# ---- serial_rx7 ----
### Gate families picked out, serial_rx7

The bar under the picture is 20 um long.
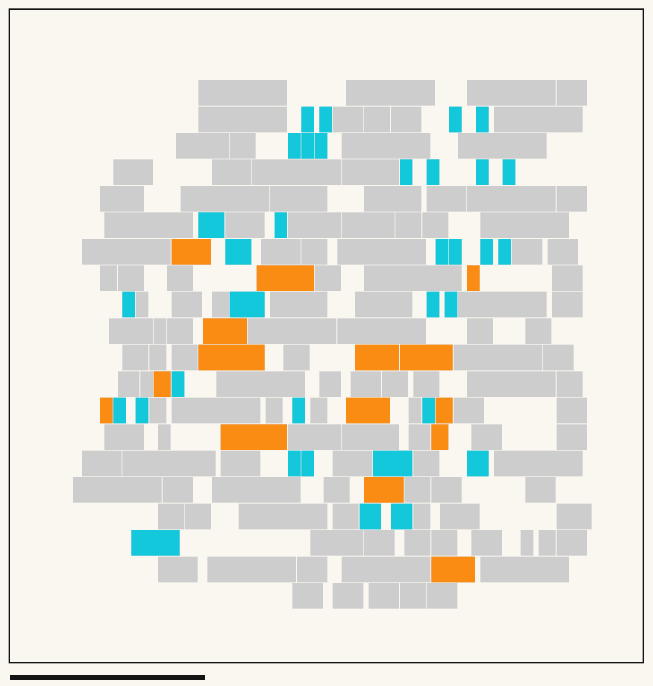

### config.mk
export PLATFORM = sky130hd
export DESIGN_NAME = serial_rx7
export DESIGN_NICKNAME = d
export VERILOG_FILES = /design/src/rtl/serial_rx7.sv
export SDC_FILE = /design/constraint.sdc
export NUM_CORES = 1
export LEC_CHECK = 0
export CAP_MARGIN = 25
export CORE_AREA = 5 5 60 62
export CTS_CLUSTER_SIZE = 24
export DETAILED_ROUTE_END_ITERATION = 8
export DIE_AREA = 0 0 65 67
export GPL_TIMING_DRIVEN = 0
export PLACE_DENSITY_LB_ADDON = 0.2
export SLEW_MARGIN = 20
export SYNTH_ARGS = -nofsm -noshare
export SYNTH_HDL_FRONTEND = slang
export SYNTH_SLANG_ARGS = --single-unit
### constraint.sdc
create_clock -name clk -period 1.45 [get_ports clk]
set_input_delay 0.29 -clock clk [delete_from_list [all_inputs] [get_ports clk]]
set_output_delay 0.29 -clock clk [all_outputs]
set_load 0.005 [all_outputs]
### src/rtl/serial_rx7.sv
// serial_rx7: receiver for the single-clock 7-bit serial link.
// Frame: start bit (0), DATA_BITS data bits LSB first, then an even-parity bit.
// There is no stop bit.
// Each recovered word is presented with a one-cycle valid strobe.
// A parity mismatch gives a one-cycle parity_err strobe and bumps a saturating error counter.
// Optional build macro RX_PARITY_DROP_EN: when defined, a bad-parity frame raises
// only parity_err. data_out is left untouched and valid is not raised.
//
// state  | meaning
// -------+--------------------------------------------------------------
// IDLE   | line idle; a 0 on serial_in is a start bit
// DATA   | sampling data bit idx into the shift register
// PARITY | sampling parity bit, finalizing the frame
module serial_rx7 #(
    parameter int DATA_BITS = 7,
    parameter int ERR_CNT_W = 8
) (
    input  logic                 clk,
    input  logic                 rstn,
    input  logic                 serial_in,
    output logic [DATA_BITS-1:0] data_out,
    output logic                 valid,
    output logic                 parity_err,
    output logic                 busy,
    output logic [ERR_CNT_W-1:0] err_cnt
);

    localparam int IDX_W = (DATA_BITS > 1) ? $clog2(DATA_BITS) : 1;
    localparam logic [IDX_W-1:0] LAST_IDX = IDX_W'(DATA_BITS - 1);

    typedef enum logic [1:0] {
        S_IDLE   = 2'd0,
        S_DATA   = 2'd1,
        S_PARITY = 2'd2
    } state_t;

    state_t               state;
    state_t               state_nxt;
    logic [IDX_W-1:0]     idx;
    logic [DATA_BITS-1:0] shreg;
    logic                 finalize;
    logic                 parity_bad;

    // State register
    always_ff @(posedge clk or negedge rstn) begin
        if (!rstn) state <= S_IDLE;
        else       state <= state_nxt;
    end

    // Next-state logic and frame-completion decode
    always_comb begin
        state_nxt  = state;
        finalize   = 1'b0;
        parity_bad = 1'b0;
        case (state)
            S_IDLE: begin
                if (!serial_in) state_nxt = S_DATA;
            end
            S_DATA: begin
                if (idx == LAST_IDX) state_nxt = S_PARITY;
            end
            S_PARITY: begin
                finalize   = 1'b1;
                parity_bad = serial_in ^ (^shreg);
                state_nxt  = S_IDLE;
            end
            default: state_nxt = S_IDLE;
        endcase
    end

    // Bit index and shift register; the index is cleared on the start bit
    always_ff @(posedge clk or negedge rstn) begin
        if (!rstn) begin
            idx   <= '0;
            shreg <= '0;
        end else begin
            case (state)
                S_IDLE: begin
                    if (!serial_in) idx <= '0;
                end
                S_DATA: begin
                    shreg[idx] <= serial_in;
                    idx        <= idx + IDX_W'(1);
                end
                default: ;
            endcase
        end
    end

    // Frame outputs: one-cycle strobes, held word, saturating error count
    always_ff @(posedge clk or negedge rstn) begin
        if (!rstn) begin
            data_out   <= '0;
            valid      <= 1'b0;
            parity_err <= 1'b0;
            err_cnt    <= '0;
        end else begin
            valid      <= 1'b0;
            parity_err <= 1'b0;
            if (finalize) begin
                if (!parity_bad) begin
                    data_out <= shreg;
                    valid    <= 1'b1;
                end else begin
                    parity_err <= 1'b1;
                    if (!(&err_cnt)) err_cnt <= err_cnt + ERR_CNT_W'(1);
`ifdef RX_PARITY_DROP_EN
                    // Bad words are discarded; the last good word stays visible.
`else
                    data_out <= shreg;
                    valid    <= 1'b1;
`endif
                end
            end
        end
    end

    assign busy = (state != S_IDLE);

endmodule

# ---- multi_cycle_control_unit_flat ----
<file path="config.mk">
export PLATFORM = sky130hd
export DESIGN_NAME = multi_cycle_control_unit_flat
export DESIGN_NICKNAME = d
export VERILOG_FILES = /design/src/rtl/multi_cycle_control_unit_if.sv /design/src/rtl/multi_cycle_control_unit.sv /design/src/flat_wrapper.sv
export SDC_FILE = /design/constraint.sdc
export NUM_CORES = 1
export LEC_CHECK = 0
export CORE_MARGIN = 5
export CORE_UTILIZATION = 37
export CTS_BUF_LIST = sky130_fd_sc_hd__clkbuf_8
export DETAILED_ROUTE_END_ITERATION = 8
export MAX_ROUTING_LAYER = met4
export SLEW_MARGIN = 10
export SYNTH_ARGS = -nofsm -noshare
export SYNTH_HDL_FRONTEND = slang
export SYNTH_SLANG_ARGS = --single-unit
export TNS_END_PERCENT = 10
</file>
<file path="constraint.sdc">
create_clock -name clk -period 2.04 [get_ports clk]
set_clock_uncertainty 0.15 [all_clocks]
set_input_delay 0.204 -clock clk [delete_from_list [all_inputs] [get_ports clk]]
set_output_delay 0.204 -clock clk [all_outputs]
set_load 0.03 [all_outputs]
</file>
<file path="src/rtl/multi_cycle_control_unit_if.sv">
// Control bundle between the multi-cycle sequencer (master) and the RV32I datapath (slave).
// Carries IR opcode and status inputs plus every enable and select the sequencer drives.
interface multi_cycle_control_unit_if;
    logic [6:0] opcode;
    logic       ecall_exit;
    logic       mem_ready;
    logic       i_or_d;
    logic       mem_read;
    logic       mem_write;
    logic       ir_write;
    logic       pc_write;
    logic       pc_write_cond;
    logic       pc_source;
    logic [1:0] alu_src_a;
    logic [1:0] alu_src_b;
    logic [1:0] alu_op;
    logic       reg_write;
    logic [1:0] wb_sel;
    logic       is_halted;
    logic [1:0] halt_cause;

    modport master (
        input  opcode, ecall_exit, mem_ready,
        output i_or_d, mem_read, mem_write, ir_write, pc_write, pc_write_cond,
               pc_source, alu_src_a, alu_src_b, alu_op, reg_write, wb_sel,
               is_halted, halt_cause
    );

    modport slave (
        output opcode, ecall_exit, mem_ready,
        input  i_or_d, mem_read, mem_write, ir_write, pc_write, pc_write_cond,
               pc_source, alu_src_a, alu_src_b, alu_op, reg_write, wb_sel,
               is_halted, halt_cause
    );
endinterface

</file>
<file path="src/rtl/multi_cycle_control_unit.sv">
// IF/ID/EX/MEM/WB sequencer for the multi-cycle RV32I datapath over a shared memory
// with a ready handshake; halts on ecall exit, illegal opcode or memory timeout.
module multi_cycle_control_unit #(
    parameter int MAX_WAIT = 255
) (
    input logic                          clk,
    input logic                          reset,
    multi_cycle_control_unit_if.master   bus
);
    localparam logic [2:0] S_IF   = 3'd0;
    localparam logic [2:0] S_ID   = 3'd1;
    localparam logic [2:0] S_EX   = 3'd2;
    localparam logic [2:0] S_MEM  = 3'd3;
    localparam logic [2:0] S_WB   = 3'd4;
    localparam logic [2:0] S_HALT = 3'd5;

    localparam logic [6:0] OP_ARITH     = 7'b0110011;
    localparam logic [6:0] OP_ARITH_IMM = 7'b0010011;
    localparam logic [6:0] OP_LOAD      = 7'b0000011;
    localparam logic [6:0] OP_STORE     = 7'b0100011;
    localparam logic [6:0] OP_BRANCH    = 7'b1100011;
    localparam logic [6:0] OP_JAL       = 7'b1101111;
    localparam logic [6:0] OP_JALR      = 7'b1100111;
    localparam logic [6:0] OP_ECALL     = 7'b1110011;

    localparam logic [7:0] WAIT_LAST = 8'(MAX_WAIT - 1);

    logic [2:0] state_q, state_d;
    logic [7:0] wait_q, wait_d;
    logic [1:0] cause_q, cause_d;
    logic       mem_wait;
    logic       is_load;

    assign is_load = (bus.opcode == OP_LOAD);

    always_comb begin
        state_d           = state_q;
        wait_d            = wait_q;
        cause_d           = cause_q;
        mem_wait          = 1'b0;
        bus.i_or_d        = 1'b0;
        bus.mem_read      = 1'b0;
        bus.mem_write     = 1'b0;
        bus.ir_write      = 1'b0;
        bus.pc_write      = 1'b0;
        bus.pc_write_cond = 1'b0;
        bus.pc_source     = 1'b0;
        bus.alu_src_a     = 2'd0;
        bus.alu_src_b     = 2'd0;
        bus.alu_op        = 2'd0;
        bus.reg_write     = 1'b0;
        bus.wb_sel        = 2'd0;
        // Reset gates every output combinationally so requests drop without a clock edge.
        if (!reset) begin
            case (state_q)
                S_IF: begin
                    mem_wait      = 1'b1;
                    bus.mem_read  = 1'b1;
                    bus.alu_src_b = 2'd1;
                    if (bus.mem_ready) begin
                        bus.ir_write = 1'b1;
                        bus.pc_write = 1'b1;
                        state_d      = S_ID;
                    end
                end
                S_ID: begin
                    bus.alu_src_a = 2'd1;
                    bus.alu_src_b = 2'd2;
                    case (bus.opcode)
                        OP_ARITH, OP_ARITH_IMM, OP_LOAD, OP_STORE,
                        OP_BRANCH, OP_JAL, OP_JALR: state_d = S_EX;
                        OP_ECALL: begin
                            if (bus.ecall_exit) begin
                                state_d = S_HALT;
                                cause_d = 2'd0;
                            end else begin
                                state_d = S_IF;
                            end
                        end
                        default: begin
                            state_d = S_HALT;
                            cause_d = 2'd1;
                        end
                    endcase
                end
                S_EX: begin
                    state_d = S_IF;
                    case (bus.opcode)
                        OP_ARITH: begin
                            bus.alu_src_a = 2'd2;
                            bus.alu_op    = 2'd2;
                            state_d       = S_WB;
                        end
                        OP_ARITH_IMM: begin
                            bus.alu_src_a = 2'd2;
                            bus.alu_src_b = 2'd2;
                            bus.alu_op    = 2'd2;
                            state_d       = S_WB;
                        end
                        OP_LOAD, OP_STORE: begin
                            bus.alu_src_a = 2'd2;
                            bus.alu_src_b = 2'd2;
                            state_d       = S_MEM;
                        end
                        OP_BRANCH: begin
                            bus.alu_src_a     = 2'd2;
                            bus.alu_op        = 2'd1;
                            bus.pc_write_cond = 1'b1;
                            bus.pc_source     = 1'b1;
                        end
                        OP_JAL: begin
                            bus.reg_write = 1'b1;
                            bus.wb_sel    = 2'd2;
                            bus.pc_write  = 1'b1;
                            bus.pc_source = 1'b1;
                        end
                        OP_JALR: begin
                            bus.alu_src_a = 2'd2;
                            bus.alu_src_b = 2'd2;
                            bus.reg_write = 1'b1;
                            bus.wb_sel    = 2'd2;
                            bus.pc_write  = 1'b1;
                        end
                        default: state_d = S_IF;
                    endcase
                end
                S_MEM: begin
                    mem_wait      = 1'b1;
                    bus.i_or_d    = 1'b1;
                    bus.mem_read  = is_load;
                    bus.mem_write = (bus.opcode == OP_STORE);
                    if (bus.mem_ready) begin
                        state_d = is_load ? S_WB : S_IF;
                    end
                end
                S_WB: begin
                    bus.reg_write = 1'b1;
                    bus.wb_sel    = is_load ? 2'd1 : 2'd0;
                    state_d       = S_IF;
                end
                S_HALT: state_d = S_HALT;
                default: state_d = S_IF;
            endcase

            // A ready on the last tolerated cycle still completes; otherwise time out.
            if (mem_wait) begin
                if (bus.mem_ready) begin
                    wait_d = 8'd0;
                end else if (wait_q == WAIT_LAST) begin
                    state_d = S_HALT;
                    cause_d = 2'd2;
                end else begin
                    wait_d = wait_q + 8'd1;
                end
            end
        end
    end

    always_ff @(posedge clk or posedge reset) begin
        if (reset) begin
            state_q <= S_IF;
            wait_q  <= 8'd0;
            cause_q <= 2'd0;
        end else begin
            state_q <= state_d;
            wait_q  <= wait_d;
            cause_q <= cause_d;
        end
    end

    assign bus.is_halted  = (state_q == S_HALT);
    assign bus.halt_cause = cause_q;
endmodule

</file>
<file path="src/flat_wrapper.sv">
// flat-port wrapper written by rule: the top's interface ports become plain ports
module multi_cycle_control_unit_flat 
#(
    parameter int MAX_WAIT = 255
)
  (clk, reset, bus_opcode, bus_ecall_exit, bus_mem_ready, bus_i_or_d, bus_mem_read, bus_mem_write, bus_ir_write, bus_pc_write, bus_pc_write_cond, bus_pc_source, bus_alu_src_a, bus_alu_src_b, bus_alu_op, bus_reg_write, bus_wb_sel, bus_is_halted, bus_halt_cause);
  multi_cycle_control_unit_if bus_i ();
  input logic clk;
  input logic reset;
  input wire logic [$bits(bus_i.opcode)-1:0] bus_opcode;
  input wire logic [$bits(bus_i.ecall_exit)-1:0] bus_ecall_exit;
  input wire logic [$bits(bus_i.mem_ready)-1:0] bus_mem_ready;
  output wire logic [$bits(bus_i.i_or_d)-1:0] bus_i_or_d;
  output wire logic [$bits(bus_i.mem_read)-1:0] bus_mem_read;
  output wire logic [$bits(bus_i.mem_write)-1:0] bus_mem_write;
  output wire logic [$bits(bus_i.ir_write)-1:0] bus_ir_write;
  output wire logic [$bits(bus_i.pc_write)-1:0] bus_pc_write;
  output wire logic [$bits(bus_i.pc_write_cond)-1:0] bus_pc_write_cond;
  output wire logic [$bits(bus_i.pc_source)-1:0] bus_pc_source;
  output wire logic [$bits(bus_i.alu_src_a)-1:0] bus_alu_src_a;
  output wire logic [$bits(bus_i.alu_src_b)-1:0] bus_alu_src_b;
  output wire logic [$bits(bus_i.alu_op)-1:0] bus_alu_op;
  output wire logic [$bits(bus_i.reg_write)-1:0] bus_reg_write;
  output wire logic [$bits(bus_i.wb_sel)-1:0] bus_wb_sel;
  output wire logic [$bits(bus_i.is_halted)-1:0] bus_is_halted;
  output wire logic [$bits(bus_i.halt_cause)-1:0] bus_halt_cause;
  assign bus_i.opcode = bus_opcode;
  assign bus_i.ecall_exit = bus_ecall_exit;
  assign bus_i.mem_ready = bus_mem_ready;
  assign bus_i_or_d = bus_i.i_or_d;
  assign bus_mem_read = bus_i.mem_read;
  assign bus_mem_write = bus_i.mem_write;
  assign bus_ir_write = bus_i.ir_write;
  assign bus_pc_write = bus_i.pc_write;
  assign bus_pc_write_cond = bus_i.pc_write_cond;
  assign bus_pc_source = bus_i.pc_source;
  assign bus_alu_src_a = bus_i.alu_src_a;
  assign bus_alu_src_b = bus_i.alu_src_b;
  assign bus_alu_op = bus_i.alu_op;
  assign bus_reg_write = bus_i.reg_write;
  assign bus_wb_sel = bus_i.wb_sel;
  assign bus_is_halted = bus_i.is_halted;
  assign bus_halt_cause = bus_i.halt_cause;
  multi_cycle_control_unit #(.MAX_WAIT(MAX_WAIT)) u_core (.clk(clk), .reset(reset), .bus(bus_i));
endmodule
</file>

==> layout pictures side by side <==
Signal wires by layer.
The bar under the picture is 20 um long.
picture 1
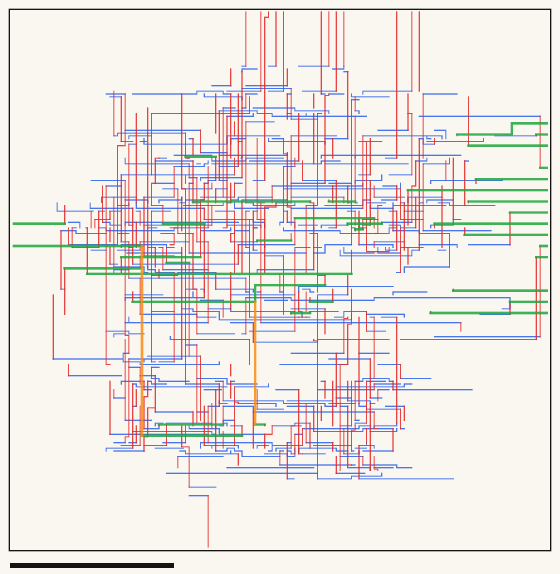
picture 2
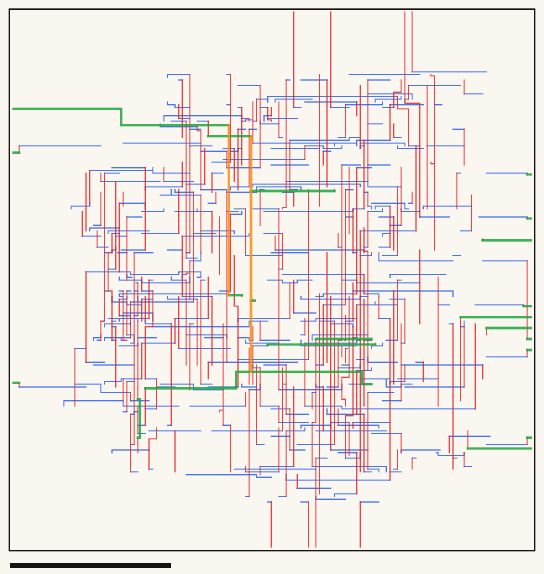
- most wire: picture 1
serial_rx7 -> picture 2
multi_cycle_control_unit_flat -> picture 1

Key to picture 1:
layer	color	wire length
met1	blue	1720 um
met2	red	1510 um
met4	orange	38.1 um
met3	green	292 um

### Placement density heat map, multi_cycle_control_unit_flat

The die is cut into 7 by 7 equal tiles; dark blue is low, red is high, 0 to 100% covered.
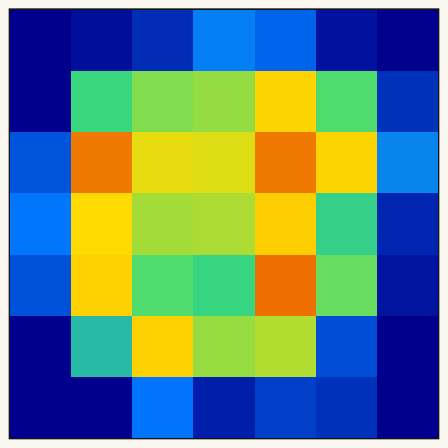
densest ninth of the die	center
nearly empty tiles	16%
mean over tiles	37%
tiles over 75% full	18%
CORE AREA: 0.003028 mm^2
fp util: 38.10%
final core utilization: 55.04%

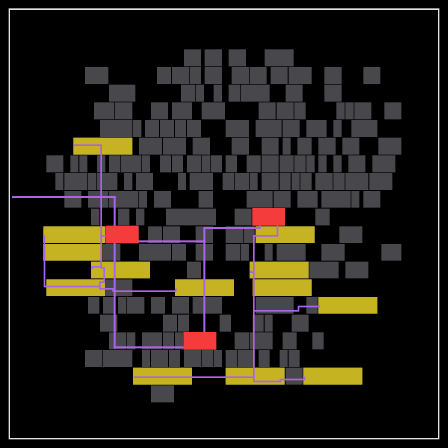
*Clock distribution, multi_cycle_control_unit_flat*
[clock wires] purple | length: 228 um
[cells driving clock nets] red | count: 3
[flip-flops] yellow | count: 13
routed clock nets	4
clk latency of the worst-skew pair: 250 ps
clock share of power: 32.4%
Clock net power: 230 uW

==> Changelog: implementation, multi_cycle_control_unit_flat <==
### Physical design

- DRT iter0 DRCs: 64
- Top area cell types: dfrtp_1 28%, o21ai_0 5.2%, nand2_1 5.2%
- Largest net degree at the start of global routing: 14
- Register Area: 326.6 um^2
- Slew @ Worst Pin: 378.3 ps
- Worst-case clock buffer depth: 2
- Drt first pass iters: 4
- Total of max-cap violations: 0
- Clock buf/inv share: 2.703%
- Syn nets: 160
- CTS tree: built
- Outcome: complete, no violations
- P_comb: ~180 uW
- Logic share of the area: 47.07%
- Gate Area: 784.5 um^2
multi_cycle_control_unit_flat: state kept, by name, indices dropped and copies added, names as in the netlist:
name	flops
u_core.bus.halt_cause	2
u_core.state_q	3
u_core.wait_q	8
multi_cycle_control_unit_flat: final timing paths:
check	start	endpoint	cells past startpoint
worst max-delay path	bus_opcode[1]	bus_wb_sel[0]	5
worst min-delay path	reset	u_core.state_q[0]$_DFFE_PP0N_	4
worst max register to register	u_core.wait_q[1]$_DFFE_PP0P_	u_core.state_q[2]$_DFFE_PP0N_	5
worst min register to register	u_core.wait_q[6]$_DFFE_PP0P_	u_core.wait_q[6]$_DFFE_PP0P_	1
max in group asynchronous	reset	u_core.state_q[1]$_DFFE_PP0N_	4
min in group clk	u_core.wait_q[6]$_DFFE_PP0P_	u_core.wait_q[6]$_DFFE_PP0P_	1
multi_cycle_control_unit_flat: critical path, delay by kind of cell:
kind          cells  cell delay [ps]
buf+inv           2              700
simple gates      3              750
multi_cycle_control_unit_flat: routing by layer:
| metal | global-route usage (%) | up-vias |
|---|---|---|
| met5 | - | - |
| met4 | 4.404 | 0 |
| met3 | 4.422 | 4 |
| met2 | 23.53 | 51 |
| met1 | 24.24 | 619 |
| li1 | - | 632 |
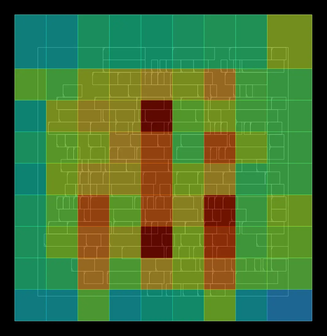
*Congestion heat map, serial_rx7*
GR Layer Usage met3: 5.059%
Tot GR Track Use: 15.36%
GRT Max-Usage Layer: met2
wire per inst: 14.19 um

## Picture notes: 'Gate families picked out' of serial_rx7
family	color	cells
NAND gates	cyan	34
NOR gates	orange	15
Commonest Layout Cell: dfrtp_1
final std cells w/o fill: 206
logic share of the area: 37.37%

==> Changelog: implementation, serial_rx7 <==
### Physical design

- Final worst hold slack: 244.0 ps
- Seq pwr: 1410 uW
- Total Power: 4290 uW
- Overflow after GRT: 0
- Switching share of power: 40.22%
- Pint: 2565 uW
- Vias post-DR: 1038
- # setup viols final: 11
- # DRC: 0
- Setup TNS: -1346 ps
- Share of the synthesized area in the top cell type: approximately 53%
- Post-DP HPWL: 1.832 mm
- CP bufs+invs: 0
- CTS tree: built
- Outcome: complete, but fails checks
- Peak Freq: 607.6 MHz
- CTS H-tree depth: 2
- Synthesized area per cell: 11.17 um^2
- Post-route ant nets: 0
- Final GP Congestion: about 0.82
- Reg2reg end: err_cnt[1]$_DFFE_PN0P_
- Failing checks: setup timing
- P_comb: 2410 uW
- Clock net power: 470 uW
- Yosys reg bits: 29
- Peak VDD IR: roughly 1200 uV
- Max-slew violation count: 0
- Final WS setup: -195.8 ps
- Critical Path End: err_cnt[1]$_DFFE_PN0P_
## serial_rx7: what timing repair did
item | 4_1_cts | 5_1_grt
gates resized | 35 | 20
buffers inserted | 17 | 6
hold buffers | 1 | 0
endpoints found under the hold margin | 29 | 0
pin swaps | 9 | 6
setup endpoints to repair | 29 | 24
## serial_rx7: cell usage after synthesis (all sizes together)
library cell,number
nand2,28
a31oi,1
nand2b,1
nor3b,3
o21ai,2
nor4b,1
or3,2
nor2,4
or2,2
dfrtp,29
inv,6
nand3,1
mux2,8
xor2,8
ha,3
nand4,2
buf,1
nand3b,2
a21o,2
nor3,4
a21oi,1
nor4,3
xnor2,6
clkbuf,2
## serial_rx7: layer usage
metal	wire length, um	track usage, %	vias to the layer above
met2	1523	26.05	25
met1	1214	17.34	504
li1	-	-	503
met5	0	0	-
met3	135	5.059	6
met4	50	7.388	0
## serial_rx7: final cells by class
class                   instances  area, um^2
plain buffers                   3       21.27
clock buffers                   6       41.29
clock inverters                 2       10.01
fillers                       240        1016
inverters                       6       25.02
multi-input cells              84       733.2
flip-flops and latches         29       726.9
well taps                      33       41.29
repair buffers                 43       362.8

# ---- sl_word_transmitter ----
### Congestion heat map, sl_word_transmitter

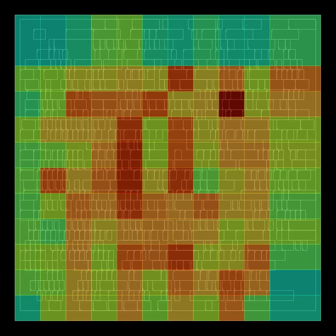

==> src/rtl/sl_word_transmitter.sv <==
// sl_word_transmitter
// Sends one 8/16/32-bit word plus an odd parity bit over a two-wire
// pulse line: a low pulse on sl0 encodes a 0, a low pulse on sl1 a 1.
// Each bit is a low half-period followed by a high half-period. After the
// parity bit both lines stay high for a fixed gap, then done pulses once
// and the block becomes ready again.
//
// state | meaning
// ------+----------------------------------------------------------
// IDLE  | ready high, both lines high, waiting for an enable edge
// PULSE | low half of the current bit on the selected line
// SPACE | high half of the current bit, both lines high
// GAP   | inter-word idle time after the parity bit, both lines high

module sl_word_transmitter #(
   parameter int HALF_BIT_CLKS = 4,
   parameter int GAP_BITS      = 4
) (
   input  logic        clk,
   input  logic        reset,
   input  logic        enable,
   input  logic [31:0] data,
   input  logic [1:0]  mode,
   output logic        ready,
   output logic        done,
   output logic        sl0,
   output logic        sl1
);

   // Timer reload values; the timer counts down and a phase ends when it
   // reads zero, so a load of L gives a phase of L+1 cycles.
   localparam logic [12:0] HALF_LOAD = 13'(HALF_BIT_CLKS - 1);
   localparam logic [12:0] GAP_LOAD  = 13'(GAP_BITS * 2 * HALF_BIT_CLKS - 1);

   typedef enum logic [1:0] {
      IDLE  = 2'd0,
      PULSE = 2'd1,
      SPACE = 2'd2,
      GAP   = 2'd3
   } stateT;

   stateT       state, stateNext;
   logic        enableD;
   logic [12:0] timer, timerNext;
   logic [5:0]  bitsLeft, bitsLeftNext;
   logic [32:0] frame, frameNext;
   logic        readyNext, doneNext, sl0Next, sl1Next;
   logic        start;
   logic [32:0] startFrame;
   logic [5:0]  startBits;

   // Rising edge of enable, only honoured while idle.
   assign start = enable & ~enableD & ready;

   // Build the outgoing frame MSB-aligned: data bits first, then parity,
   // so the bit on the wire is always frame[32]. startBits counts the bits
   // still to follow the first one (N data + parity - 1 = N).
   always_comb begin
      startFrame = '0;
      startBits  = 6'd32;
      case (mode)
         2'b00: begin
            startFrame = {data[7:0], ~^data[7:0], 24'd0};
            startBits  = 6'd8;
         end
         2'b01: begin
            startFrame = {data[15:0], ~^data[15:0], 16'd0};
            startBits  = 6'd16;
         end
         default: begin
            startFrame = {data, ~^data};
            startBits  = 6'd32;
         end
      endcase
   end

   // Next-state and next-output logic; both lines default high so they can
   // never be low together and drop only while a bit is in PULSE.
   always_comb begin
      stateNext    = state;
      timerNext    = timer;
      bitsLeftNext = bitsLeft;
      frameNext    = frame;
      readyNext    = ready;
      doneNext     = 1'b0;
      sl0Next      = 1'b1;
      sl1Next      = 1'b1;
      case (state)
         IDLE: begin
            if (start) begin
               stateNext    = PULSE;
               timerNext    = HALF_LOAD;
               bitsLeftNext = startBits;
               frameNext    = startFrame;
               readyNext    = 1'b0;
               sl0Next      = startFrame[32];
               sl1Next      = ~startFrame[32];
            end
         end
         PULSE: begin
            sl0Next = frame[32];
            sl1Next = ~frame[32];
            if (timer == 13'd0) begin
               stateNext = SPACE;
               timerNext = HALF_LOAD;
               sl0Next   = 1'b1;
               sl1Next   = 1'b1;
            end else begin
               timerNext = timer - 13'd1;
            end
         end
         SPACE: begin
            if (timer == 13'd0) begin
               if (bitsLeft == 6'd0) begin
                  stateNext = GAP;
                  timerNext = GAP_LOAD;
               end else begin
                  stateNext    = PULSE;
                  timerNext    = HALF_LOAD;
                  bitsLeftNext = bitsLeft - 6'd1;
                  frameNext    = {frame[31:0], 1'b0};
                  sl0Next      = frame[31];
                  sl1Next      = ~frame[31];
               end
            end else begin
               timerNext = timer - 13'd1;
            end
         end
         GAP: begin
            if (timer == 13'd0) begin
               stateNext = IDLE;
               readyNext = 1'b1;
               doneNext  = 1'b1;
               frameNext = '0;
            end else begin
               timerNext = timer - 13'd1;
            end
         end
      endcase
   end

   // State, counters and registered outputs; reset aborts any word at once.
   always_ff @(posedge clk) begin
      if (reset) begin
         state    <= IDLE;
         enableD  <= 1'b0;
         timer    <= '0;
         bitsLeft <= '0;
         frame    <= '0;
         ready    <= 1'b1;
         done     <= 1'b0;
         sl0      <= 1'b1;
         sl1      <= 1'b1;
      end else begin
         state    <= stateNext;
         enableD  <= enable;
         timer    <= timerNext;
         bitsLeft <= bitsLeftNext;
         frame    <= frameNext;
         ready    <= readyNext;
         done     <= doneNext;
         sl0      <= sl0Next;
         sl1      <= sl1Next;
      end
   end

endmodule

==> config.mk <==
export PLATFORM = sky130hd
export DESIGN_NAME = sl_word_transmitter
export DESIGN_NICKNAME = d
export VERILOG_FILES = /design/src/rtl/sl_word_transmitter.sv
export SDC_FILE = /design/constraint.sdc
export NUM_CORES = 1
export LEC_CHECK = 0
export ABC_AREA = 1
export CAP_MARGIN = 20
export CORE_UTILIZATION = 60
export DETAILED_ROUTE_END_ITERATION = 7
export PLACE_DENSITY = 0.84
export SYNTH_ARGS = -nofsm -noshare
export SYNTH_HDL_FRONTEND = slang
export SYNTH_SLANG_ARGS = --single-unit
==> constraint.sdc <==
create_clock -name clk -period 4.33 [get_ports clk]
set_clock_uncertainty 0.1 [all_clocks]
set_input_delay 0.866 -clock clk [delete_from_list [all_inputs] [get_ports clk]]
set_output_delay 0.866 -clock clk [all_outputs]
set_load 0.02 [all_outputs]
# ---- dram_lut_rd_sequencer ----
[config.mk]
export PLATFORM = sky130hd
export DESIGN_NAME = dram_lut_rd_sequencer
export DESIGN_NICKNAME = d
export VERILOG_FILES = /design/src/rtl/dram_lut_pkg.sv /design/src/rtl/dram_lut_outstanding_ctr.sv /design/src/rtl/dram_lut_rd_sequencer.sv
export SDC_FILE = /design/constraint.sdc
export NUM_CORES = 1
export LEC_CHECK = 0
export ABC_AREA = 0
export CAP_MARGIN = 40
export CORE_MARGIN = 3
export CORE_UTILIZATION = 45
export CTS_CLUSTER_DIAMETER = 30
export DETAILED_ROUTE_END_ITERATION = 6
export PLACE_DENSITY = 0.68
export RECOVER_POWER = 25
export SYNTH_ARGS = -nofsm -noshare
export SYNTH_HDL_FRONTEND = slang
export SYNTH_SLANG_ARGS = --single-unit
[constraint.sdc]
create_clock -name user_clk -period 9.9 [get_ports user_clk]
set_input_delay 0.99 -clock user_clk [delete_from_list [all_inputs] [get_ports user_clk]]
set_output_delay 0.99 -clock user_clk [all_outputs]
set_load 0.02 [all_outputs]
[src/rtl/dram_lut_pkg.sv]
// Shared types and constants for the DRAM LUT read sequencer.
// State encoding, status-word bit positions and default widths.
package dram_lut_pkg;

  localparam int ADDR_W_DEF  = 24;
  localparam int CNT_W_DEF   = 24;
  localparam int MAX_OUT_DEF = 8;

  localparam int BUSY_BIT = 31;
  localparam int ERR_BIT  = 30;
  localparam int OUT_LSB  = 24;
  localparam int WRAP_MSB = 23;

  typedef enum logic [1:0] {
    IDLE,
    ISSUE,
    DRAIN
  } state_t;

endpackage

[src/rtl/dram_lut_outstanding_ctr.sv]
// In-flight read burst counter with sticky underflow error.
// Ports: clk/rst, inc (accept), dec (return), clr_err, count, full, err.
module dram_lut_outstanding_ctr
  import dram_lut_pkg::*;
#(
  parameter  int MAX_OUT = MAX_OUT_DEF,
  localparam int CW      = $clog2(MAX_OUT) + 1
) (
  input  logic          clk,
  input  logic          rst,
  input  logic          inc,
  input  logic          dec,
  input  logic          clr_err,
  output logic [CW-1:0] count,
  output logic          full,
  output logic          err
);

  assign full = (count == CW'(MAX_OUT));

  always_ff @(posedge clk) begin
    if (rst) begin
      count <= '0;
      err   <= 1'b0;
    end else begin
      // An accept and a return in the same cycle cancel out.
      if (inc && !dec)
        count <= count + 1'b1;
      else if (!inc && dec && count != '0)
        count <= count - 1'b1;
      // A return with nothing in flight is flagged; a new
      // underflow takes precedence over a clear in the same cycle.
      if (dec && !inc && count == '0)
        err <= 1'b1;
      else if (clr_err)
        err <= 1'b0;
    end
  end

endmodule

[src/rtl/dram_lut_rd_sequencer.sv]
// Walks a DRAM LUT address window issuing burst reads to a playback FIFO.
// Ports: start/stop/loop_en/base_addr/num_bursts control, fifo_afull,
// cmd_valid/cmd_addr/cmd_ack command handshake, rd_dvalid returns,
// busy/done status and the packed rd_valid_status word.
module dram_lut_rd_sequencer
  import dram_lut_pkg::*;
#(
  parameter int ADDR_W  = ADDR_W_DEF,
  parameter int CNT_W   = CNT_W_DEF,
  parameter int MAX_OUT = MAX_OUT_DEF,
  parameter int STRIDE  = 1
) (
  input  logic              user_clk,
  input  logic              user_rst,
  input  logic              start,
  input  logic              stop,
  input  logic              loop_en,
  input  logic [ADDR_W-1:0] base_addr,
  input  logic [CNT_W-1:0]  num_bursts,
  input  logic              fifo_afull,
  output logic              cmd_valid,
  output logic [ADDR_W-1:0] cmd_addr,
  input  logic              cmd_ack,
  input  logic              rd_dvalid,
  output logic              busy,
  output logic              done,
  output logic [31:0]       rd_valid_status
);

  localparam int CW = $clog2(MAX_OUT) + 1;

  state_t            state, state_n;
  logic              cmd_valid_n;
  logic [ADDR_W-1:0] addr_n, base_r, base_n;
  logic [CNT_W-1:0]  num_r, num_n;
  logic [CNT_W-1:0]  issued, issued_n;
  logic [CNT_W-1:0]  wrap, wrap_n;
  logic              loop_r, loop_n;
  logic              stop_pend, stop_n;
  logic              done_n;
  logic              clr_err;
  logic              accept;
  logic              stop_seen;
  logic [CW-1:0]     out_cnt;
  logic              full;
  logic              err;
  logic [31:0]       status_n;

  assign accept    = cmd_valid && cmd_ack;
  assign stop_seen = stop_pend || stop;
  assign busy      = (state != IDLE);

  dram_lut_outstanding_ctr #(
    .MAX_OUT (MAX_OUT)
  ) u_ctr (
    .clk     (user_clk),
    .rst     (user_rst),
    .inc     (accept),
    .dec     (rd_dvalid),
    .clr_err (clr_err),
    .count   (out_cnt),
    .full    (full),
    .err     (err)
  );

  always_comb begin
    state_n     = state;
    cmd_valid_n = cmd_valid;
    addr_n      = cmd_addr;
    base_n      = base_r;
    num_n       = num_r;
    loop_n      = loop_r;
    issued_n    = issued;
    wrap_n      = wrap;
    stop_n      = stop_pend;
    done_n      = 1'b0;
    clr_err     = 1'b0;
    unique case (state)
      IDLE: begin
        if (start) begin
          clr_err = 1'b1;
          if (num_bursts != '0) begin
            base_n      = base_addr;
            num_n       = num_bursts;
            loop_n      = loop_en;
            addr_n      = base_addr;
            issued_n    = '0;
            wrap_n      = '0;
            stop_n      = 1'b0;
            state_n     = ISSUE;
            // Raise straight away so the first command follows start.
            cmd_valid_n = !fifo_afull && !full;
          end else begin
            done_n = 1'b1;
          end
        end
      end
      ISSUE: begin
        if (stop)
          stop_n = 1'b1;
        if (accept) begin
          cmd_valid_n = 1'b0;
          addr_n      = cmd_addr + ADDR_W'(STRIDE);
          if (issued == num_r - 1'b1) begin
            issued_n = '0;
            if (loop_r) begin
              addr_n = base_r;
              if (wrap != '1)
                wrap_n = wrap + 1'b1;
            end else begin
              state_n = DRAIN;
            end
          end else begin
            issued_n = issued + 1'b1;
          end
        end else if (!cmd_valid && !full && !fifo_afull && !stop_seen) begin
          cmd_valid_n = 1'b1;
        end
        // A raised command is never withdrawn; stop waits for its ack.
        if (stop_seen && (!cmd_valid || accept))
          state_n = DRAIN;
      end
      DRAIN: begin
        if (out_cnt == '0 && !rd_dvalid) begin
          state_n = IDLE;
          done_n  = 1'b1;
        end
      end
      default: state_n = IDLE;
    endcase
  end

  always_comb begin
    status_n                    = '0;
    status_n[BUSY_BIT]          = (state != IDLE);
    status_n[ERR_BIT]           = err;
    status_n[OUT_LSB +: 6]      = 6'(out_cnt);
    status_n[WRAP_MSB:0]        = 24'(wrap);
  end

  always_ff @(posedge user_clk) begin
    if (user_rst) begin
      state           <= IDLE;
      cmd_valid       <= 1'b0;
      cmd_addr        <= '0;
      base_r          <= '0;
      num_r           <= '0;
      loop_r          <= 1'b0;
      issued          <= '0;
      wrap            <= '0;
      stop_pend       <= 1'b0;
      done            <= 1'b0;
      rd_valid_status <= '0;
    end else begin
      state           <= state_n;
      cmd_valid       <= cmd_valid_n;
      cmd_addr        <= addr_n;
      base_r          <= base_n;
      num_r           <= num_n;
      loop_r          <= loop_n;
      issued          <= issued_n;
      wrap            <= wrap_n;
      stop_pend       <= stop_n;
      done            <= done_n;
      rd_valid_status <= status_n;
    end
  end

endmodule

### Clock distribution, sl_word_transmitter

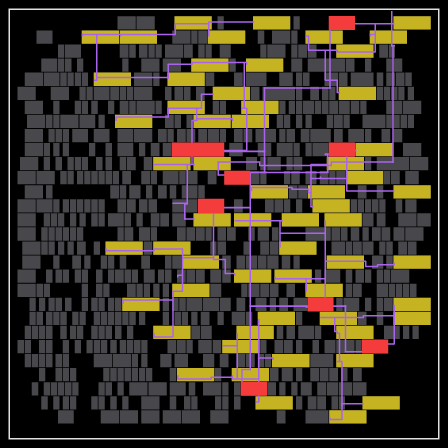
[cells driving clock nets] red | count: 9
[clock wires] purple | length: 749 um
[flip-flops] yellow | count: 59
routed clock nets	10
clock share of power: 14.9%
Clock net power: 450 uW
clk latency of the worst-skew pair: 340 ps

Notes on 'Congestion heat map' of sl_word_transmitter above:
Tot GR Track Use: 29.00%
GR Layer Usage met3: 4.286%
final core utilization: 71.13%

==> Changelog: implementation, sl_word_transmitter <==
### Physical design

- Nets: approximately 700
- CP bufs+invs: 3
- Layout cells sized above 1: approximately 7.4%
- Initial antenna violation count: 0
- I/O pins: 41
- Total of max-cap violations: 0
- Largest registers: frame x33, timer x13, bitsLeft x6
- Hold path start: frame[29]$_SDFFE_PP0P_
- Area leader, netlist: dfxtp_1
- Largest net degree at the start of global routing: 45
- Die Span Y: roughly 83 um
- Clock buf/inv share: 3.984%
- Final WS setup: 1664 ps
- Post-route ant nets: 0
- Yosys reg bits: roughly 59
- Slowest CP cell: clkdlybuf4s50_1
- FFs w/ async S/R, synth: 0%
- Routed met2 length: 4.447 mm
- Logic share of the area: 50.43%
- Die area: approximately 0.0068 mm^2
- Gate Area: 0.002265 mm^2
- Hold path endpoint: frame[29]$_SDFFE_PP0P_
- Critical path depth: 10
- Top cell by count, worst path: o21ai_0
- Outcome: complete, no violations
- Met1 usage: between 30 and 40%
sl_word_transmitter: cells by family after synthesis:
| logic type | synth area share [%] |
|---|---|
| flip-flops | 30.19 |
| XOR/XNOR | 3.806 |
| buffers and inverters | 11.93 |
| AND-OR/OR-AND | 21.46 |
| adder cells (fa/ha/maj) | 1.279 |
| AND/OR/NAND/NOR | 31.34 |
sl_word_transmitter: stage by stage:
stage	utilization, %	power, uW	instance area (um^2)	cells	hold slack [ps]
after detailed placement	68.29	2564	4312	726	343.0
after CTS	71.13	3014	4491	742	353.3
after global placement	68.29	2515	4312	726	336.5
final	71.13	3027	4491	742	353.4
after floorplan	-	2285	3913	626	324.7
after global routing	71.13	3296	4491	742	385.4
sl_word_transmitter: worst min-delay path: cells and delay by family, from the launching register on:
| kind | cells | cell delay [ps] |
|---|---|---|
| AND-OR/OR-AND | 1 | 50 |
| buffers and inverters | 1 | 60 |
| flip-flops | 1 | 300 |
sl_word_transmitter: power groups by stage:
stage	registers [uW]	clock network [uW]	logic [uW]
6_report	904	450	1670
5_1_grt	931	485	1880
4_1_cts	900	455	1660
3_5_place_dp	908	0	1660
3_3_place_gp	901	0	1610
2_1_floorplan	880	0	1400
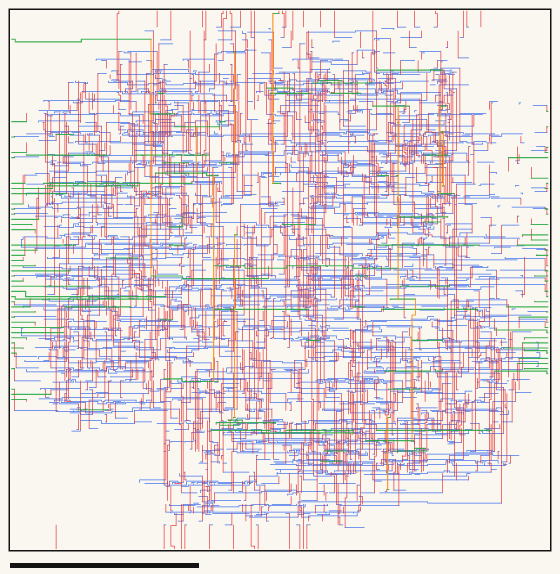
*Signal wires by layer, dram_lut_rd_sequencer*
The bar under the picture is 50 um long.
layer	color	wire length
met1	blue	10500 um
met4	orange	397 um
met2	red	9240 um
met3	green	1190 um
wire per inst: 15.96 um
Tot GR Track Use: 21.02%
vias post-DR: 7429

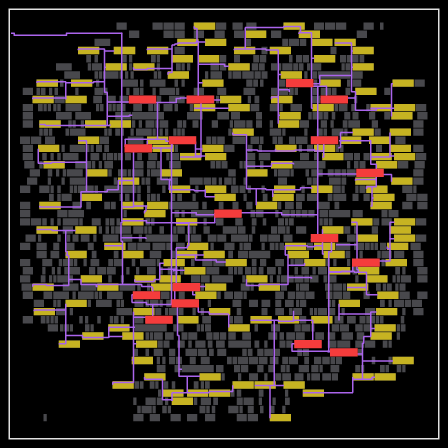
*Clock distribution, dram_lut_rd_sequencer*
[flip-flops] yellow | count: 161
[cells driving clock nets] red | count: 17
[clock wires] purple | length: 2010 um
routed clock nets	18
clock share of power: 40.2%
Clock net power: 778 uW
Final Skew: 8.379 ps
clk latency of the worst-skew pair: 430 ps

==> Changelog: implementation, dram_lut_rd_sequencer <==
### Physical design

- Setup crit start: user_rst
- Final core utilization: 57.25%
- Synth Area in Compound Gates: about 15%
- Layout cells sized above 1: about a tenth
- Routed met2 length: 9.240 mm
- RSZ-0062 raised after global routing: false
- Max-slew violation count: around 120
- Post-CTS resize count: 0
- P_comb: between 400 and 500 uW
- Largest Pwr Group: the clock network
- # DRC: 0
- Min-Delay Path Depth: 2
- Grt met2 use: a little under a third
- Peak VDD IR: 135.6 uV
- Slowest CP cell: clkbuf_1
- Final Hold Viols: 0
- GR Layer Usage met3: 4.153%
- Inserted Clock Buffers: 17
- Seq pwr: 752 uW
- Most common cell in the synthesized netlist: nand2_1
- Pleak: 0.003870 uW
- Nets: around 1200
- Setup TNS: 0 ps
- Top layer in use: met4
- Number of synthesis warnings: 0
- Power Density: 186.2 mW/mm^2
- Post-Synthesis Cell Area: 0.008412 mm^2
- Outcome: complete, but fails checks
- CORE AREA: 0.01815 mm^2
- Total of max-cap violations: 2
- CTS sink cnt: 161
- Top area cell types: dfxtp_1 38%, nand2_1 9.8%, xnor2_1 4.7%
- CP Class: input pin to flop
- Largest net degree at the start of global routing: 67
- Failing checks: capacitance limit, slew limit
- I/O pins: approximately 120
## dram_lut_rd_sequencer: sequential cells by signal, summed over array words and instances (netlist names)
register	cells
rd_valid_status	30
base_r	24
cmd_addr	24
issued	24
num_r	24
wrap	24
u_ctr.count	4
state	2
cmd_valid	1
done	1
loop_r	1
stop_pend	1
u_ctr.err	1
## dram_lut_rd_sequencer: per-stage QoR
step           cell area (um^2)  instances  worst slack, ps  hold slack, ps  total power (uW)
2_1_floorplan              8416       1018             6666           435.7              1028
3_3_place_gp               9610       1298             5302           442.5              1151
3_5_place_dp               9699       1303             5427           447.2              1167
4_1_cts                   10400       1335             5779           457.3              1945
5_1_grt                   10390       1335             4253           473.4              2022
6_report                  10390       1335             4769           455.2              1934
## dram_lut_rd_sequencer: cell type report
cell class | count | area, um^2
Multi-Input combinational cell | 774 | 4877
Timing Repair Buffer | 123 | 1245
Inverter | 16 | 60.06
Sequential cell | 161 | 3223
Clock buffer | 19 | 442.9
Fill cell | 1659 | 7757
Tap cell | 229 | 286.5
Clock inverter | 13 | 255.2
## dram_lut_rd_sequencer: worst max-delay path: cells and delay by family
kind | cells | cell delay [ps]
AND/OR/NAND/NOR | 1 | 210
buffers and inverters | 2 | 4030

==> screenshots <==
Gate families picked out.
shot_01.png
The bar under the picture is 20 um long.
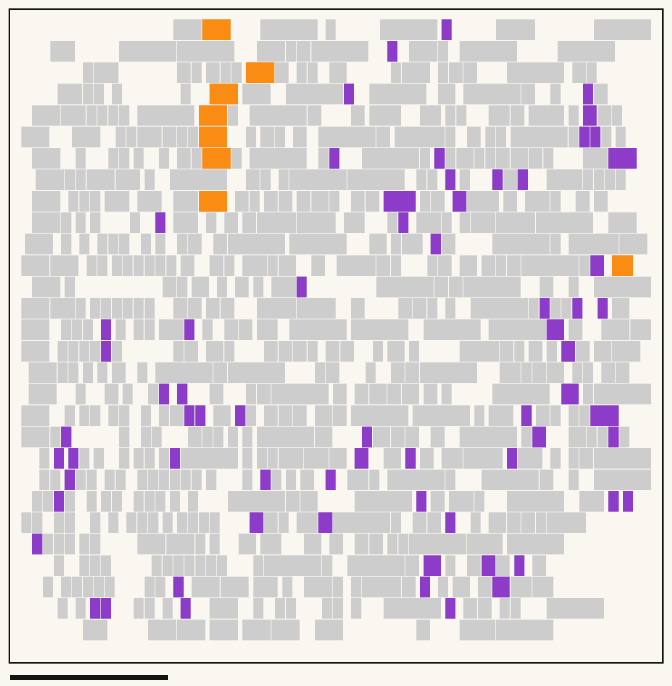
shot_02.png
The bar under the picture is 50 um long.
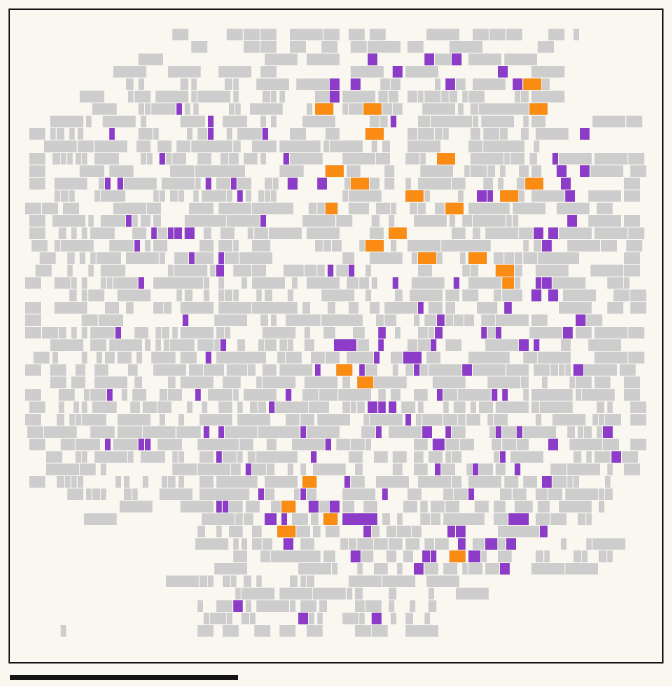
sl_word_transmitter is shot_01.png.
dram_lut_rd_sequencer is shot_02.png.

Key to shot_01.png:
family	color	cells	most used
AND-OR and OR-AND gates	orange	8	a32o_1
NOR gates	purple	67	nor2_1


# ---- bam8_err_monitor ----
### Gate families picked out, bam8_err_monitor

The bar under the picture is 50 um long.
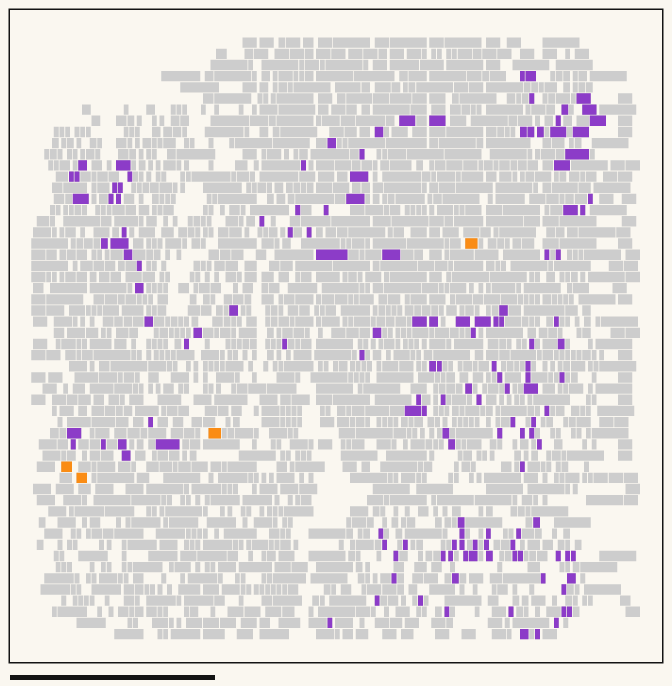

<file path="config.mk">
export PLATFORM = sky130hd
export DESIGN_NAME = bam8_err_monitor
export DESIGN_NICKNAME = d
export VERILOG_FILES = /design/src/rtl/bam8_err_monitor.sv
export SDC_FILE = /design/constraint.sdc
export NUM_CORES = 1
export LEC_CHECK = 0
export ABC_AREA = 1
export CAP_MARGIN = 20
export CORE_MARGIN = 5
export CORE_UTILIZATION = 50
export DETAILED_ROUTE_END_ITERATION = 12
export GPL_ROUTABILITY_DRIVEN = 0
export PLACE_DENSITY_LB_ADDON = 0.15
export SETUP_SLACK_MARGIN = 0.4
export SYNTH_ARGS = -nofsm -noshare
export SYNTH_HDL_FRONTEND = slang
export SYNTH_SLANG_ARGS = --single-unit
</file>
<file path="constraint.sdc">
create_clock -name clk -period 2.4 [get_ports clk]
set_clock_uncertainty 0.2 [all_clocks]
set_input_delay 0.24 -clock clk [delete_from_list [all_inputs] [get_ports clk]]
set_output_delay 0.24 -clock clk [all_outputs]
set_load 0.01 [all_outputs]
</file>
<file path="src/rtl/bam8_err_monitor.sv">
`default_nettype none
// ============================================================================
// bam8_err_monitor : windowed error statistics for the 8x8 approximate multiplier
// Rev 1.0
// ============================================================================
module bam8_err_monitor #(
  parameter int N     = 8,
  parameter int CNT_W = 16,
  parameter int ACC_W = 32
) (
  input  logic               clk,
  input  logic               rst_n,
  input  logic               start_i,
  input  logic [CNT_W-1:0]   win_len_i,
  input  logic               in_valid_i,
  output logic               in_ready_o,
  input  logic [N-1:0]       a_i,
  input  logic [N-1:0]       b_i,
  input  logic [2*N-1:0]     p_apx_i,
  output logic               out_valid_o,
  input  logic               out_ready_i,
  output logic [ACC_W-1:0]   err_sum_o,
  output logic [2*N-1:0]     err_max_o,
  output logic [CNT_W-1:0]   err_cnt_o,
  output logic               busy_o
);

  localparam logic [1:0] S_IDLE   = 2'd0;
  localparam logic [1:0] S_RUN    = 2'd1;
  localparam logic [1:0] S_DRAIN  = 2'd2;
  localparam logic [1:0] S_REPORT = 2'd3;

  logic [1:0]       state_q, state_d;
  logic [CNT_W-1:0] rem_q, rem_d;
  logic [2*N-1:0]   e_q;
  logic             e_v_q;
  logic [ACC_W-1:0] sum_q, sum_d;
  logic [2*N-1:0]   max_q, max_d;
  logic [CNT_W-1:0] cnt_q, cnt_d;

  logic             w_accept;
  logic             w_open;
  logic [2*N-1:0]   w_prod;
  logic [2*N-1:0]   w_err;
  logic [ACC_W:0]   w_sum_wide;

  assign w_accept = (state_q == S_RUN) && in_valid_i;
  assign w_open   = (state_q == S_IDLE) && start_i && (win_len_i != '0);

  assign w_prod = {{N{1'b0}}, a_i} * {{N{1'b0}}, b_i};
  assign w_err  = (w_prod >= p_apx_i) ? (w_prod - p_apx_i) : (p_apx_i - w_prod);

  // One extra bit catches the carry so the sum can clamp instead of wrapping.
  assign w_sum_wide = {1'b0, sum_q} + {{(ACC_W+1-2*N){1'b0}}, e_q};

  always_comb begin
    state_d = state_q;
    rem_d   = rem_q;
    case (state_q)
      S_IDLE: begin
        if (w_open) begin
          state_d = S_RUN;
          rem_d   = win_len_i;
        end
      end
      S_RUN: begin
        if (w_accept) begin
          rem_d = rem_q - CNT_W'(1);
          if (rem_q == CNT_W'(1)) state_d = S_DRAIN;
        end
      end
      S_DRAIN:  state_d = S_REPORT;
      S_REPORT: if (out_ready_i) state_d = S_IDLE;
      default:  state_d = S_IDLE;
    endcase
  end

  always_comb begin
    sum_d = sum_q;
    max_d = max_q;
    cnt_d = cnt_q;
    if (w_open) begin
      sum_d = '0;
      max_d = '0;
      cnt_d = '0;
    end else if (e_v_q) begin
      sum_d = w_sum_wide[ACC_W] ? {ACC_W{1'b1}} : w_sum_wide[ACC_W-1:0];
      max_d = (e_q > max_q) ? e_q : max_q;
      cnt_d = cnt_q + {{(CNT_W-1){1'b0}}, (e_q != '0)};
    end
  end

  always_ff @(posedge clk or negedge rst_n) begin
    if (!rst_n) begin
      state_q <= S_IDLE;
      rem_q   <= '0;
      e_q     <= '0;
      e_v_q   <= 1'b0;
      sum_q   <= '0;
      max_q   <= '0;
      cnt_q   <= '0;
    end else begin
      state_q <= state_d;
      rem_q   <= rem_d;
      e_v_q   <= w_accept;
      if (w_accept) e_q <= w_err;
      sum_q   <= sum_d;
      max_q   <= max_d;
      cnt_q   <= cnt_d;
    end
  end

  assign in_ready_o  = (state_q == S_RUN);
  assign out_valid_o = (state_q == S_REPORT);
  assign busy_o      = (state_q != S_IDLE);
  assign err_sum_o   = sum_q;
  assign err_max_o   = max_q;
  assign err_cnt_o   = cnt_q;

endmodule
`default_nettype wire
</file>
# ---- fifo_wptr_full ----
[src/rtl/fifo_wptr_full.sv]
// Write-side pointer, RAM write control and full/almost-full/level/overflow status for an
// asynchronous FIFO; the read pointer arrives already synchronized into this clock domain.
module fifo_wptr_full #(
  parameter int ADDR_WIDTH   = 4,
  parameter int AFULL_THRESH = 12
) (
  input  logic                  clk,
  input  logic                  rst_n,
  input  logic                  wr_en,
  input  logic                  clr_ovf,
  input  logic [ADDR_WIDTH:0]   rptr_gray_sync,
  output logic [ADDR_WIDTH:0]   wptr_gray,
  output logic [ADDR_WIDTH-1:0] waddr,
  output logic                  mem_we,
  output logic                  full,
  output logic                  almost_full,
  output logic [ADDR_WIDTH:0]   wr_level,
  output logic                  overflow
);

  localparam int PW = ADDR_WIDTH + 1;
  localparam logic [PW-1:0] AFULL_T = PW'(AFULL_THRESH);

  function automatic logic [PW-1:0] gray2bin(input logic [PW-1:0] g);
    logic [PW-1:0] b;
    b[PW-1] = g[PW-1];
    for (int i = PW - 2; i >= 0; i--) begin
      b[i] = b[i+1] ^ g[i];
    end
    return b;
  endfunction

  function automatic logic [PW-1:0] bin2gray(input logic [PW-1:0] b);
    return {1'b0, b[PW-1:1]} ^ b;
  endfunction

  logic [PW-1:0] wbin_q, wbin_d;
  logic [PW-1:0] wgray_q, wgray_d;
  logic [PW-1:0] level_q, level_d;
  logic [PW-1:0] rbin_s;
  logic [PW-1:0] rgray_full_s;
  logic          full_q, full_d;
  logic          afull_q, afull_d;
  logic          ovf_q, ovf_d;
  logic          accept_s;

  // Next-state for pointers and status; full compares against the read pointer one lap behind
  always_comb begin
    accept_s     = wr_en & ~full_q;
    wbin_d       = wbin_q + {{ADDR_WIDTH{1'b0}}, accept_s};
    wgray_d      = bin2gray(wbin_d);
    rbin_s       = gray2bin(rptr_gray_sync);
    level_d      = wbin_d - rbin_s;
    rgray_full_s = {~rptr_gray_sync[ADDR_WIDTH:ADDR_WIDTH-1], rptr_gray_sync[ADDR_WIDTH-2:0]};
    full_d       = (wgray_d == rgray_full_s);
    afull_d      = (level_d >= AFULL_T);
    if (wr_en & full_q) begin
      ovf_d = 1'b1;
    end else if (clr_ovf) begin
      ovf_d = 1'b0;
    end else begin
      ovf_d = ovf_q;
    end
  end

  // State registers
  always_ff @(posedge clk or negedge rst_n) begin
    if (!rst_n) begin
      wbin_q  <= {PW{1'b0}};
      wgray_q <= {PW{1'b0}};
      level_q <= {PW{1'b0}};
      full_q  <= 1'b0;
      afull_q <= 1'b0;
      ovf_q   <= 1'b0;
    end else begin
      wbin_q  <= wbin_d;
      wgray_q <= wgray_d;
      level_q <= level_d;
      full_q  <= full_d;
      afull_q <= afull_d;
      ovf_q   <= ovf_d;
    end
  end

  // Write enable is gated by rst_n so the RAM sees no write while reset is held
  assign mem_we      = accept_s & rst_n;
  assign waddr       = wbin_q[ADDR_WIDTH-1:0];
  assign wptr_gray   = wgray_q;
  assign full        = full_q;
  assign almost_full = afull_q;
  assign wr_level    = level_q;
  assign overflow    = ovf_q;

endmodule
[config.mk]
export PLATFORM = sky130hd
export DESIGN_NAME = fifo_wptr_full
export DESIGN_NICKNAME = d
export VERILOG_FILES = /design/src/rtl/fifo_wptr_full.sv
export SDC_FILE = /design/constraint.sdc
export NUM_CORES = 1
export LEC_CHECK = 0
export ABC_AREA = 1
export ABC_CLOCK_PERIOD_IN_PS = 2200
export CAP_MARGIN = 20
export CORE_MARGIN = 4
export CORE_UTILIZATION = 42
export DETAILED_ROUTE_END_ITERATION = 7
export PLACE_DENSITY = 0.85
export SLEW_MARGIN = 10
export SYNTH_ARGS = -nofsm -noshare
export SYNTH_HDL_FRONTEND = slang
export SYNTH_SLANG_ARGS = --single-unit
[constraint.sdc]
create_clock -name clk -period 2.2 [get_ports clk]
set_input_delay 0.44 -clock clk [delete_from_list [all_inputs] [get_ports clk]]
set_output_delay 0.44 -clock clk [all_outputs]
set_load 0.01 [all_outputs]
# ---- dac_spi_writer ----
--- src/rtl/dac_spi_pkg.sv ---
// Shared types and command-word layout for the dual 12-bit SPI DAC writer.
// Frame bit positions follow the MCP4822 command format.
package dac_spi_pkg;

  typedef enum logic [2:0] {
    IDLE,
    CS_SETUP,
    SHIFT,
    CS_HOLD,
    GAP,
    LDAC
  } state_t;

  localparam int CMD_CH_BIT   = 15;
  localparam int CMD_GA_BIT   = 13;
  localparam int CMD_SHDN_BIT = 12;
  localparam int DAC_W        = 12;
  localparam int FRAME_W      = 16;

  function automatic logic [FRAME_W-1:0] make_cmd(
    input logic             ch,
    input logic             ga,
    input logic             shdn,
    input logic [DAC_W-1:0] data
  );
    logic [FRAME_W-1:0] w;
    w               = '0;
    w[CMD_CH_BIT]   = ch;
    w[CMD_GA_BIT]   = ga;
    w[CMD_SHDN_BIT] = shdn;
    w[DAC_W-1:0]    = data;
    return w;
  endfunction

endpackage

--- src/rtl/dac_spi_writer_shifter.sv ---
// Serialises one SPI mode-0 frame, MSB first.
// load presets mosi to bit 15; start runs 16 bits of 2*CLK_DIV cycles.
module spi_word_shifter
  import dac_spi_pkg::*;
#(
  parameter int CLK_DIV = 2
) (
  input  logic               clk,
  input  logic               rst,
  input  logic               load,
  input  logic [FRAME_W-1:0] word,
  input  logic               start,
  output logic               sclk,
  output logic               mosi,
  output logic               busy,
  output logic               last
);

  localparam int HW = (CLK_DIV > 1) ? $clog2(CLK_DIV) : 1;
  localparam int BW = $clog2(FRAME_W);
  localparam logic [HW-1:0] HALF_END = HW'(CLK_DIV - 1);
  localparam logic [BW-1:0] BIT_END  = BW'(FRAME_W - 1);

  logic [HW-1:0]      half;
  logic [BW-1:0]      bitc;
  logic [FRAME_W-1:0] shreg;

  assign last = busy && sclk && (half == HALF_END) && (bitc == BIT_END);

  always_ff @(posedge clk) begin
    if (rst) begin
      busy  <= 1'b0;
      sclk  <= 1'b0;
      mosi  <= 1'b0;
      half  <= '0;
      bitc  <= '0;
      shreg <= '0;
    end else if (load) begin
      shreg <= word;
      mosi  <= word[FRAME_W-1];
    end else if (start) begin
      busy <= 1'b1;
      sclk <= 1'b0;
      half <= '0;
      bitc <= '0;
    end else if (busy) begin
      if (half != HALF_END) begin
        half <= half + 1'b1;
      end else begin
        half <= '0;
        if (!sclk) begin
          sclk <= 1'b1;
        end else if (last) begin
          busy <= 1'b0;
          sclk <= 1'b0;
          mosi <= 1'b0;
        end else begin
          // data only moves on the falling edge
          sclk  <= 1'b0;
          bitc  <= bitc + 1'b1;
          shreg <= {shreg[FRAME_W-2:0], 1'b0};
          mosi  <= shreg[FRAME_W-2];
        end
      end
    end
  end

endmodule

--- src/rtl/dac_spi_writer.sv ---
// Writes channel A then B to a dual SPI DAC, then pulses LDAC.
// Strobes arriving outside IDLE are dropped and flagged as overrun.
module dac_spi_writer
  import dac_spi_pkg::*;
#(
  parameter int CLK_DIV     = 2,
  parameter int GAP_CYCLES  = 4,
  parameter int LDAC_CYCLES = 2
) (
  input  logic             clk,
  input  logic             rst,
  input  logic             sample_strobe,
  input  logic [DAC_W-1:0] dacA_word,
  input  logic [DAC_W-1:0] dacB_word,
  input  logic [1:0]       dac_gain_1x,
  input  logic [1:0]       dac_active,
  input  logic             ovr_clr,
  output logic             spi_sclk,
  output logic             spi_mosi,
  output logic             spi_cs_n,
  output logic             dac_ldac_n,
  output logic             busy,
  output logic             done,
  output logic             overrun
);

  localparam int CW = 16;
  localparam logic [CW-1:0] SETUP_END = CW'(CLK_DIV - 1);
  localparam logic [CW-1:0] GAP_END   = CW'(GAP_CYCLES - 1);
  localparam logic [CW-1:0] LDAC_END  = CW'(LDAC_CYCLES - 1);

  state_t             state;
  state_t             state_nxt;
  logic [CW-1:0]      cnt;
  logic               word_b;
  logic [FRAME_W-1:0] frame_b;
  logic               sh_load;
  logic               sh_start;
  logic [FRAME_W-1:0] sh_word;
  logic               sh_busy;
  logic               sh_last;
  logic               accept;

  assign accept = (state == IDLE) && sample_strobe;

  always_comb begin
    state_nxt = state;
    sh_load   = 1'b0;
    sh_start  = 1'b0;
    sh_word   = make_cmd(1'b0, dac_gain_1x[0], dac_active[0], dacA_word);
    unique case (state)
      IDLE: begin
        if (sample_strobe) begin
          state_nxt = CS_SETUP;
          sh_load   = 1'b1;
        end
      end
      CS_SETUP: begin
        if (cnt == SETUP_END && !sh_busy) begin
          state_nxt = SHIFT;
          sh_start  = 1'b1;
        end
      end
      SHIFT: begin
        if (sh_last) state_nxt = CS_HOLD;
      end
      CS_HOLD: begin
        if (cnt == SETUP_END) state_nxt = GAP;
      end
      GAP: begin
        if (cnt == GAP_END) begin
          if (word_b) begin
            state_nxt = LDAC;
          end else begin
            state_nxt = CS_SETUP;
            sh_load   = 1'b1;
            sh_word   = frame_b;
          end
        end
      end
      LDAC: begin
        if (cnt == LDAC_END) state_nxt = IDLE;
      end
      default: state_nxt = IDLE;
    endcase
  end

  always_ff @(posedge clk) begin
    if (rst) begin
      state      <= IDLE;
      cnt        <= '0;
      word_b     <= 1'b0;
      frame_b    <= '0;
      spi_cs_n   <= 1'b1;
      dac_ldac_n <= 1'b1;
      busy       <= 1'b0;
      done       <= 1'b0;
      overrun    <= 1'b0;
    end else begin
      state <= state_nxt;
      cnt   <= (state_nxt != state) ? '0 : cnt + 1'b1;
      if (accept) begin
        word_b  <= 1'b0;
        frame_b <= make_cmd(1'b1, dac_gain_1x[1], dac_active[1], dacB_word);
      end else if (state == GAP && state_nxt == CS_SETUP) begin
        word_b <= 1'b1;
      end
      // outputs are registered from the next state
      spi_cs_n   <= !(state_nxt inside {CS_SETUP, SHIFT, CS_HOLD});
      dac_ldac_n <= (state_nxt != LDAC);
      busy       <= (state_nxt != IDLE);
      done       <= (state == LDAC) && (state_nxt == IDLE);
      if (sample_strobe && state != IDLE) overrun <= 1'b1;
      else if (ovr_clr)                   overrun <= 1'b0;
    end
  end

  spi_word_shifter #(
    .CLK_DIV(CLK_DIV)
  ) u_shifter (
    .clk  (clk),
    .rst  (rst),
    .load (sh_load),
    .word (sh_word),
    .start(sh_start),
    .sclk (spi_sclk),
    .mosi (spi_mosi),
    .busy (sh_busy),
    .last (sh_last)
  );

endmodule

--- config.mk ---
export PLATFORM = sky130hd
export DESIGN_NAME = dac_spi_writer
export DESIGN_NICKNAME = d
export VERILOG_FILES = /design/src/rtl/dac_spi_pkg.sv /design/src/rtl/dac_spi_writer_shifter.sv /design/src/rtl/dac_spi_writer.sv
export SDC_FILE = /design/constraint.sdc
export NUM_CORES = 1
export LEC_CHECK = 0
export CAP_MARGIN = 0
export CELL_PAD_IN_SITES_DETAIL_PLACEMENT = 2
export CELL_PAD_IN_SITES_GLOBAL_PLACEMENT = 2
export CORE_MARGIN = 1
export CORE_UTILIZATION = 30
export CTS_BUF_LIST = sky130_fd_sc_hd__clkbuf_8
export DETAILED_ROUTE_END_ITERATION = 6
export PLACE_DENSITY = 0.78
export SYNTH_ARGS = -nofsm -noshare
export SYNTH_HDL_FRONTEND = slang
export SYNTH_HIERARCHICAL = 1
export SYNTH_SLANG_ARGS = --single-unit
--- constraint.sdc ---
create_clock -name clk -period 3.35 [get_ports clk]
set_clock_uncertainty 0.15 [all_clocks]
set_input_delay 0.335 -clock clk [delete_from_list [all_inputs] [get_ports clk]]
set_output_delay 0.335 -clock clk [all_outputs]
set_load 0.01 [all_outputs]
# ---- inst_mem_access ----
$ cat src/rtl/inst_mem_access.sv
// Memory-access pipeline stage: passes non-memory ops straight to writeback and
// runs LD/ST through a request/ack handshake with a bounded wait.
module inst_mem_access #(
    parameter logic [3:0] LD_OP   = 4'b1010,
    parameter logic [3:0] ST_OP   = 4'b1011,
    parameter int         TIMEOUT = 15
) (
    input  logic        clk,
    input  logic        rst,
    input  logic        en_ctrl,
    input  logic        valid_ctrl,
    input  logic [3:0]  opcode,
    input  logic [15:0] alu_result,
    input  logic [15:0] store_data,
    input  logic [2:0]  rc_addr,
    input  logic        rf_w_en,
    output logic        dm_req,
    output logic        dm_we,
    output logic [15:0] dm_addr,
    output logic [15:0] dm_wdata,
    input  logic [15:0] dm_rdata,
    input  logic        dm_ack,
    output logic        busy,
    output logic        wb_valid,
    output logic [2:0]  wb_rc_addr,
    output logic [15:0] wb_rc_data,
    output logic        wb_rf_w_en,
    output logic [3:0]  wb_opcode,
    output logic        err
);
    typedef enum logic {IDLE = 1'b0, ACC = 1'b1} state_t;

    localparam logic [3:0] TIMEOUT_CNT = 4'(TIMEOUT);

    state_t      state_reg;
    logic [3:0]  wait_cnt_reg;
    logic [3:0]  op_reg;
    logic [2:0]  rc_reg;
    logic        wen_reg;

    logic        accept;
    logic        is_mem_op;
    logic [3:0]  wait_cnt_next;

    assign accept        = (state_reg == IDLE) && en_ctrl && valid_ctrl;
    assign is_mem_op     = (opcode == LD_OP) || (opcode == ST_OP);
    assign wait_cnt_next = wait_cnt_reg + 4'd1;
    assign busy          = (state_reg == ACC);

    always_ff @(posedge clk) begin
        if (rst) begin
            state_reg    <= IDLE;
            wait_cnt_reg <= 4'd0;
            op_reg       <= 4'd0;
            rc_reg       <= 3'd0;
            wen_reg      <= 1'b0;
            dm_req       <= 1'b0;
            dm_we        <= 1'b0;
            dm_addr      <= 16'd0;
            dm_wdata     <= 16'd0;
            wb_valid     <= 1'b0;
            wb_rc_addr   <= 3'd0;
            wb_rc_data   <= 16'd0;
            wb_rf_w_en   <= 1'b0;
            wb_opcode    <= 4'd0;
            err          <= 1'b0;
        end else begin
            // Pulses and the write enable fall back to 0 unless set below.
            wb_valid   <= 1'b0;
            wb_rf_w_en <= 1'b0;
            err        <= 1'b0;
            case (state_reg)
                IDLE: begin
                    if (accept && is_mem_op) begin
                        state_reg    <= ACC;
                        wait_cnt_reg <= 4'd0;
                        op_reg       <= opcode;
                        rc_reg       <= rc_addr;
                        wen_reg      <= rf_w_en;
                        dm_req       <= 1'b1;
                        dm_we        <= (opcode == ST_OP);
                        dm_addr      <= alu_result;
                        dm_wdata     <= store_data;
                    end else if (accept) begin
                        wb_valid   <= 1'b1;
                        wb_opcode  <= opcode;
                        wb_rc_addr <= rc_addr;
                        wb_rc_data <= alu_result;
                        wb_rf_w_en <= rf_w_en;
                    end
                end
                ACC: begin
                    // An ack on the final wait cycle still completes normally.
                    if (dm_ack) begin
                        state_reg  <= IDLE;
                        dm_req     <= 1'b0;
                        dm_we      <= 1'b0;
                        wb_valid   <= 1'b1;
                        wb_opcode  <= op_reg;
                        wb_rc_addr <= rc_reg;
                        if (op_reg == ST_OP) begin
                            wb_rc_data <= 16'd0;
                            wb_rf_w_en <= 1'b0;
                        end else begin
                            wb_rc_data <= dm_rdata;
                            wb_rf_w_en <= wen_reg;
                        end
                    end else if (wait_cnt_next == TIMEOUT_CNT) begin
                        state_reg    <= IDLE;
                        wait_cnt_reg <= wait_cnt_next;
                        dm_req       <= 1'b0;
                        dm_we        <= 1'b0;
                        err          <= 1'b1;
                    end else begin
                        wait_cnt_reg <= wait_cnt_next;
                    end
                end
                default: state_reg <= IDLE;
            endcase
        end
    end
endmodule
$ cat config.mk
export PLATFORM = sky130hd
export DESIGN_NAME = inst_mem_access
export DESIGN_NICKNAME = d
export VERILOG_FILES = /design/src/rtl/inst_mem_access.sv
export SDC_FILE = /design/constraint.sdc
export NUM_CORES = 1
export LEC_CHECK = 0
export ABC_AREA = 1
export CAP_MARGIN = 20
export CORE_ASPECT_RATIO = 1.5
export CORE_MARGIN = 2
export CORE_UTILIZATION = 45
export CTS_BUF_LIST = sky130_fd_sc_hd__clkbuf_16
export CTS_CLUSTER_DIAMETER = 40
export DETAILED_ROUTE_END_ITERATION = 7
export DONT_BUFFER_PORTS = 1
export HOLD_SLACK_MARGIN = 0.12
export SLEW_MARGIN = 40
export SYNTH_ARGS = -nofsm -noshare
export SYNTH_HDL_FRONTEND = slang
export SYNTH_SLANG_ARGS = --single-unit
export TNS_END_PERCENT = 1
$ cat constraint.sdc
create_clock -name clk -period 2.8 [get_ports clk]
set_input_delay 0.56 -clock clk [delete_from_list [all_inputs] [get_ports clk]]
set_output_delay 0.56 -clock clk [all_outputs]
set_load 0.05 [all_outputs]
# ---- neighbour_context_gen ----
File: config.mk
export PLATFORM = sky130hd
export DESIGN_NAME = neighbour_context_gen
export DESIGN_NICKNAME = d
export VERILOG_FILES = /design/src/rtl/neighbour_context_gen.sv
export SDC_FILE = /design/constraint.sdc
export NUM_CORES = 1
export LEC_CHECK = 0
export CORE_ASPECT_RATIO = 0.7
export CORE_MARGIN = 3
export CORE_UTILIZATION = 28
export CTS_CLUSTER_DIAMETER = 30
export DETAILED_ROUTE_END_ITERATION = 8
export MAX_ROUTING_LAYER = met4
export PLACE_DENSITY = 0.43
export REMOVE_ABC_BUFFERS = 1
export SYNTH_ARGS = -nofsm -noshare
export SYNTH_HDL_FRONTEND = slang
export SYNTH_SLANG_ARGS = --single-unit
File: constraint.sdc
create_clock -name clk -period 4.4 [get_ports clk]
set_input_delay 0.66 -clock clk [delete_from_list [all_inputs] [get_ports clk]]
set_output_delay 0.66 -clock clk [all_outputs]
set_load 0.03 [all_outputs]
File: src/rtl/neighbour_context_gen.sv
// neighbour_context_gen
//   Builds the JPEG-LS causal neighbourhood for a raster-order pixel stream.
//   For every accepted sample x it outputs a (left), b (above), c (above-left)
//   and d (above-right), using a one-row line buffer. Edge rules are applied
//   at row 0 and at both row ends. Outputs are registered with one cycle of
//   latency, and EOL/start_enc drive the mode-determination stage.
//
// Optional build macro: NEIGH_BACKPRESSURE_EN
//   Adds the out_ready input. Outputs stall while start_enc=1 and out_ready=0.
//   When the macro is absent, pix_ready is constant 1.
//
// Ports:
//   clk         rising-edge clock
//   reset       asynchronous reset, active low
//   sof         start of frame, qualified by pix_valid
//   pix_in      input sample
//   pix_valid   pix_in valid
//   pix_ready   block accepts pix_in this cycle
//   out_ready   (NEIGH_BACKPRESSURE_EN only) downstream accepts outputs
//   a,b,c,d,x   registered neighbourhood and current sample
//   EOL         x is the last sample of its row
//   start_enc   a/b/c/d/x/EOL valid this cycle
//   frame_done  pulse with the final sample of the frame
module neighbour_context_gen #(
  parameter int pixel_length = 8,
  parameter int image_width  = 64,
  parameter int image_height = 64,
  parameter int col_bits     = 6,
  parameter int row_bits     = 6
) (
  input  logic                    clk,
  input  logic                    reset,
  input  logic                    sof,
  input  logic [pixel_length-1:0] pix_in,
  input  logic                    pix_valid,
`ifdef NEIGH_BACKPRESSURE_EN
  input  logic                    out_ready,
`endif
  output logic                    pix_ready,
  output logic [pixel_length-1:0] a,
  output logic [pixel_length-1:0] b,
  output logic [pixel_length-1:0] c,
  output logic [pixel_length-1:0] d,
  output logic [pixel_length-1:0] x,
  output logic                    EOL,
  output logic                    start_enc,
  output logic                    frame_done
);

  localparam logic [col_bits-1:0] LAST_COL = col_bits'(image_width - 1);
  localparam logic [row_bits-1:0] LAST_ROW = row_bits'(image_height - 1);

  typedef enum logic [1:0] {IDLE, FIRST_ROW, NEXT_ROWS} state_t;

  state_t                  state, state_nxt;
  logic [col_bits-1:0]     col;
  logic [row_bits-1:0]     row;
  logic [pixel_length-1:0] c_start;
  logic [pixel_length-1:0] linebuf [image_width];

  logic                    accept, stall, start_frame, take, in_first;
  logic                    last_col, last_row;
  logic [col_bits-1:0]     col_p0, col_inc_p0;
  logic [row_bits-1:0]     row_p0;
  logic [pixel_length-1:0] above_b_p0, above_d_p0;
  logic [pixel_length-1:0] a_p0, b_p0, c_p0, d_p0;

`ifdef NEIGH_BACKPRESSURE_EN
  // A held output blocks new input until downstream takes it.
  assign stall     = start_enc && !out_ready;
  assign pix_ready = out_ready || !start_enc;
`else
  assign stall     = 1'b0;
  assign pix_ready = 1'b1;
`endif

  assign accept = pix_valid && pix_ready;

  // Stage p0: neighbourhood selection from line buffer and previous outputs
  always_comb begin
    start_frame = accept && sof;
    // Pixels that arrive in IDLE without sof are swallowed.
    take        = accept && (start_frame || (state != IDLE));
    col_p0      = start_frame ? '0 : col;
    row_p0      = start_frame ? '0 : row;
    in_first    = start_frame || (state == FIRST_ROW);
    last_col    = (col_p0 == LAST_COL);
    last_row    = (row_p0 == LAST_ROW);
    col_inc_p0  = col_p0 + col_bits'(1);
    above_b_p0  = linebuf[col_p0];
    // Beyond the right edge, d replicates b. The wrapped index is never used.
    above_d_p0  = last_col ? above_b_p0 : linebuf[col_inc_p0];
    a_p0 = '0;
    b_p0 = '0;
    c_p0 = '0;
    d_p0 = '0;
    if (in_first) begin
      a_p0 = (col_p0 == '0) ? '0 : x;
    end else begin
      b_p0 = above_b_p0;
      d_p0 = above_d_p0;
      if (col_p0 == '0) begin
        a_p0 = above_b_p0;
        c_p0 = c_start;
      end else begin
        a_p0 = x;
        c_p0 = b;
      end
    end
  end

  always_comb begin
    state_nxt = state;
    if (take) begin
      if (last_col && last_row) state_nxt = IDLE;
      else if (last_col)        state_nxt = NEXT_ROWS;
      else if (in_first)        state_nxt = FIRST_ROW;
      else                      state_nxt = NEXT_ROWS;
    end
  end

  always_ff @(posedge clk or negedge reset) begin
    if (!reset) state <= IDLE;
    else        state <= state_nxt;
  end

  // Stage p1: registered outputs and counters
  always_ff @(posedge clk or negedge reset) begin
    if (!reset) begin
      a          <= '0;
      b          <= '0;
      c          <= '0;
      d          <= '0;
      x          <= '0;
      EOL        <= 1'b0;
      start_enc  <= 1'b0;
      frame_done <= 1'b0;
      col        <= '0;
      row        <= '0;
      c_start    <= '0;
    end else if (take) begin
      a          <= a_p0;
      b          <= b_p0;
      c          <= c_p0;
      d          <= d_p0;
      x          <= pix_in;
      EOL        <= last_col;
      start_enc  <= 1'b1;
      frame_done <= last_col && last_row;
      col        <= last_col ? '0 : col_inc_p0;
      if (last_col) row <= last_row ? '0 : row_p0 + row_bits'(1);
      else          row <= row_p0;
      // c for the next row's column 0 is this row's column-0 b.
      if (col_p0 == '0) c_start <= b_p0;
    end else if (!stall) begin
      start_enc  <= 1'b0;
      frame_done <= 1'b0;
    end
  end

  // Write-after-read: the same-cycle read above still sees the previous row.
  always_ff @(posedge clk) begin
    if (take) linebuf[col_p0] <= pix_in;
  end

endmodule

### Placement density heat map, dac_spi_writer

The die is cut into 11 by 11 equal tiles; dark blue is low, red is high, 0 to 100% covered.
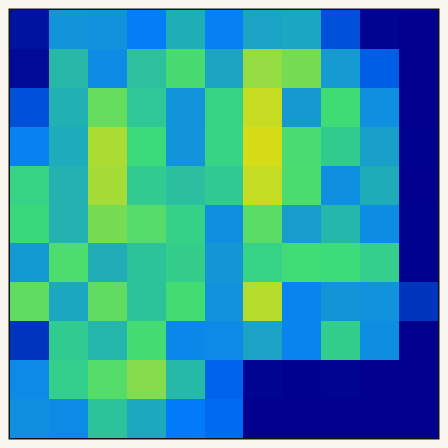
emptiest ninth of the die	south-east
nearly empty tiles	16%
fullest tile	70%
mean over tiles	34%
final core utilization: 38.02%
CORE AREA: 0.01037 mm^2

==> Changelog: implementation, dac_spi_writer <==
### Physical design

- Outcome: complete, no violations
- Logic share of the area: 45.41%
- Slowest stage delay, CP: 460 ps
- Die Span Y: 105.7 um
- CP Class: flop to flop
- Final std cells w/o fill: 540
- Largest net degree at the start of global routing: 39
- XORs/XNORs by Area: approximately 3.8%
- Max-slew violation count: 0
- Setup TNS: 0 ps
- Critical Path Start Type: flop
- Log Warnings: 27
- Crit. End Element: flop
- Final GP Congestion: 0.7727
- Slew @ Worst Pin: approximately 740 ps
- Top layer in use: met4
- # setup viols final: 0
- Final period util: 85.17%
- FFs w/ async S/R, synth: 0%
- Flip-flops: 63
- Sw power: 522.4 uW
- Final worst hold slack: 135.5 ps
- Drt first pass iters: 4
- Buffers on Ports: 38
- Adder Share, Synth: 1.163%
- Slowest CP cell: and4b_1
- CTS H-tree depth: 3
- Final WS setup: 496.9 ps
- Worst path cell trace: nor4_2 -> nand2_1 -> nor4_1 -> and4b_1 -> and2_4 -> a2111oi_0
- Clock net power: 860 uW
- Critical Path End: u_shifter/shreg[2]$_SDFFE_PP0P_
- Mux share: 5.196%
- Hold path endpoint: u_shifter/sclk$_SDFFE_PP0P_
- CTS tree: built
- Final Hold Viols: 0
- Fp util: 31.12%
- Worst-path maximum fanout: 19
- # DRC: 0
- Most common cell in the synthesized netlist: dfxtp_1
- I/O pins: 39
- Synth Area in Compound Gates: 19.66%
- Inverters: 10
- Tmin final: about 2900 ps
- Fill cell total of the finished layout: between 1000 and 1500
- Tap cells: around 140
- Layout cells sized above 1: 13.37%
[dac_spi_writer: cell usage in the layout, fill, tap and decap left out, types with 2 or more instances in the layout]
| master | instances |
|---|---|
| nor2_1 | 56 |
| and4_1 | 5 |
| nor2b_1 | 5 |
| nor4_4 | 3 |
| bufinv_16 | 3 |
| nand3_1 | 7 |
| nand4_1 | 8 |
| nor4_1 | 2 |
| nand2b_1 | 3 |
| inv_1 | 10 |
| dfxtp_1 | 63 |
| clkbuf_8 | 11 |
| xnor2_1 | 4 |
| a2111oi_0 | 3 |
| mux2_1 | 8 |
| buf_4 | 7 |
| a21boi_0 | 13 |
| ha_1 | 3 |
| nand2_1 | 44 |
| a21oi_1 | 25 |
| and2_1 | 3 |
| and4b_1 | 2 |
| a2111oi_2 | 11 |
| a31oi_1 | 4 |
| xor2_1 | 10 |
| mux2_2 | 6 |
| a311oi_1 | 2 |
| a211oi_1 | 2 |
| clkdlybuf4s50_1 | 37 |
| and3_1 | 5 |
| o21ai_0 | 6 |
| or2_2 | 2 |
| nor3_1 | 5 |
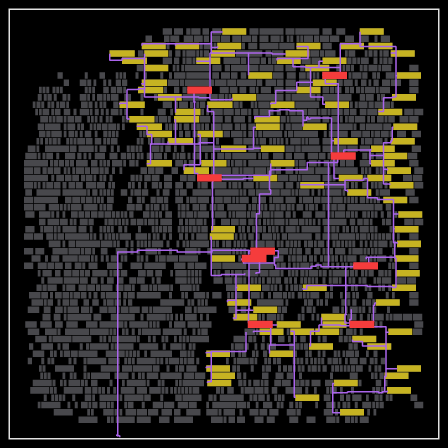
*Clock distribution, bam8_err_monitor*
[clock wires] purple | length: 1510 um
[flip-flops] yellow | count: 99
[cells driving clock nets] red | count: 9
routed clock nets	10
Clock net power: 1610 uW
clock share of power: 7.1%
clk latency of the worst-skew pair: 370 ps

About 'Gate families picked out' of bam8_err_monitor:
family	color	cells	most used
NOR gates	purple	140	nor2_1
AND-OR and OR-AND gates	orange	4	a21o_1
logic share of the area: 54.42%
final std cells w/o fill: 2295
Commonest Layout Cell: nand2_1

==> Changelog: implementation, bam8_err_monitor <==
### Physical design

- Outcome: complete, but fails checks
- Failing checks: setup timing
- Flop2flop setup slack: ~10 ps
- Reg2reg end: err_sum_o[10]$_DFFE_PN0P_
- Most common cell in the synthesized netlist: nand2_1
- Final WS setup: -2508 ps
- Setup crit start: a_i[3]
- Clock buf/inv share: under 10%
- # setup viols final: 15
- FFs w/ async S/R, synth: 100.0%
- Fp util: 50.81%
- Initial antenna violation count: 0
- Gate Area: 0.008812 mm^2
- Total Wirelength: 37.75 mm
- Die Span Y: 158.9 um
- Worst-case clock buffer depth: 2
- CP top delay family: adder cells
- Share of the synthesized area in the top cell type: roughly 22%
- Die area: 0.02526 mm^2
- CP bufs+invs: 6
- Logic pwr share: about four fifths
- Root buffer cell: clkbuf_16
- Top area cell types: dfrtp_1 22%, nand2_1 21%, ha_1 12%
- Overflow after GRT: 0
- Number of synthesis warnings: 0
- Layout cells sized above 1: 28.39%
- I/O pins: 120
- Max-slew violation count: 0
- Area leader, netlist: dfrtp_1
- Ys cells: 1734
- Slowest stage delay, CP: 570 ps
- Final worst hold slack: between 200 and 250 ps
- Post-Synthesis Cell Area: around 0.011 mm^2
- Dpl ws: -3518 ps
- CTS sink cnt: 99
- Clock transition at path regs: 90 ps
- Final non-clock buffer share: ~19%
- Seq pwr: 2950 uW
- Peak VDD IR: 1346 uV
- Fill cell total of the finished layout: 1585
- Slowest CP cell: fa_1
- Register area share after synthesis: approximately 22%
- Global-route wire length before repair: 55.68 mm
- Post-route ant nets: 0
- Crit Reg-Reg Startpoint: e_q[6]$_DFFE_PN0P_
-- bam8_err_monitor: sequential cells by signal (all words and copies together) (netlist names) --
register	count
err_max_o	16
rem_q	16
err_cnt_o	16
e_v_q	1
state_q	2
e_q	16
err_sum_o	32
-- bam8_err_monitor: per-layer routing --
metal  up-vias  global-route usage [%]  part of all wire (%)
li1       5929                       -                     -
met1      5869                   31.42                    39
met2       557                   45.99                    49
met3       200                   3.940                   6.2
met4         0                   9.849                   6.2
met5         -                       0                     0
-- bam8_err_monitor: cells by family after synthesis --
family          after synthesis  synth area share, %
simple gates                918                34.32
buf+inv                     374                13.16
compound gates              149                7.244
fa+ha+maj                   147                19.23
flops                        99                22.34
xor+xnor                     47                3.712
-- bam8_err_monitor: repair_timing --
| action | 4_1_cts | 5_1_grt |
|---|---|---|
| hold endpoints to repair | 38 | 0 |
| gates cloned | 6 | 0 |
| buffers inserted | 26 | 29 |
| hold buffers | 1 | 0 |
| pin swaps | 104 | 141 |
| setup endpoints to repair | 82 | 85 |
| resized | 295 | 207 |
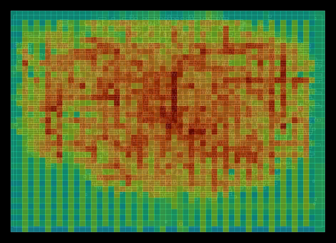
*Congestion heat map, neighbour_context_gen*
Tot GR Track Use: 25.13%
wire per inst: 35.13 um

==> Changelog: implementation, neighbour_context_gen <==
### Physical design

- Outcome: complete, no violations
- Share of the synthesized area in the top cell type: between 50% and 60%
- Antenna Cells: 3
- Met1 usage: 37.80%
- Initial antenna violation count: 6
- FFs w/ async S/R, synth: 11.27%
- Setup crit start: col[0]$_DFFE_PN0P_
- Nets: 2187
- Gate Area: 0.009460 mm^2
- Max-slew violation count: 0
- Number of enable-type register cells in the synthesized netlist: slightly above 500
- Largest net degree at the start of global routing: ~66
- GRT Max-Usage Layer: met1
- Sw power: 7084 uW
- Post-CTS resize count: 0
- P_comb: 5840 uW
- Vias post-DR: 20660
- Drt first pass iters: 6
- Yosys simple share: 7.029%
- Slowest CP cell: a2111oi_0
- Final Hold Viols: 0
- Clock share of power: 41.1%
- Final period util: around 93%
- Worst-case clock buffer depth: 3
- Sequential share of power: 30.5%
- Layout cells sized above 1: 28.22%
[neighbour_context_gen: cells by family (layout without fill, tap and decap cells)]
family                     after synthesis  after routing
AOI/OAI and AO/OA                      492            492
muxes                                  230            230
buffers and inverters                  154            518
xor gates and xnor gates                 3              3
adders and majority gates                2              2
DFF                                    577            577
other                                    1              4
and+or+nand+nor                        445            445
[neighbour_context_gen: through the flow]
step	instance area, um^2	power, uW	instances	util [%]	setup slack (ps)
global route	34360	21040	3519	36.20	299.8
finish	34360	20540	3519	36.20	300.3
floorplan	26410	9152	1759	-	-3933
global placement	30600	11990	3309	32.24	-251.2
detailed placement	30600	11960	3309	32.24	-319.6
CTS	34330	20430	3515	36.17	268.1
[neighbour_context_gen: state kept, by name (all words and copies together) (netlist names)]
register and cells:
state 2, linebuf 512, c_start 8, d 8, frame_done 1, EOL 1, col 6, b 8
start_enc 1, x 8, c 8, a 8, row 6
[neighbour_context_gen: critical path, delay by kind of cell, from the launching register on]
family          cells  cell delay, ps
compound gates      3            1120
buf+inv             4            1210
flops               1             710
simple gates        5             880
[neighbour_context_gen: metal layers]
layer	wire (um)	share of wire (%)
met4	2463	2.0
met3	16680	13
met1	56750	46
met2	47740	39
met5	0	0
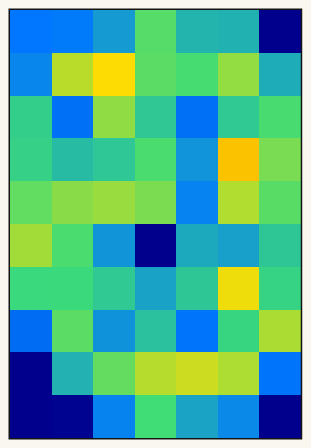
*Placement density heat map, inst_mem_access*
The die is cut into 7 by 10 equal tiles; dark blue is low, red is high, 0 to 100% covered.
emptiest ninth of the die	south-west
fullest tile	78%
nearly empty tiles	8.6%
mean over tiles	43%
final core utilization: 49.30%
fp util: 45.88%
CORE AREA: 0.006441 mm^2

==> Changelog: implementation, inst_mem_access <==
### Physical design

- Outcome: complete, no violations
- Main kind of combinational logic by area: simple AND/OR/NAND/NOR gates
- Worst EP required: 3010 ps
- Slew headroom: 45.32%
- Vias post-DR: 2503
- Synthesized area per cell: between 7 and 8 um^2
- Syn Inst Count: 391
- Rows: 36
- Yosys stat chip area: 0.002955 mm^2
- Hold/Removal Path Class: input pin to flop
- FFs w/ async S/R, synth: 0%
- Clk_buf instances: 9
- Total Wirelength: ~7 mm
- Most common cell in the synthesized netlist: nor2_1
- Sequential share of power: a little over half
- Unique cell types: 24
- I/O pins: 122
- Root buffer cell: clkbuf_16
- Final Hold Viols: 0
- Peak Freq: 551.2 MHz
- Final non-clock buffer share: 0.9456%
- Nets: 443
- Tot GR Track Use: roughly 19%
- XORs/XNORs by Area: 0%
- Worst-path maximum fanout: 25
- Top cell by count, worst path: inv_2
- Multi-input gates: 260
==> inst_mem_access: routing by layer <==
| metal | vias to the layer above | GRT usage (%) |
|---|---|---|
| met3 | 22 | 7.267 |
| li1 | 1242 | - |
| met2 | 113 | 33.19 |
| met4 | 0 | 14.94 |
| met1 | 1126 | 19.36 |
| met5 | - | 0 |
==> inst_mem_access: metrics by stage <==
stage | cell area, um^2 | hold WS, ps | setup WS [ps] | cells | power (uW)
2_1_floorplan | 2955 | 438.2 | 1176 | 391 | 1336
3_3_place_gp | 2920 | 450.1 | 924.5 | 445 | 1353
5_1_grt | 3176 | 287.7 | 805.9 | 461 | 2401
6_report | 3176 | 298.0 | 985.7 | 461 | 2309
4_1_cts | 3176 | 284.7 | 984.5 | 461 | 2338
3_5_place_dp | 2920 | 447.6 | 902.8 | 445 | 1356
==> inst_mem_access: power by group through the flow <==
| stage | logic [uW] | registers [uW] | clock network [uW] |
|---|---|---|---|
| floorplan | 98.0 | 1240 | 0 |
| global placement | 107 | 1250 | 0 |
| detailed placement | 110 | 1250 | 0 |
| CTS | 110 | 1220 | 1000 |
| global route | 126 | 1230 | 1050 |
| finish | 108 | 1220 | 977 |
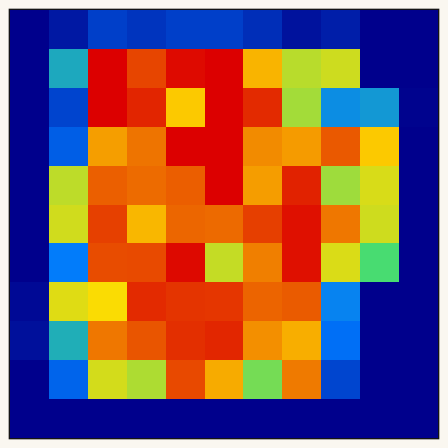
*Placement density heat map, fifo_wptr_full*
The die is cut into 11 by 11 equal tiles; dark blue is low, red is high, 0 to 100% covered.
tiles over 75% full	41%
densest ninth of the die	center
fullest tile	100%
mean over tiles	49%
emptiest ninth of the die	south-east
nearly empty tiles	29%
fp util: 43.95%
CORE AREA: 0.002212 mm^2
final core utilization: 71.61%

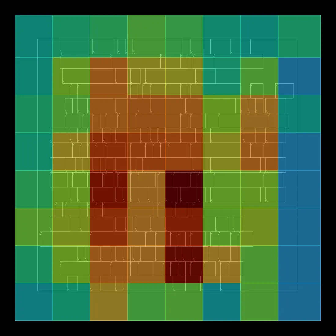
*Congestion heat map, fifo_wptr_full*
wire per inst: 14.30 um
met1 usage: 23.44%
grt met2 use: 34.56%
Tot GR Track Use: 19.87%
GR Layer Usage met3: 2.552%

==> Changelog: implementation, fifo_wptr_full <==
### Physical design

- Outcome: complete, no violations
- Dpl ws: -675.0 ps
- Clock share of power: 6.3%
- Most common cell in the synthesized netlist: nand2_1
- Arrival time worst endpoint: 2320 ps
- Number of synthesis warnings: 0
- Final Hold Viols: 0
- Yosys stat chip area: 972.2 um^2
- Syn Inst Count: 120
- Path depth of the worst reg2reg path: 13
- Die Span Y: between 50 and 60 um
- Setup TNS: 0 ps
- Sw power: 1104 uW
- Main kind of combinational logic by area: simple AND/OR/NAND/NOR gates
- WL met1: 1.205 mm
- Post-DP HPWL: 2.068 mm
- Power Density: 1684 mW/mm^2
- Vias in the first global route: 1077
- DR WL met3: 145 um
- Critical Path End: almost_full$_DFF_PN0_
## fifo_wptr_full: cell type report
cell class,instances,area [um^2],share of cell area [%]
multi-input cells,82,574.3,36.26
clock inverters,1,5.005,0.3160
clock buffers,3,22.52,1.422
flip-flops and latches,17,425.4,26.86
well taps,28,35.03,2.212
repair buffers,52,446.7,28.20
inverters,20,75.07,4.739
## fifo_wptr_full: state kept, by name, indices dropped and copies added (netlist names)
signal	flops
wr_level	5
wptr_gray	4
almost_full	1
overflow	1
full	1
wbin_q	5
## fifo_wptr_full: worst max-delay path, cell delays in order
cell             delay [ps]
clkdlybuf4s50_1         520
inv_1                    90
nand2_1                 100
nand3_1                  80
nand2_1                  90
inv_2                    50
ha_4                    160
fa_2                    350
nor2_2                  100
a211oi_2                 50
or2_1                   230
nand3_1                  70
## fifo_wptr_full: power by group through the flow
| stage | Combinational, uW | Clock [uW] | Sequential (uW) |
|---|---|---|---|
| 6_report | 1920 | 168 | 575 |
| 5_1_grt | 2080 | 189 | 593 |
| 4_1_cts | 1830 | 172 | 571 |
| 3_5_place_dp | 1560 | 0 | 573 |
| 3_3_place_gp | 1480 | 0 | 561 |
| 2_1_floorplan | 680 | 0 | 628 |

# ---- ev_cmd_arbiter_flat ----
### Congestion heat map, ev_cmd_arbiter_flat

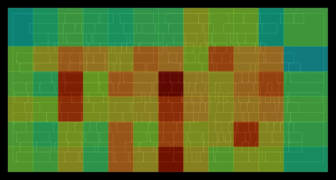

File: src/rtl/ev_cmd_arbiter_if.sv
// Purpose : requester-side and core-side signal bundle for the EV command arbiter.
// Latency : none (wires only).
// Backpr. : plc/hmi use valid/ready; a request transfers on the cycle both are high.
// Ports   : plc_* / hmi_* request channels (valid, op[2:0], data[7:0], ready),
//           core_op/core_data/core_strobe to the core, grant_hmi, busy, drop_cnt status.
//           modport slave = arbiter side, modport master = requester/core side.
interface ev_cmd_arbiter_if;
    logic       plc_valid;
    logic [2:0] plc_op;
    logic [7:0] plc_data;
    logic       plc_ready;
    logic       hmi_valid;
    logic [2:0] hmi_op;
    logic [7:0] hmi_data;
    logic       hmi_ready;
    logic [2:0] core_op;
    logic [7:0] core_data;
    logic       core_strobe;
    logic       grant_hmi;
    logic       busy;
    logic [7:0] drop_cnt;

    modport slave (
        input  plc_valid, plc_op, plc_data,
        output plc_ready,
        input  hmi_valid, hmi_op, hmi_data,
        output hmi_ready,
        output core_op, core_data, core_strobe, grant_hmi, busy, drop_cnt
    );

    modport master (
        output plc_valid, plc_op, plc_data,
        input  plc_ready,
        output hmi_valid, hmi_op, hmi_data,
        input  hmi_ready,
        input  core_op, core_data, core_strobe, grant_hmi, busy, drop_cnt
    );
endinterface

File: src/rtl/ev_cmd_arbiter.sv
// Purpose : arbitrates PLC/HMI commands onto the motor-core op bus, holding each op DWELL_CYC cycles.
// Latency : accept edge -> core_op valid 1 cycle; next accept possible in first IDLE cycle after dwell.
// Backpr. : readys only in IDLE with ena=1; ena=0 freezes everything; readys gated by rst_n.
// Ports   : clk, rst_n (async, active-low), ena, mode_hmi (preferred side), temp_fault,
//           bus (ev_cmd_arbiter_if.slave): request channels in, core_op/data/strobe, grant_hmi,
//           busy, drop_cnt out.
// Option  : define AUTO_PWM_EN to follow every issued op 4 with an op 5 of the same dwell
//           (skipped if temp_fault is high when the op 4 dwell ends).
module ev_cmd_arbiter #(
    parameter int unsigned DWELL_CYC  = 2,
    parameter int unsigned STARVE_LIM = 4
) (
    input  logic            clk,
    input  logic            rst_n,
    input  logic            ena,
    input  logic            mode_hmi,
    input  logic            temp_fault,
    ev_cmd_arbiter_if.slave bus
);

    typedef enum logic [1:0] {
        S_IDLE  = 2'd0,
        S_ISSUE = 2'd1,
        S_CHAIN = 2'd2
    } state_t;

    localparam logic [3:0] DWELL_LAST = 4'(DWELL_CYC - 1);
    localparam logic [3:0] LIM        = 4'(STARVE_LIM);

    state_t     state_q, state_d;
    logic [3:0] dwell_q, dwell_d;
    logic [3:0] streak_q, streak_d;
    logic       mode_prev_q, mode_prev_d;
    logic [2:0] core_op_q, core_op_d;
    logic [7:0] core_data_q, core_data_d;
    logic       core_strobe_q, core_strobe_d;
    logic       grant_hmi_q, grant_hmi_d;
    logic       busy_q, busy_d;
    logic [7:0] drop_cnt_q, drop_cnt_d;

    logic       both_vld;
    logic [3:0] streak_eff;
    logic       sel_hmi;
    logic       arb_ok;
    logic       accept;
    logic [2:0] acc_op;
    logic [7:0] acc_data;
    logic       acc_drop;
    logic       chain_go;

    // Arbitration: op 7 outranks everything (PLC on a tie); otherwise the preferred
    // side wins until it has starved the other side STARVE_LIM grants in a row.
    // A preference change restarts the streak in the same cycle it is seen.
    always_comb begin
        both_vld   = bus.plc_valid & bus.hmi_valid;
        streak_eff = (mode_hmi != mode_prev_q) ? 4'd0 : streak_q;
        sel_hmi    = bus.hmi_valid;
        if (both_vld) begin
            if (bus.plc_op == 3'd7) begin
                sel_hmi = 1'b0;
            end else if (bus.hmi_op == 3'd7) begin
                sel_hmi = 1'b1;
            end else if (streak_eff == LIM) begin
                sel_hmi = ~mode_hmi;
            end else begin
                sel_hmi = mode_hmi;
            end
        end
    end

    assign arb_ok        = rst_n & ena & (state_q == S_IDLE);
    assign bus.plc_ready = arb_ok & ~sel_hmi & bus.plc_valid;
    assign bus.hmi_ready = arb_ok &  sel_hmi & bus.hmi_valid;
    assign accept        = bus.plc_ready | bus.hmi_ready;
    assign acc_op        = sel_hmi ? bus.hmi_op   : bus.plc_op;
    assign acc_data      = sel_hmi ? bus.hmi_data : bus.plc_data;
    // Speed/PWM commands are consumed but discarded while the core is overheated.
    assign acc_drop      = temp_fault & ((acc_op == 3'd4) | (acc_op == 3'd5));

`ifdef AUTO_PWM_EN
    assign chain_go = (state_q == S_ISSUE) & (core_op_q == 3'd4) & ~temp_fault;
`else
    assign chain_go = 1'b0;
`endif

    always_comb begin
        state_d       = state_q;
        dwell_d       = dwell_q;
        streak_d      = streak_q;
        mode_prev_d   = mode_prev_q;
        core_op_d     = core_op_q;
        core_data_d   = core_data_q;
        core_strobe_d = core_strobe_q;
        grant_hmi_d   = grant_hmi_q;
        busy_d        = busy_q;
        drop_cnt_d    = drop_cnt_q;

        if (ena) begin
            core_strobe_d = 1'b0;
            mode_prev_d   = mode_hmi;
            streak_d      = streak_eff;
            case (state_q)
                S_IDLE: begin
                    if (accept) begin
                        grant_hmi_d = sel_hmi;
                        if (sel_hmi != mode_hmi) begin
                            streak_d = 4'd0;
                        end else if (both_vld && (streak_eff != LIM)) begin
                            streak_d = streak_eff + 4'd1;
                        end
                        if (acc_drop) begin
                            if (drop_cnt_q != 8'hFF) begin
                                drop_cnt_d = drop_cnt_q + 8'd1;
                            end
                        end else begin
                            state_d       = S_ISSUE;
                            dwell_d       = DWELL_LAST;
                            core_op_d     = acc_op;
                            core_data_d   = acc_data;
                            core_strobe_d = 1'b1;
                            busy_d        = 1'b1;
                        end
                    end
                end
                S_ISSUE, S_CHAIN: begin
                    if (dwell_q != 4'd0) begin
                        dwell_d = dwell_q - 4'd1;
                    end else if (chain_go) begin
                        state_d       = S_CHAIN;
                        dwell_d       = DWELL_LAST;
                        core_op_d     = 3'd5;
                        core_strobe_d = 1'b1;
                    end else begin
                        state_d   = S_IDLE;
                        core_op_d = 3'd0;
                        busy_d    = 1'b0;
                    end
                end
                default: begin
                    state_d   = S_IDLE;
                    core_op_d = 3'd0;
                    busy_d    = 1'b0;
                end
            endcase
        end
    end

    always_ff @(posedge clk or negedge rst_n) begin
        if (!rst_n) begin
            state_q       <= S_IDLE;
            dwell_q       <= 4'd0;
            streak_q      <= 4'd0;
            mode_prev_q   <= 1'b0;
            core_op_q     <= 3'd0;
            core_data_q   <= 8'd0;
            core_strobe_q <= 1'b0;
            grant_hmi_q   <= 1'b0;
            busy_q        <= 1'b0;
            drop_cnt_q    <= 8'd0;
        end else begin
            state_q       <= state_d;
            dwell_q       <= dwell_d;
            streak_q      <= streak_d;
            mode_prev_q   <= mode_prev_d;
            core_op_q     <= core_op_d;
            core_data_q   <= core_data_d;
            core_strobe_q <= core_strobe_d;
            grant_hmi_q   <= grant_hmi_d;
            busy_q        <= busy_d;
            drop_cnt_q    <= drop_cnt_d;
        end
    end

    assign bus.core_op     = core_op_q;
    assign bus.core_data   = core_data_q;
    assign bus.core_strobe = core_strobe_q;
    assign bus.grant_hmi   = grant_hmi_q;
    assign bus.busy        = busy_q;
    assign bus.drop_cnt    = drop_cnt_q;

endmodule

File: src/flat_wrapper.sv
// flat-port wrapper written by rule: the top's interface ports become plain ports
module ev_cmd_arbiter_flat 
#(
    parameter int unsigned DWELL_CYC  = 2,
    parameter int unsigned STARVE_LIM = 4
)
  (clk, rst_n, ena, mode_hmi, temp_fault, bus_plc_valid, bus_plc_op, bus_plc_data, bus_plc_ready, bus_hmi_valid, bus_hmi_op, bus_hmi_data, bus_hmi_ready, bus_core_op, bus_core_data, bus_core_strobe, bus_grant_hmi, bus_busy, bus_drop_cnt);
  ev_cmd_arbiter_if bus_i ();
  input  logic clk;
  input  logic rst_n;
  input  logic ena;
  input  logic mode_hmi;
  input  logic temp_fault;
  input wire logic [$bits(bus_i.plc_valid)-1:0] bus_plc_valid;
  input wire logic [$bits(bus_i.plc_op)-1:0] bus_plc_op;
  input wire logic [$bits(bus_i.plc_data)-1:0] bus_plc_data;
  output wire logic [$bits(bus_i.plc_ready)-1:0] bus_plc_ready;
  input wire logic [$bits(bus_i.hmi_valid)-1:0] bus_hmi_valid;
  input wire logic [$bits(bus_i.hmi_op)-1:0] bus_hmi_op;
  input wire logic [$bits(bus_i.hmi_data)-1:0] bus_hmi_data;
  output wire logic [$bits(bus_i.hmi_ready)-1:0] bus_hmi_ready;
  output wire logic [$bits(bus_i.core_op)-1:0] bus_core_op;
  output wire logic [$bits(bus_i.core_data)-1:0] bus_core_data;
  output wire logic [$bits(bus_i.core_strobe)-1:0] bus_core_strobe;
  output wire logic [$bits(bus_i.grant_hmi)-1:0] bus_grant_hmi;
  output wire logic [$bits(bus_i.busy)-1:0] bus_busy;
  output wire logic [$bits(bus_i.drop_cnt)-1:0] bus_drop_cnt;
  assign bus_i.plc_valid = bus_plc_valid;
  assign bus_i.plc_op = bus_plc_op;
  assign bus_i.plc_data = bus_plc_data;
  assign bus_plc_ready = bus_i.plc_ready;
  assign bus_i.hmi_valid = bus_hmi_valid;
  assign bus_i.hmi_op = bus_hmi_op;
  assign bus_i.hmi_data = bus_hmi_data;
  assign bus_hmi_ready = bus_i.hmi_ready;
  assign bus_core_op = bus_i.core_op;
  assign bus_core_data = bus_i.core_data;
  assign bus_core_strobe = bus_i.core_strobe;
  assign bus_grant_hmi = bus_i.grant_hmi;
  assign bus_busy = bus_i.busy;
  assign bus_drop_cnt = bus_i.drop_cnt;
  ev_cmd_arbiter #(.DWELL_CYC(DWELL_CYC), .STARVE_LIM(STARVE_LIM)) u_core (.clk(clk), .rst_n(rst_n), .ena(ena), .mode_hmi(mode_hmi), .temp_fault(temp_fault), .bus(bus_i));
endmodule
File: config.mk
export PLATFORM = sky130hd
export DESIGN_NAME = ev_cmd_arbiter_flat
export DESIGN_NICKNAME = d
export VERILOG_FILES = /design/src/rtl/ev_cmd_arbiter_if.sv /design/src/rtl/ev_cmd_arbiter.sv /design/src/flat_wrapper.sv
export SDC_FILE = /design/constraint.sdc
export NUM_CORES = 1
export LEC_CHECK = 0
export CORE_ASPECT_RATIO = 0.5
export CORE_UTILIZATION = 50
export CTS_BUF_LIST = sky130_fd_sc_hd__clkbuf_2 sky130_fd_sc_hd__clkbuf_4 sky130_fd_sc_hd__clkbuf_8
export DETAILED_ROUTE_END_ITERATION = 8
export PLACE_DENSITY = 0.83
export SLEW_MARGIN = 20
export SYNTH_ARGS = -nofsm -noshare
export SYNTH_HDL_FRONTEND = slang
export SYNTH_SLANG_ARGS = --single-unit
export TNS_END_PERCENT = 50
File: constraint.sdc
create_clock -name clk -period 12.2 [get_ports clk]
set_input_delay 3.05 -clock clk [delete_from_list [all_inputs] [get_ports clk]]
set_output_delay 3.05 -clock clk [all_outputs]
set_load 0.005 [all_outputs]
# ---- conv_accum ----
## config.mk

```make
export PLATFORM = sky130hd
export DESIGN_NAME = conv_accum
export DESIGN_NICKNAME = d
export VERILOG_FILES = /design/src/rtl/conv_pkg.sv /design/src/rtl/conv_requant.sv /design/src/rtl/conv_accum.sv
export SDC_FILE = /design/constraint.sdc
export NUM_CORES = 1
export LEC_CHECK = 0
export ABC_CLOCK_PERIOD_IN_PS = 8100
export CORE_MARGIN = 5
export CORE_UTILIZATION = 55
export DETAILED_ROUTE_END_ITERATION = 8
export PLACE_DENSITY = 0.92
export SYNTH_ARGS = -nofsm -noshare
export SYNTH_HDL_FRONTEND = slang
export SYNTH_SLANG_ARGS = --single-unit
```

## constraint.sdc

```tcl
create_clock -name clk -period 8.1 [get_ports clk]
set_clock_uncertainty 0.05 [all_clocks]
set_input_delay 0.81 -clock clk [delete_from_list [all_inputs] [get_ports clk]]
set_output_delay 0.81 -clock clk [all_outputs]
set_load 0.01 [all_outputs]
```

## src/rtl/conv_pkg.sv

```systemverilog
// Shared definitions for the conv_accum accumulation stage: datapath widths,
// FSM state encoding and the saturating adder used when CONV_ACC_SAT_EN is set.
package conv_pkg;

    localparam int ACC_W = 32;
    localparam int Q_W   = 8;

    typedef enum logic [0:0] {
        ACCUM = 1'b0,
        HOLD  = 1'b1
    } acc_state_t;

    // Unsigned add that pins to all-ones on carry out. Once the accumulator
    // reaches all-ones, any further addend keeps it there.
    function automatic logic [ACC_W-1:0] sat_add32(
        input logic [ACC_W-1:0] a,
        input logic [ACC_W-1:0] b
    );
        logic [ACC_W:0] s;
        s = {1'b0, a} + {1'b0, b};
        if (s[ACC_W]) begin
            return {ACC_W{1'b1}};
        end else begin
            return s[ACC_W-1:0];
        end
    endfunction

endpackage

```

## src/rtl/conv_requant.sv

```systemverilog
// Combinational requantizer: shifts a 32-bit accumulated sum right by SHIFT
// and clamps the result to the unsigned 8-bit range.
module conv_requant
    import conv_pkg::*;
#(
    parameter int SHIFT = 8
) (
    input  logic [ACC_W-1:0] sum,
    output logic [Q_W-1:0]   q
);

    logic [ACC_W-1:0] shifted_s;

    assign shifted_s = sum >> SHIFT;

    // Clamp: any set bit above the 8-bit range saturates to 255.
    always_comb begin
        q = '0;
        if (|shifted_s[ACC_W-1:Q_W]) begin
            q = {Q_W{1'b1}};
        end else begin
            q = shifted_s[Q_W-1:0];
        end
    end

endmodule

```

## src/rtl/conv_accum.sv

```systemverilog
// conv_accum: sums a stream of 32-bit partial sums (one pixel per in_last-
// terminated burst) and holds the raw sum plus an 8-bit requantized value on a
// valid/ready output. Optional feature macro: CONV_ACC_SAT_EN (saturate the
// accumulator on carry instead of wrapping).
module conv_accum
    import conv_pkg::*;
#(
    parameter  int SHIFT     = 8,
    parameter  int MAX_TERMS = 64,
    localparam int CNT_W     = $clog2(MAX_TERMS + 1)
) (
    input  logic             clk,
    input  logic             rst_n,
    input  logic             in_valid,
    output logic             in_ready,
    input  logic [ACC_W-1:0] in_data,
    input  logic             in_last,
    output logic             out_valid,
    input  logic             out_ready,
    output logic [ACC_W-1:0] out_data,
    output logic [Q_W-1:0]   out_q,
    output logic [CNT_W-1:0] out_terms,
    output logic             ovf
);

    acc_state_t       state_r;
    acc_state_t       state_next_s;
    logic [ACC_W-1:0] acc_r;
    logic [CNT_W-1:0] cnt_r;

    logic             xfer_s;
    logic [ACC_W:0]   sum_wide_s;
    logic             carry_s;
    logic [ACC_W-1:0] acc_next_s;
    logic [CNT_W-1:0] cnt_inc_s;
    logic             limit_s;
    logic             last_s;
    logic [Q_W-1:0]   q_s;

    // Ready depends only on the registered state: no path from out_ready/in_valid.
    assign in_ready   = (state_r == ACCUM);
    assign xfer_s     = in_valid && in_ready;

    assign sum_wide_s = {1'b0, acc_r} + {1'b0, in_data};
    assign carry_s    = sum_wide_s[ACC_W];

`ifdef CONV_ACC_SAT_EN
    assign acc_next_s = sat_add32(acc_r, in_data);
`else
    assign acc_next_s = sum_wide_s[ACC_W-1:0];
`endif

    assign cnt_inc_s  = cnt_r + CNT_W'(1'b1);
    // Reaching the term limit closes the pixel even without in_last.
    assign limit_s    = (cnt_inc_s == CNT_W'(MAX_TERMS));
    assign last_s     = in_last || limit_s;

    // Requantize the value being latched so out_q always matches out_data.
    conv_requant #(
        .SHIFT (SHIFT)
    ) u_requant (
        .sum (acc_next_s),
        .q   (q_s)
    );

    // FSM state register.
    always_ff @(posedge clk or negedge rst_n) begin
        if (!rst_n) begin
            state_r <= ACCUM;
        end else begin
            state_r <= state_next_s;
        end
    end

    // FSM next state: close a pixel on its last beat, release on out_ready.
    always_comb begin
        state_next_s = state_r;
        case (state_r)
            ACCUM: begin
                if (xfer_s && last_s) begin
                    state_next_s = HOLD;
                end else begin
                    state_next_s = ACCUM;
                end
            end
            HOLD: begin
                if (out_ready) begin
                    state_next_s = ACCUM;
                end else begin
                    state_next_s = HOLD;
                end
            end
            default: begin
                state_next_s = ACCUM;
            end
        endcase
    end

    // Accumulator, beat counter and result registers.
    always_ff @(posedge clk or negedge rst_n) begin
        if (!rst_n) begin
            acc_r     <= '0;
            cnt_r     <= '0;
            out_valid <= 1'b0;
            out_data  <= '0;
            out_q     <= '0;
            out_terms <= '0;
        end else if (xfer_s) begin
            if (last_s) begin
                out_data  <= acc_next_s;
                out_q     <= q_s;
                out_terms <= cnt_inc_s;
                out_valid <= 1'b1;
                acc_r     <= '0;
                cnt_r     <= '0;
            end else begin
                acc_r     <= acc_next_s;
                cnt_r     <= cnt_inc_s;
            end
        end else if ((state_r == HOLD) && out_ready) begin
            out_valid <= 1'b0;
        end
    end

    // Sticky overflow flag: carry out or term limit hit without in_last.
    always_ff @(posedge clk or negedge rst_n) begin
        if (!rst_n) begin
            ovf <= 1'b0;
        end else if (xfer_s && (carry_s || (limit_s && !in_last))) begin
            ovf <= 1'b1;
        end
    end

endmodule

```

### Signal wires by layer, conv_accum

The bar under the picture is 20 um long.
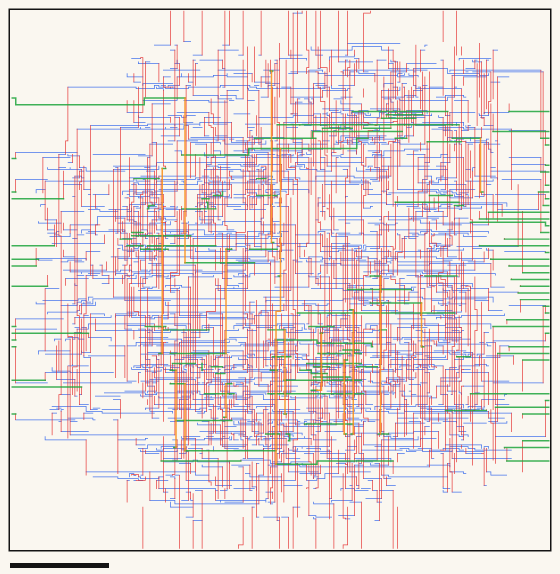
layer	color	wire length
met1	blue	6230 um
met4	orange	349 um
met2	red	6970 um
met3	green	965 um
vias post-DR: 4957
Tot GR Track Use: 25.27%

==> Changelog: implementation, conv_accum <==
### Physical design

- Hold/Removal Path Class: input pin to asynchronous set/reset pin
- Clock buf/inv share: between 3 and 4%
- Synth top cells by count: 137 x nand2_1, 89 x dfrtp_1, 79 x o21ai_0
- RSZ-0062 raised after global routing: false
- Total of max-cap violations: 0
- Syn Inst Count: 620
- Final non-clock buffer share: 13.52%
- Layout cells sized above 1: 6.034%
- Reg2reg end: out_q[1]$_DFFE_PN0P_
- Die Wd: between 100 and 150 um
- CTS tree: built
- Post-CTS resize count: 0
- CTS H-tree depth: 3
- Slew @ Worst Pin: roughly 920 ps
- Post-CTS setup buffer count: 0
- Pint: about 1300 uW
- Synthesized area per cell: 8.740 um^2
- Commonest Layout Cell: nand2_1
- Fp util: 55.96%
- Tap cells: between 100 and 150
- Die Span Y: 109.3 um
- P_comb: around 1300 uW
- Ys cells: 620
- Post-DP HPWL: 10.91 mm
- Seq pwr: 687 uW
- Overflow after GRT: 0
- Layout area overhead: 20.27%
- Power Density: 357.4 mW/mm^2
- Outcome: complete, no violations
- Gate Area: approximately 0.0030 mm^2
- Register area share after synthesis: 41.10%
- CTS sink cnt: 89
- Post-Synthesis Cell Area: 0.005419 mm^2
- CTS hold repair buffers: 0
- Flop2flop setup slack: 4490 ps
- Top area cell types: dfrtp_1 41%, nand2_1 9.5%, ha_1 7.6%
- Yosys stat chip area: 0.005419 mm^2
- Worst-case clock buffer depth: 2
- Logic pwr share: 57.2%
- Number of synthesis warnings: 0
- Via density per instance: 5.979
- I/O pins: approximately 87
- Top cells excl fill/tap: 136 x nand2_1, 89 x dfrtp_1, 85 x clkdlybuf4s50_1
- Syn nets: between 600 and 700
- Peak Freq: 244.7 MHz
==> conv_accum: critical path: stages <==
cell	delay [ps]
clkdlybuf4s50_1	430
ha_1	250
fa_1	410
a21o_1	240
a221oi_4	360
o221a_4	270
nor3b_2	60
o21bai_1	180
mux2_4	330
a211o_1	300
nor4_4	480
a31oi_1	160
==> conv_accum: per-layer routing <==
layer | global-route usage [%] | share of wire, % | vias up
met4 | 8.192 | 2.4 | 0
met1 | 32.47 | 43 | 2354
met5 | 0 | 0 | -
met2 | 42.46 | 48 | 210
met3 | 5.625 | 6.6 | 35
li1 | - | - | 2358
==> conv_accum: worst max-delay path by stage <==
stage          slack (ps)              endpoint
3_3_place_gp         3820  out_q[4]$_DFFE_PN0P_
6_report             4010  out_q[1]$_DFFE_PN0P_
2_1_floorplan        4420  out_q[0]$_DFFE_PN0P_
5_1_grt              3790  out_q[5]$_DFFE_PN0P_
4_1_cts              4020  out_q[2]$_DFFE_PN0P_
3_5_place_dp         3620  out_q[2]$_DFFE_PN0P_
==> conv_accum: stage by stage <==
stage	cell area, um^2	utilization, %	std cells
floorplan	5419	-	620
global placement	6320	65.26	813
detailed placement	6320	65.26	813
CTS	6518	67.30	829
global route	6518	67.30	829
finish	6518	67.30	829
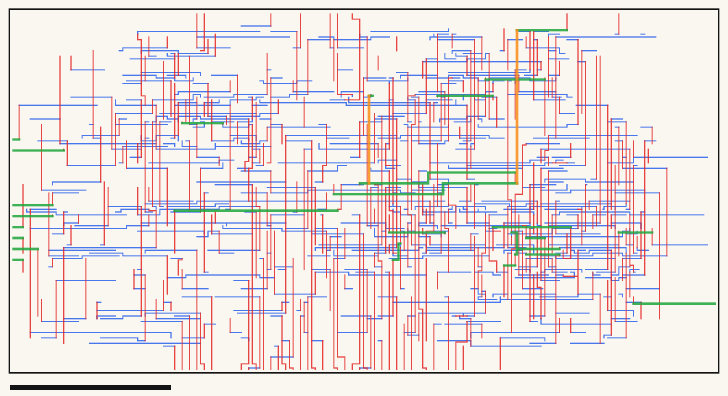
*Signal wires by layer, ev_cmd_arbiter_flat*
The bar under the picture is 20 um long.
layer	color	wire length
met2	red	2100 um
met1	blue	2060 um
met3	green	164 um
met4	orange	29.9 um
wire per inst: 15.30 um
vias post-DR: 1593
Total Wirelength: 4.360 mm
Tot GR Track Use: 24.53%

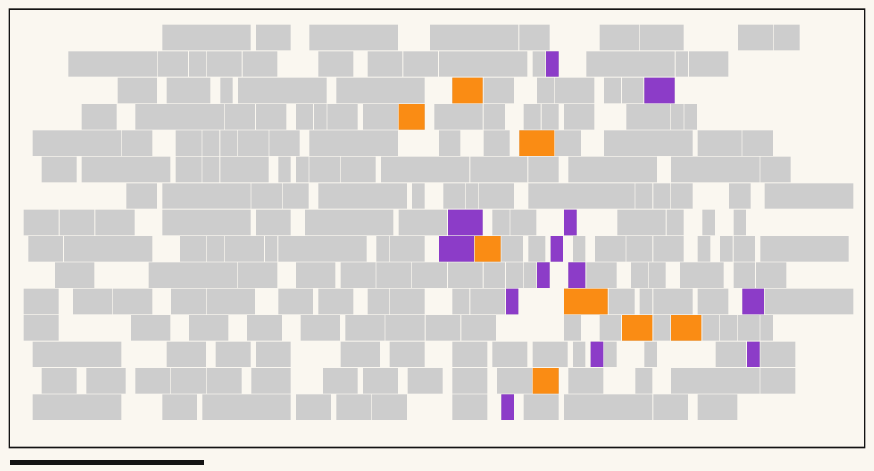
*Gate families picked out, ev_cmd_arbiter_flat*
The bar under the picture is 20 um long.
family	color	cells	most used
NOR gates	purple	13	nor2_1
AND-OR and OR-AND gates	orange	8	a21o_1
final std cells w/o fill: 285
logic share of the area: 39.68%
Commonest Layout Cell: clkdlybuf4s50_1

Notes on 'Congestion heat map' of ev_cmd_arbiter_flat above:
final core utilization: 72.26%
GR Layer Usage met3: 7.130%
grt met2 use: 40.31%

==> Changelog: implementation, ev_cmd_arbiter_flat <==
### Physical design

- FFs w/ async S/R, synth: 100.0%
- Syn Inst Count: 179
- Path depth of the worst reg2reg path: 9
- Die area: around 0.0040 mm^2
- Top area cell types: dfrtp_1 42%, mux2_2 12%, xor2_1 3.8%
- Ys cells: 179
- Die Wd: 88.01 um
- Register area share after synthesis: about two fifths
- Unique cell types: 46
- Synth Area in Compound Gates: 17.52%
- Slew @ Worst Pin: 958.4 ps
- Pleak: approximately 0.0011 uW
- CTS H-tree depth: 2
- Area leader, netlist: dfrtp_1
- Syn nets: 213
- Clock transition at path regs: roughly 70 ps
- Mux share: 14.34%
- Clk latency of the worst-skew pair: 290 ps
- Slowest CP cell: nor2_1
- Post-CTS setup buffer count: 0
- CTS sink cnt: 31
- Outcome: complete, no violations
- Dominant flop cell: dfrtp_1
- CORE AREA: 0.003491 mm^2
- Hold/Removal Path Class: flop to flop
- Buffers on Ports: 52
- Hold path start: u_core.bus.drop_cnt[5]$_DFFE_PN0P_
- Number of synthesis warnings: 0
[ev_cmd_arbiter_flat: registers in the layout (all words and copies together), names as in the netlist]
register / count
u_core.bus.grant_hmi: 1
u_core.bus.core_data: 8
u_core.dwell_q: 4
u_core.state_q: 1
u_core.mode_prev_q: 1
u_core.bus.core_strobe: 1
u_core.streak_q: 4
u_core.bus.core_op: 3
u_core.bus.drop_cnt: 8
[ev_cmd_arbiter_flat: through the flow]
step | cell area [um^2] | utilization (%) | hold slack [ps]
detailed placement | 2410 | 69.03 | 474.2
CTS | 2522 | 72.26 | 491.9
floorplan | 1849 | - | 449.4
global route | 2522 | 72.26 | 512.5
global placement | 2410 | 69.03 | 461.6
finish | 2522 | 72.26 | 487.2
[ev_cmd_arbiter_flat: final cells by class]
class	instances	area (um^2)
flip-flops and latches	31	775.7
fillers	255	968.4
repair buffers	53	528.0
well taps	51	63.81
clock inverters	3	43.79
clock buffers	5	68.82
inverters	11	41.29
multi-input cells	131	1001
[ev_cmd_arbiter_flat: metal layers]
metal	vias to the layer above	part of all wire, %
met4	0	0.67
met3	4	3.8
met2	40	48
met5	-	0
li1	775	-
met1	774	47

==> layout pictures side by side <==
Clock distribution.
(a)
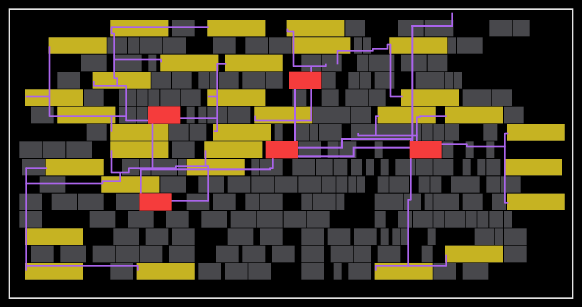
(b)
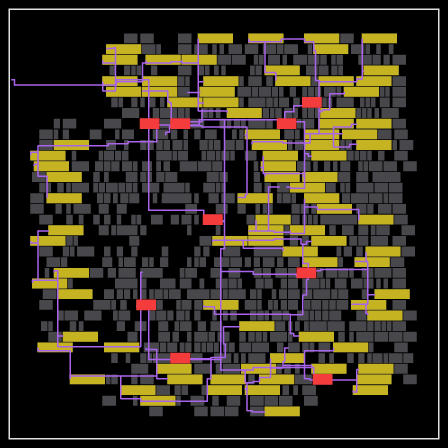
conv_accum: (b)
ev_cmd_arbiter_flat: (a)
Of these, most sequential cells: (b)



==> screenshots <==
Gate families picked out.
panel A
The bar under the picture is 100 um long.
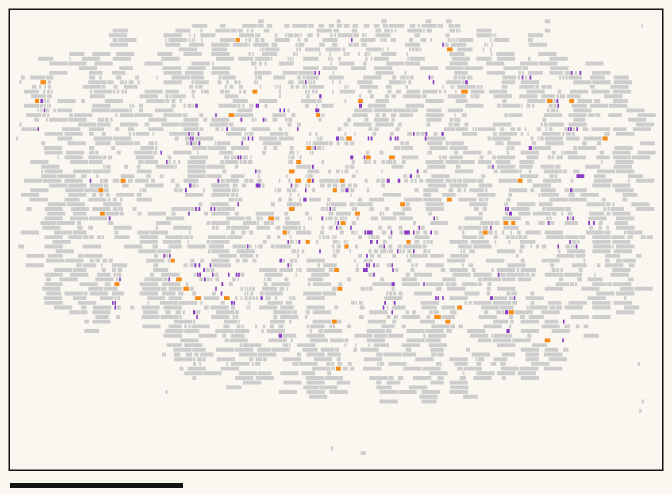
panel B
The bar under the picture is 20 um long.
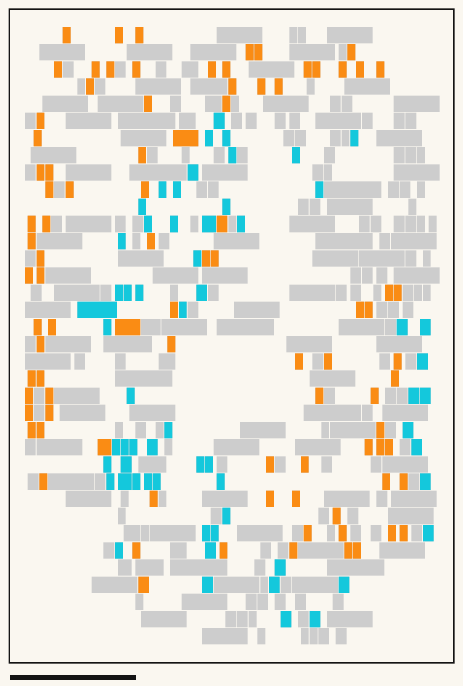
panel C
The bar under the picture is 20 um long.
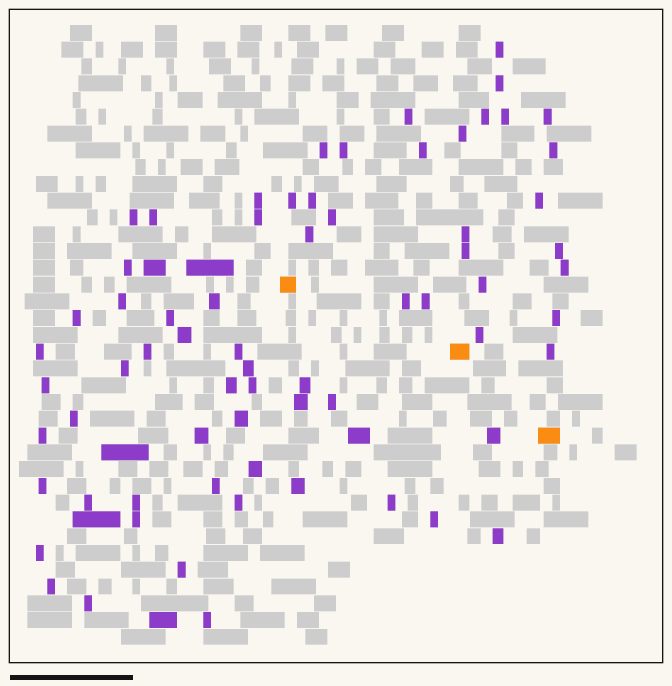
panel D
The bar under the picture is 20 um long.
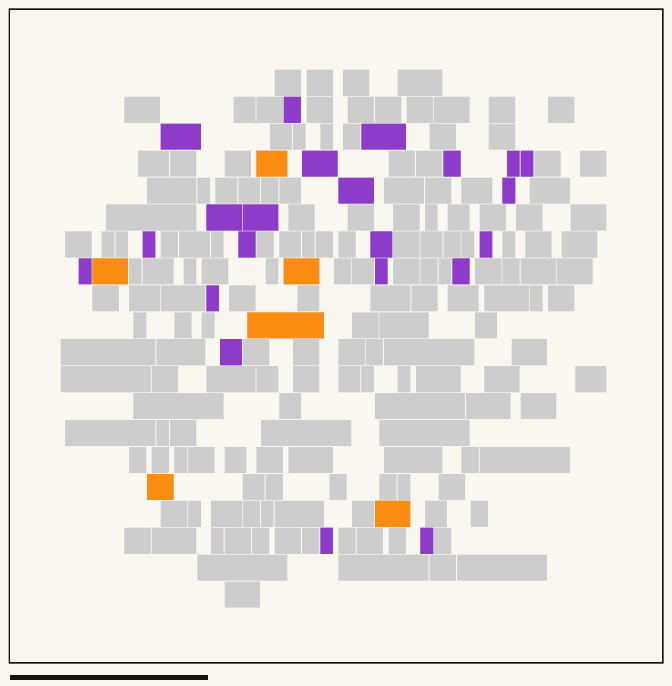
panel E
The bar under the picture is 20 um long.
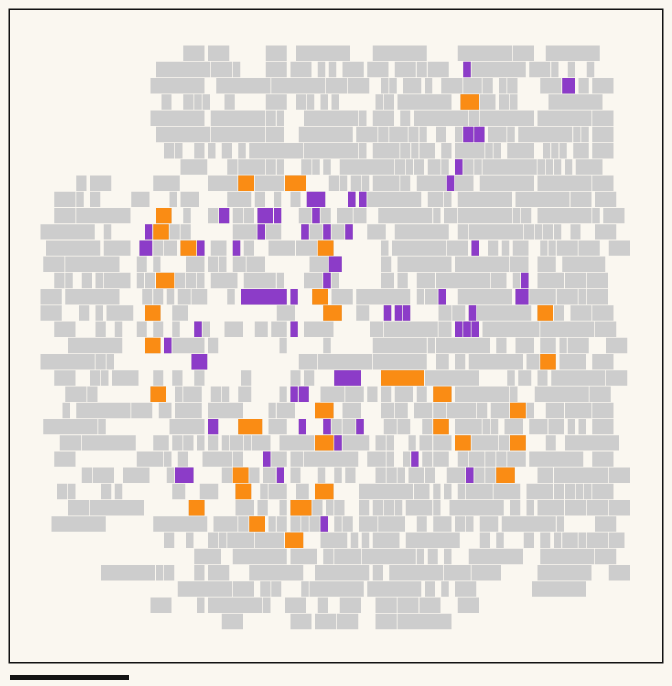
panel F
The bar under the picture is 20 um long.
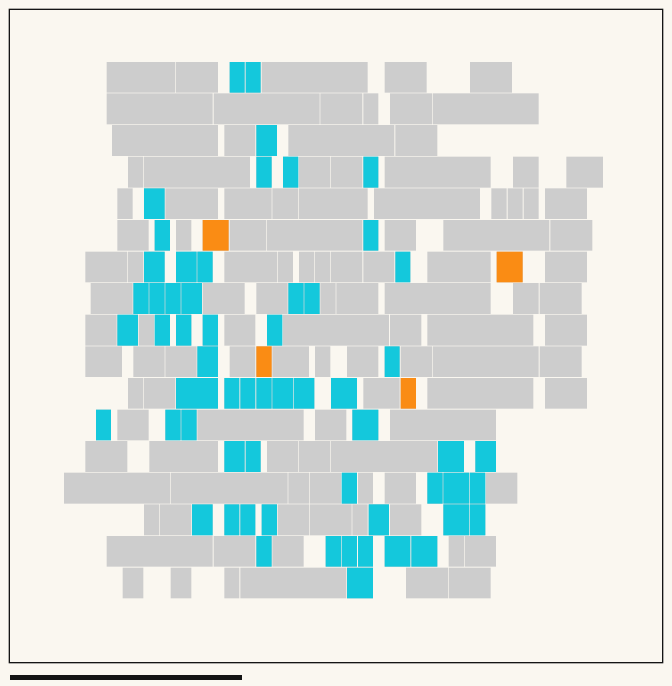
Panel F is fifo_wptr_full.
Panel D is multi_cycle_control_unit_flat.
Panel E is conv_accum.
Panel A is neighbour_context_gen.
Panel B is inst_mem_access.
Panel C is dac_spi_writer.
The one with the largest die is panel A.
The one with the fewest cells is panel F.


==> gallery <==
Congestion heat map.
image #1
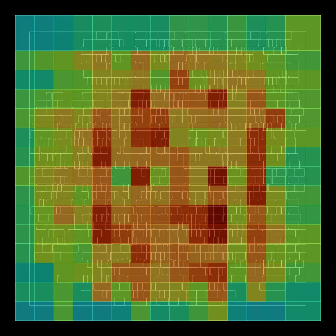
image #2
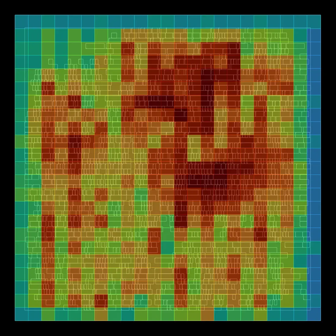
image #3
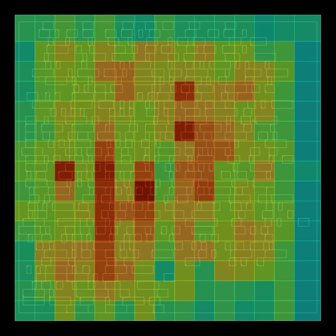
image #4
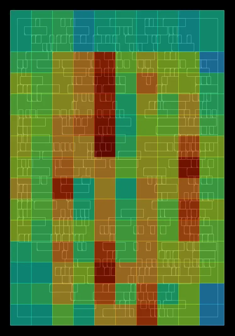
image #5
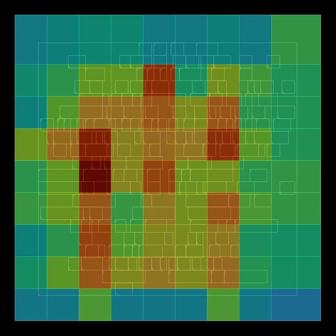
image #6
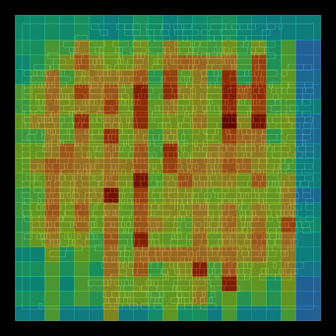
inst_mem_access -> image #4
multi_cycle_control_unit_flat -> image #5
dram_lut_rd_sequencer -> image #6
dac_spi_writer -> image #3
bam8_err_monitor -> image #2
conv_accum -> image #1

Power and IR drop assume default switching activity.
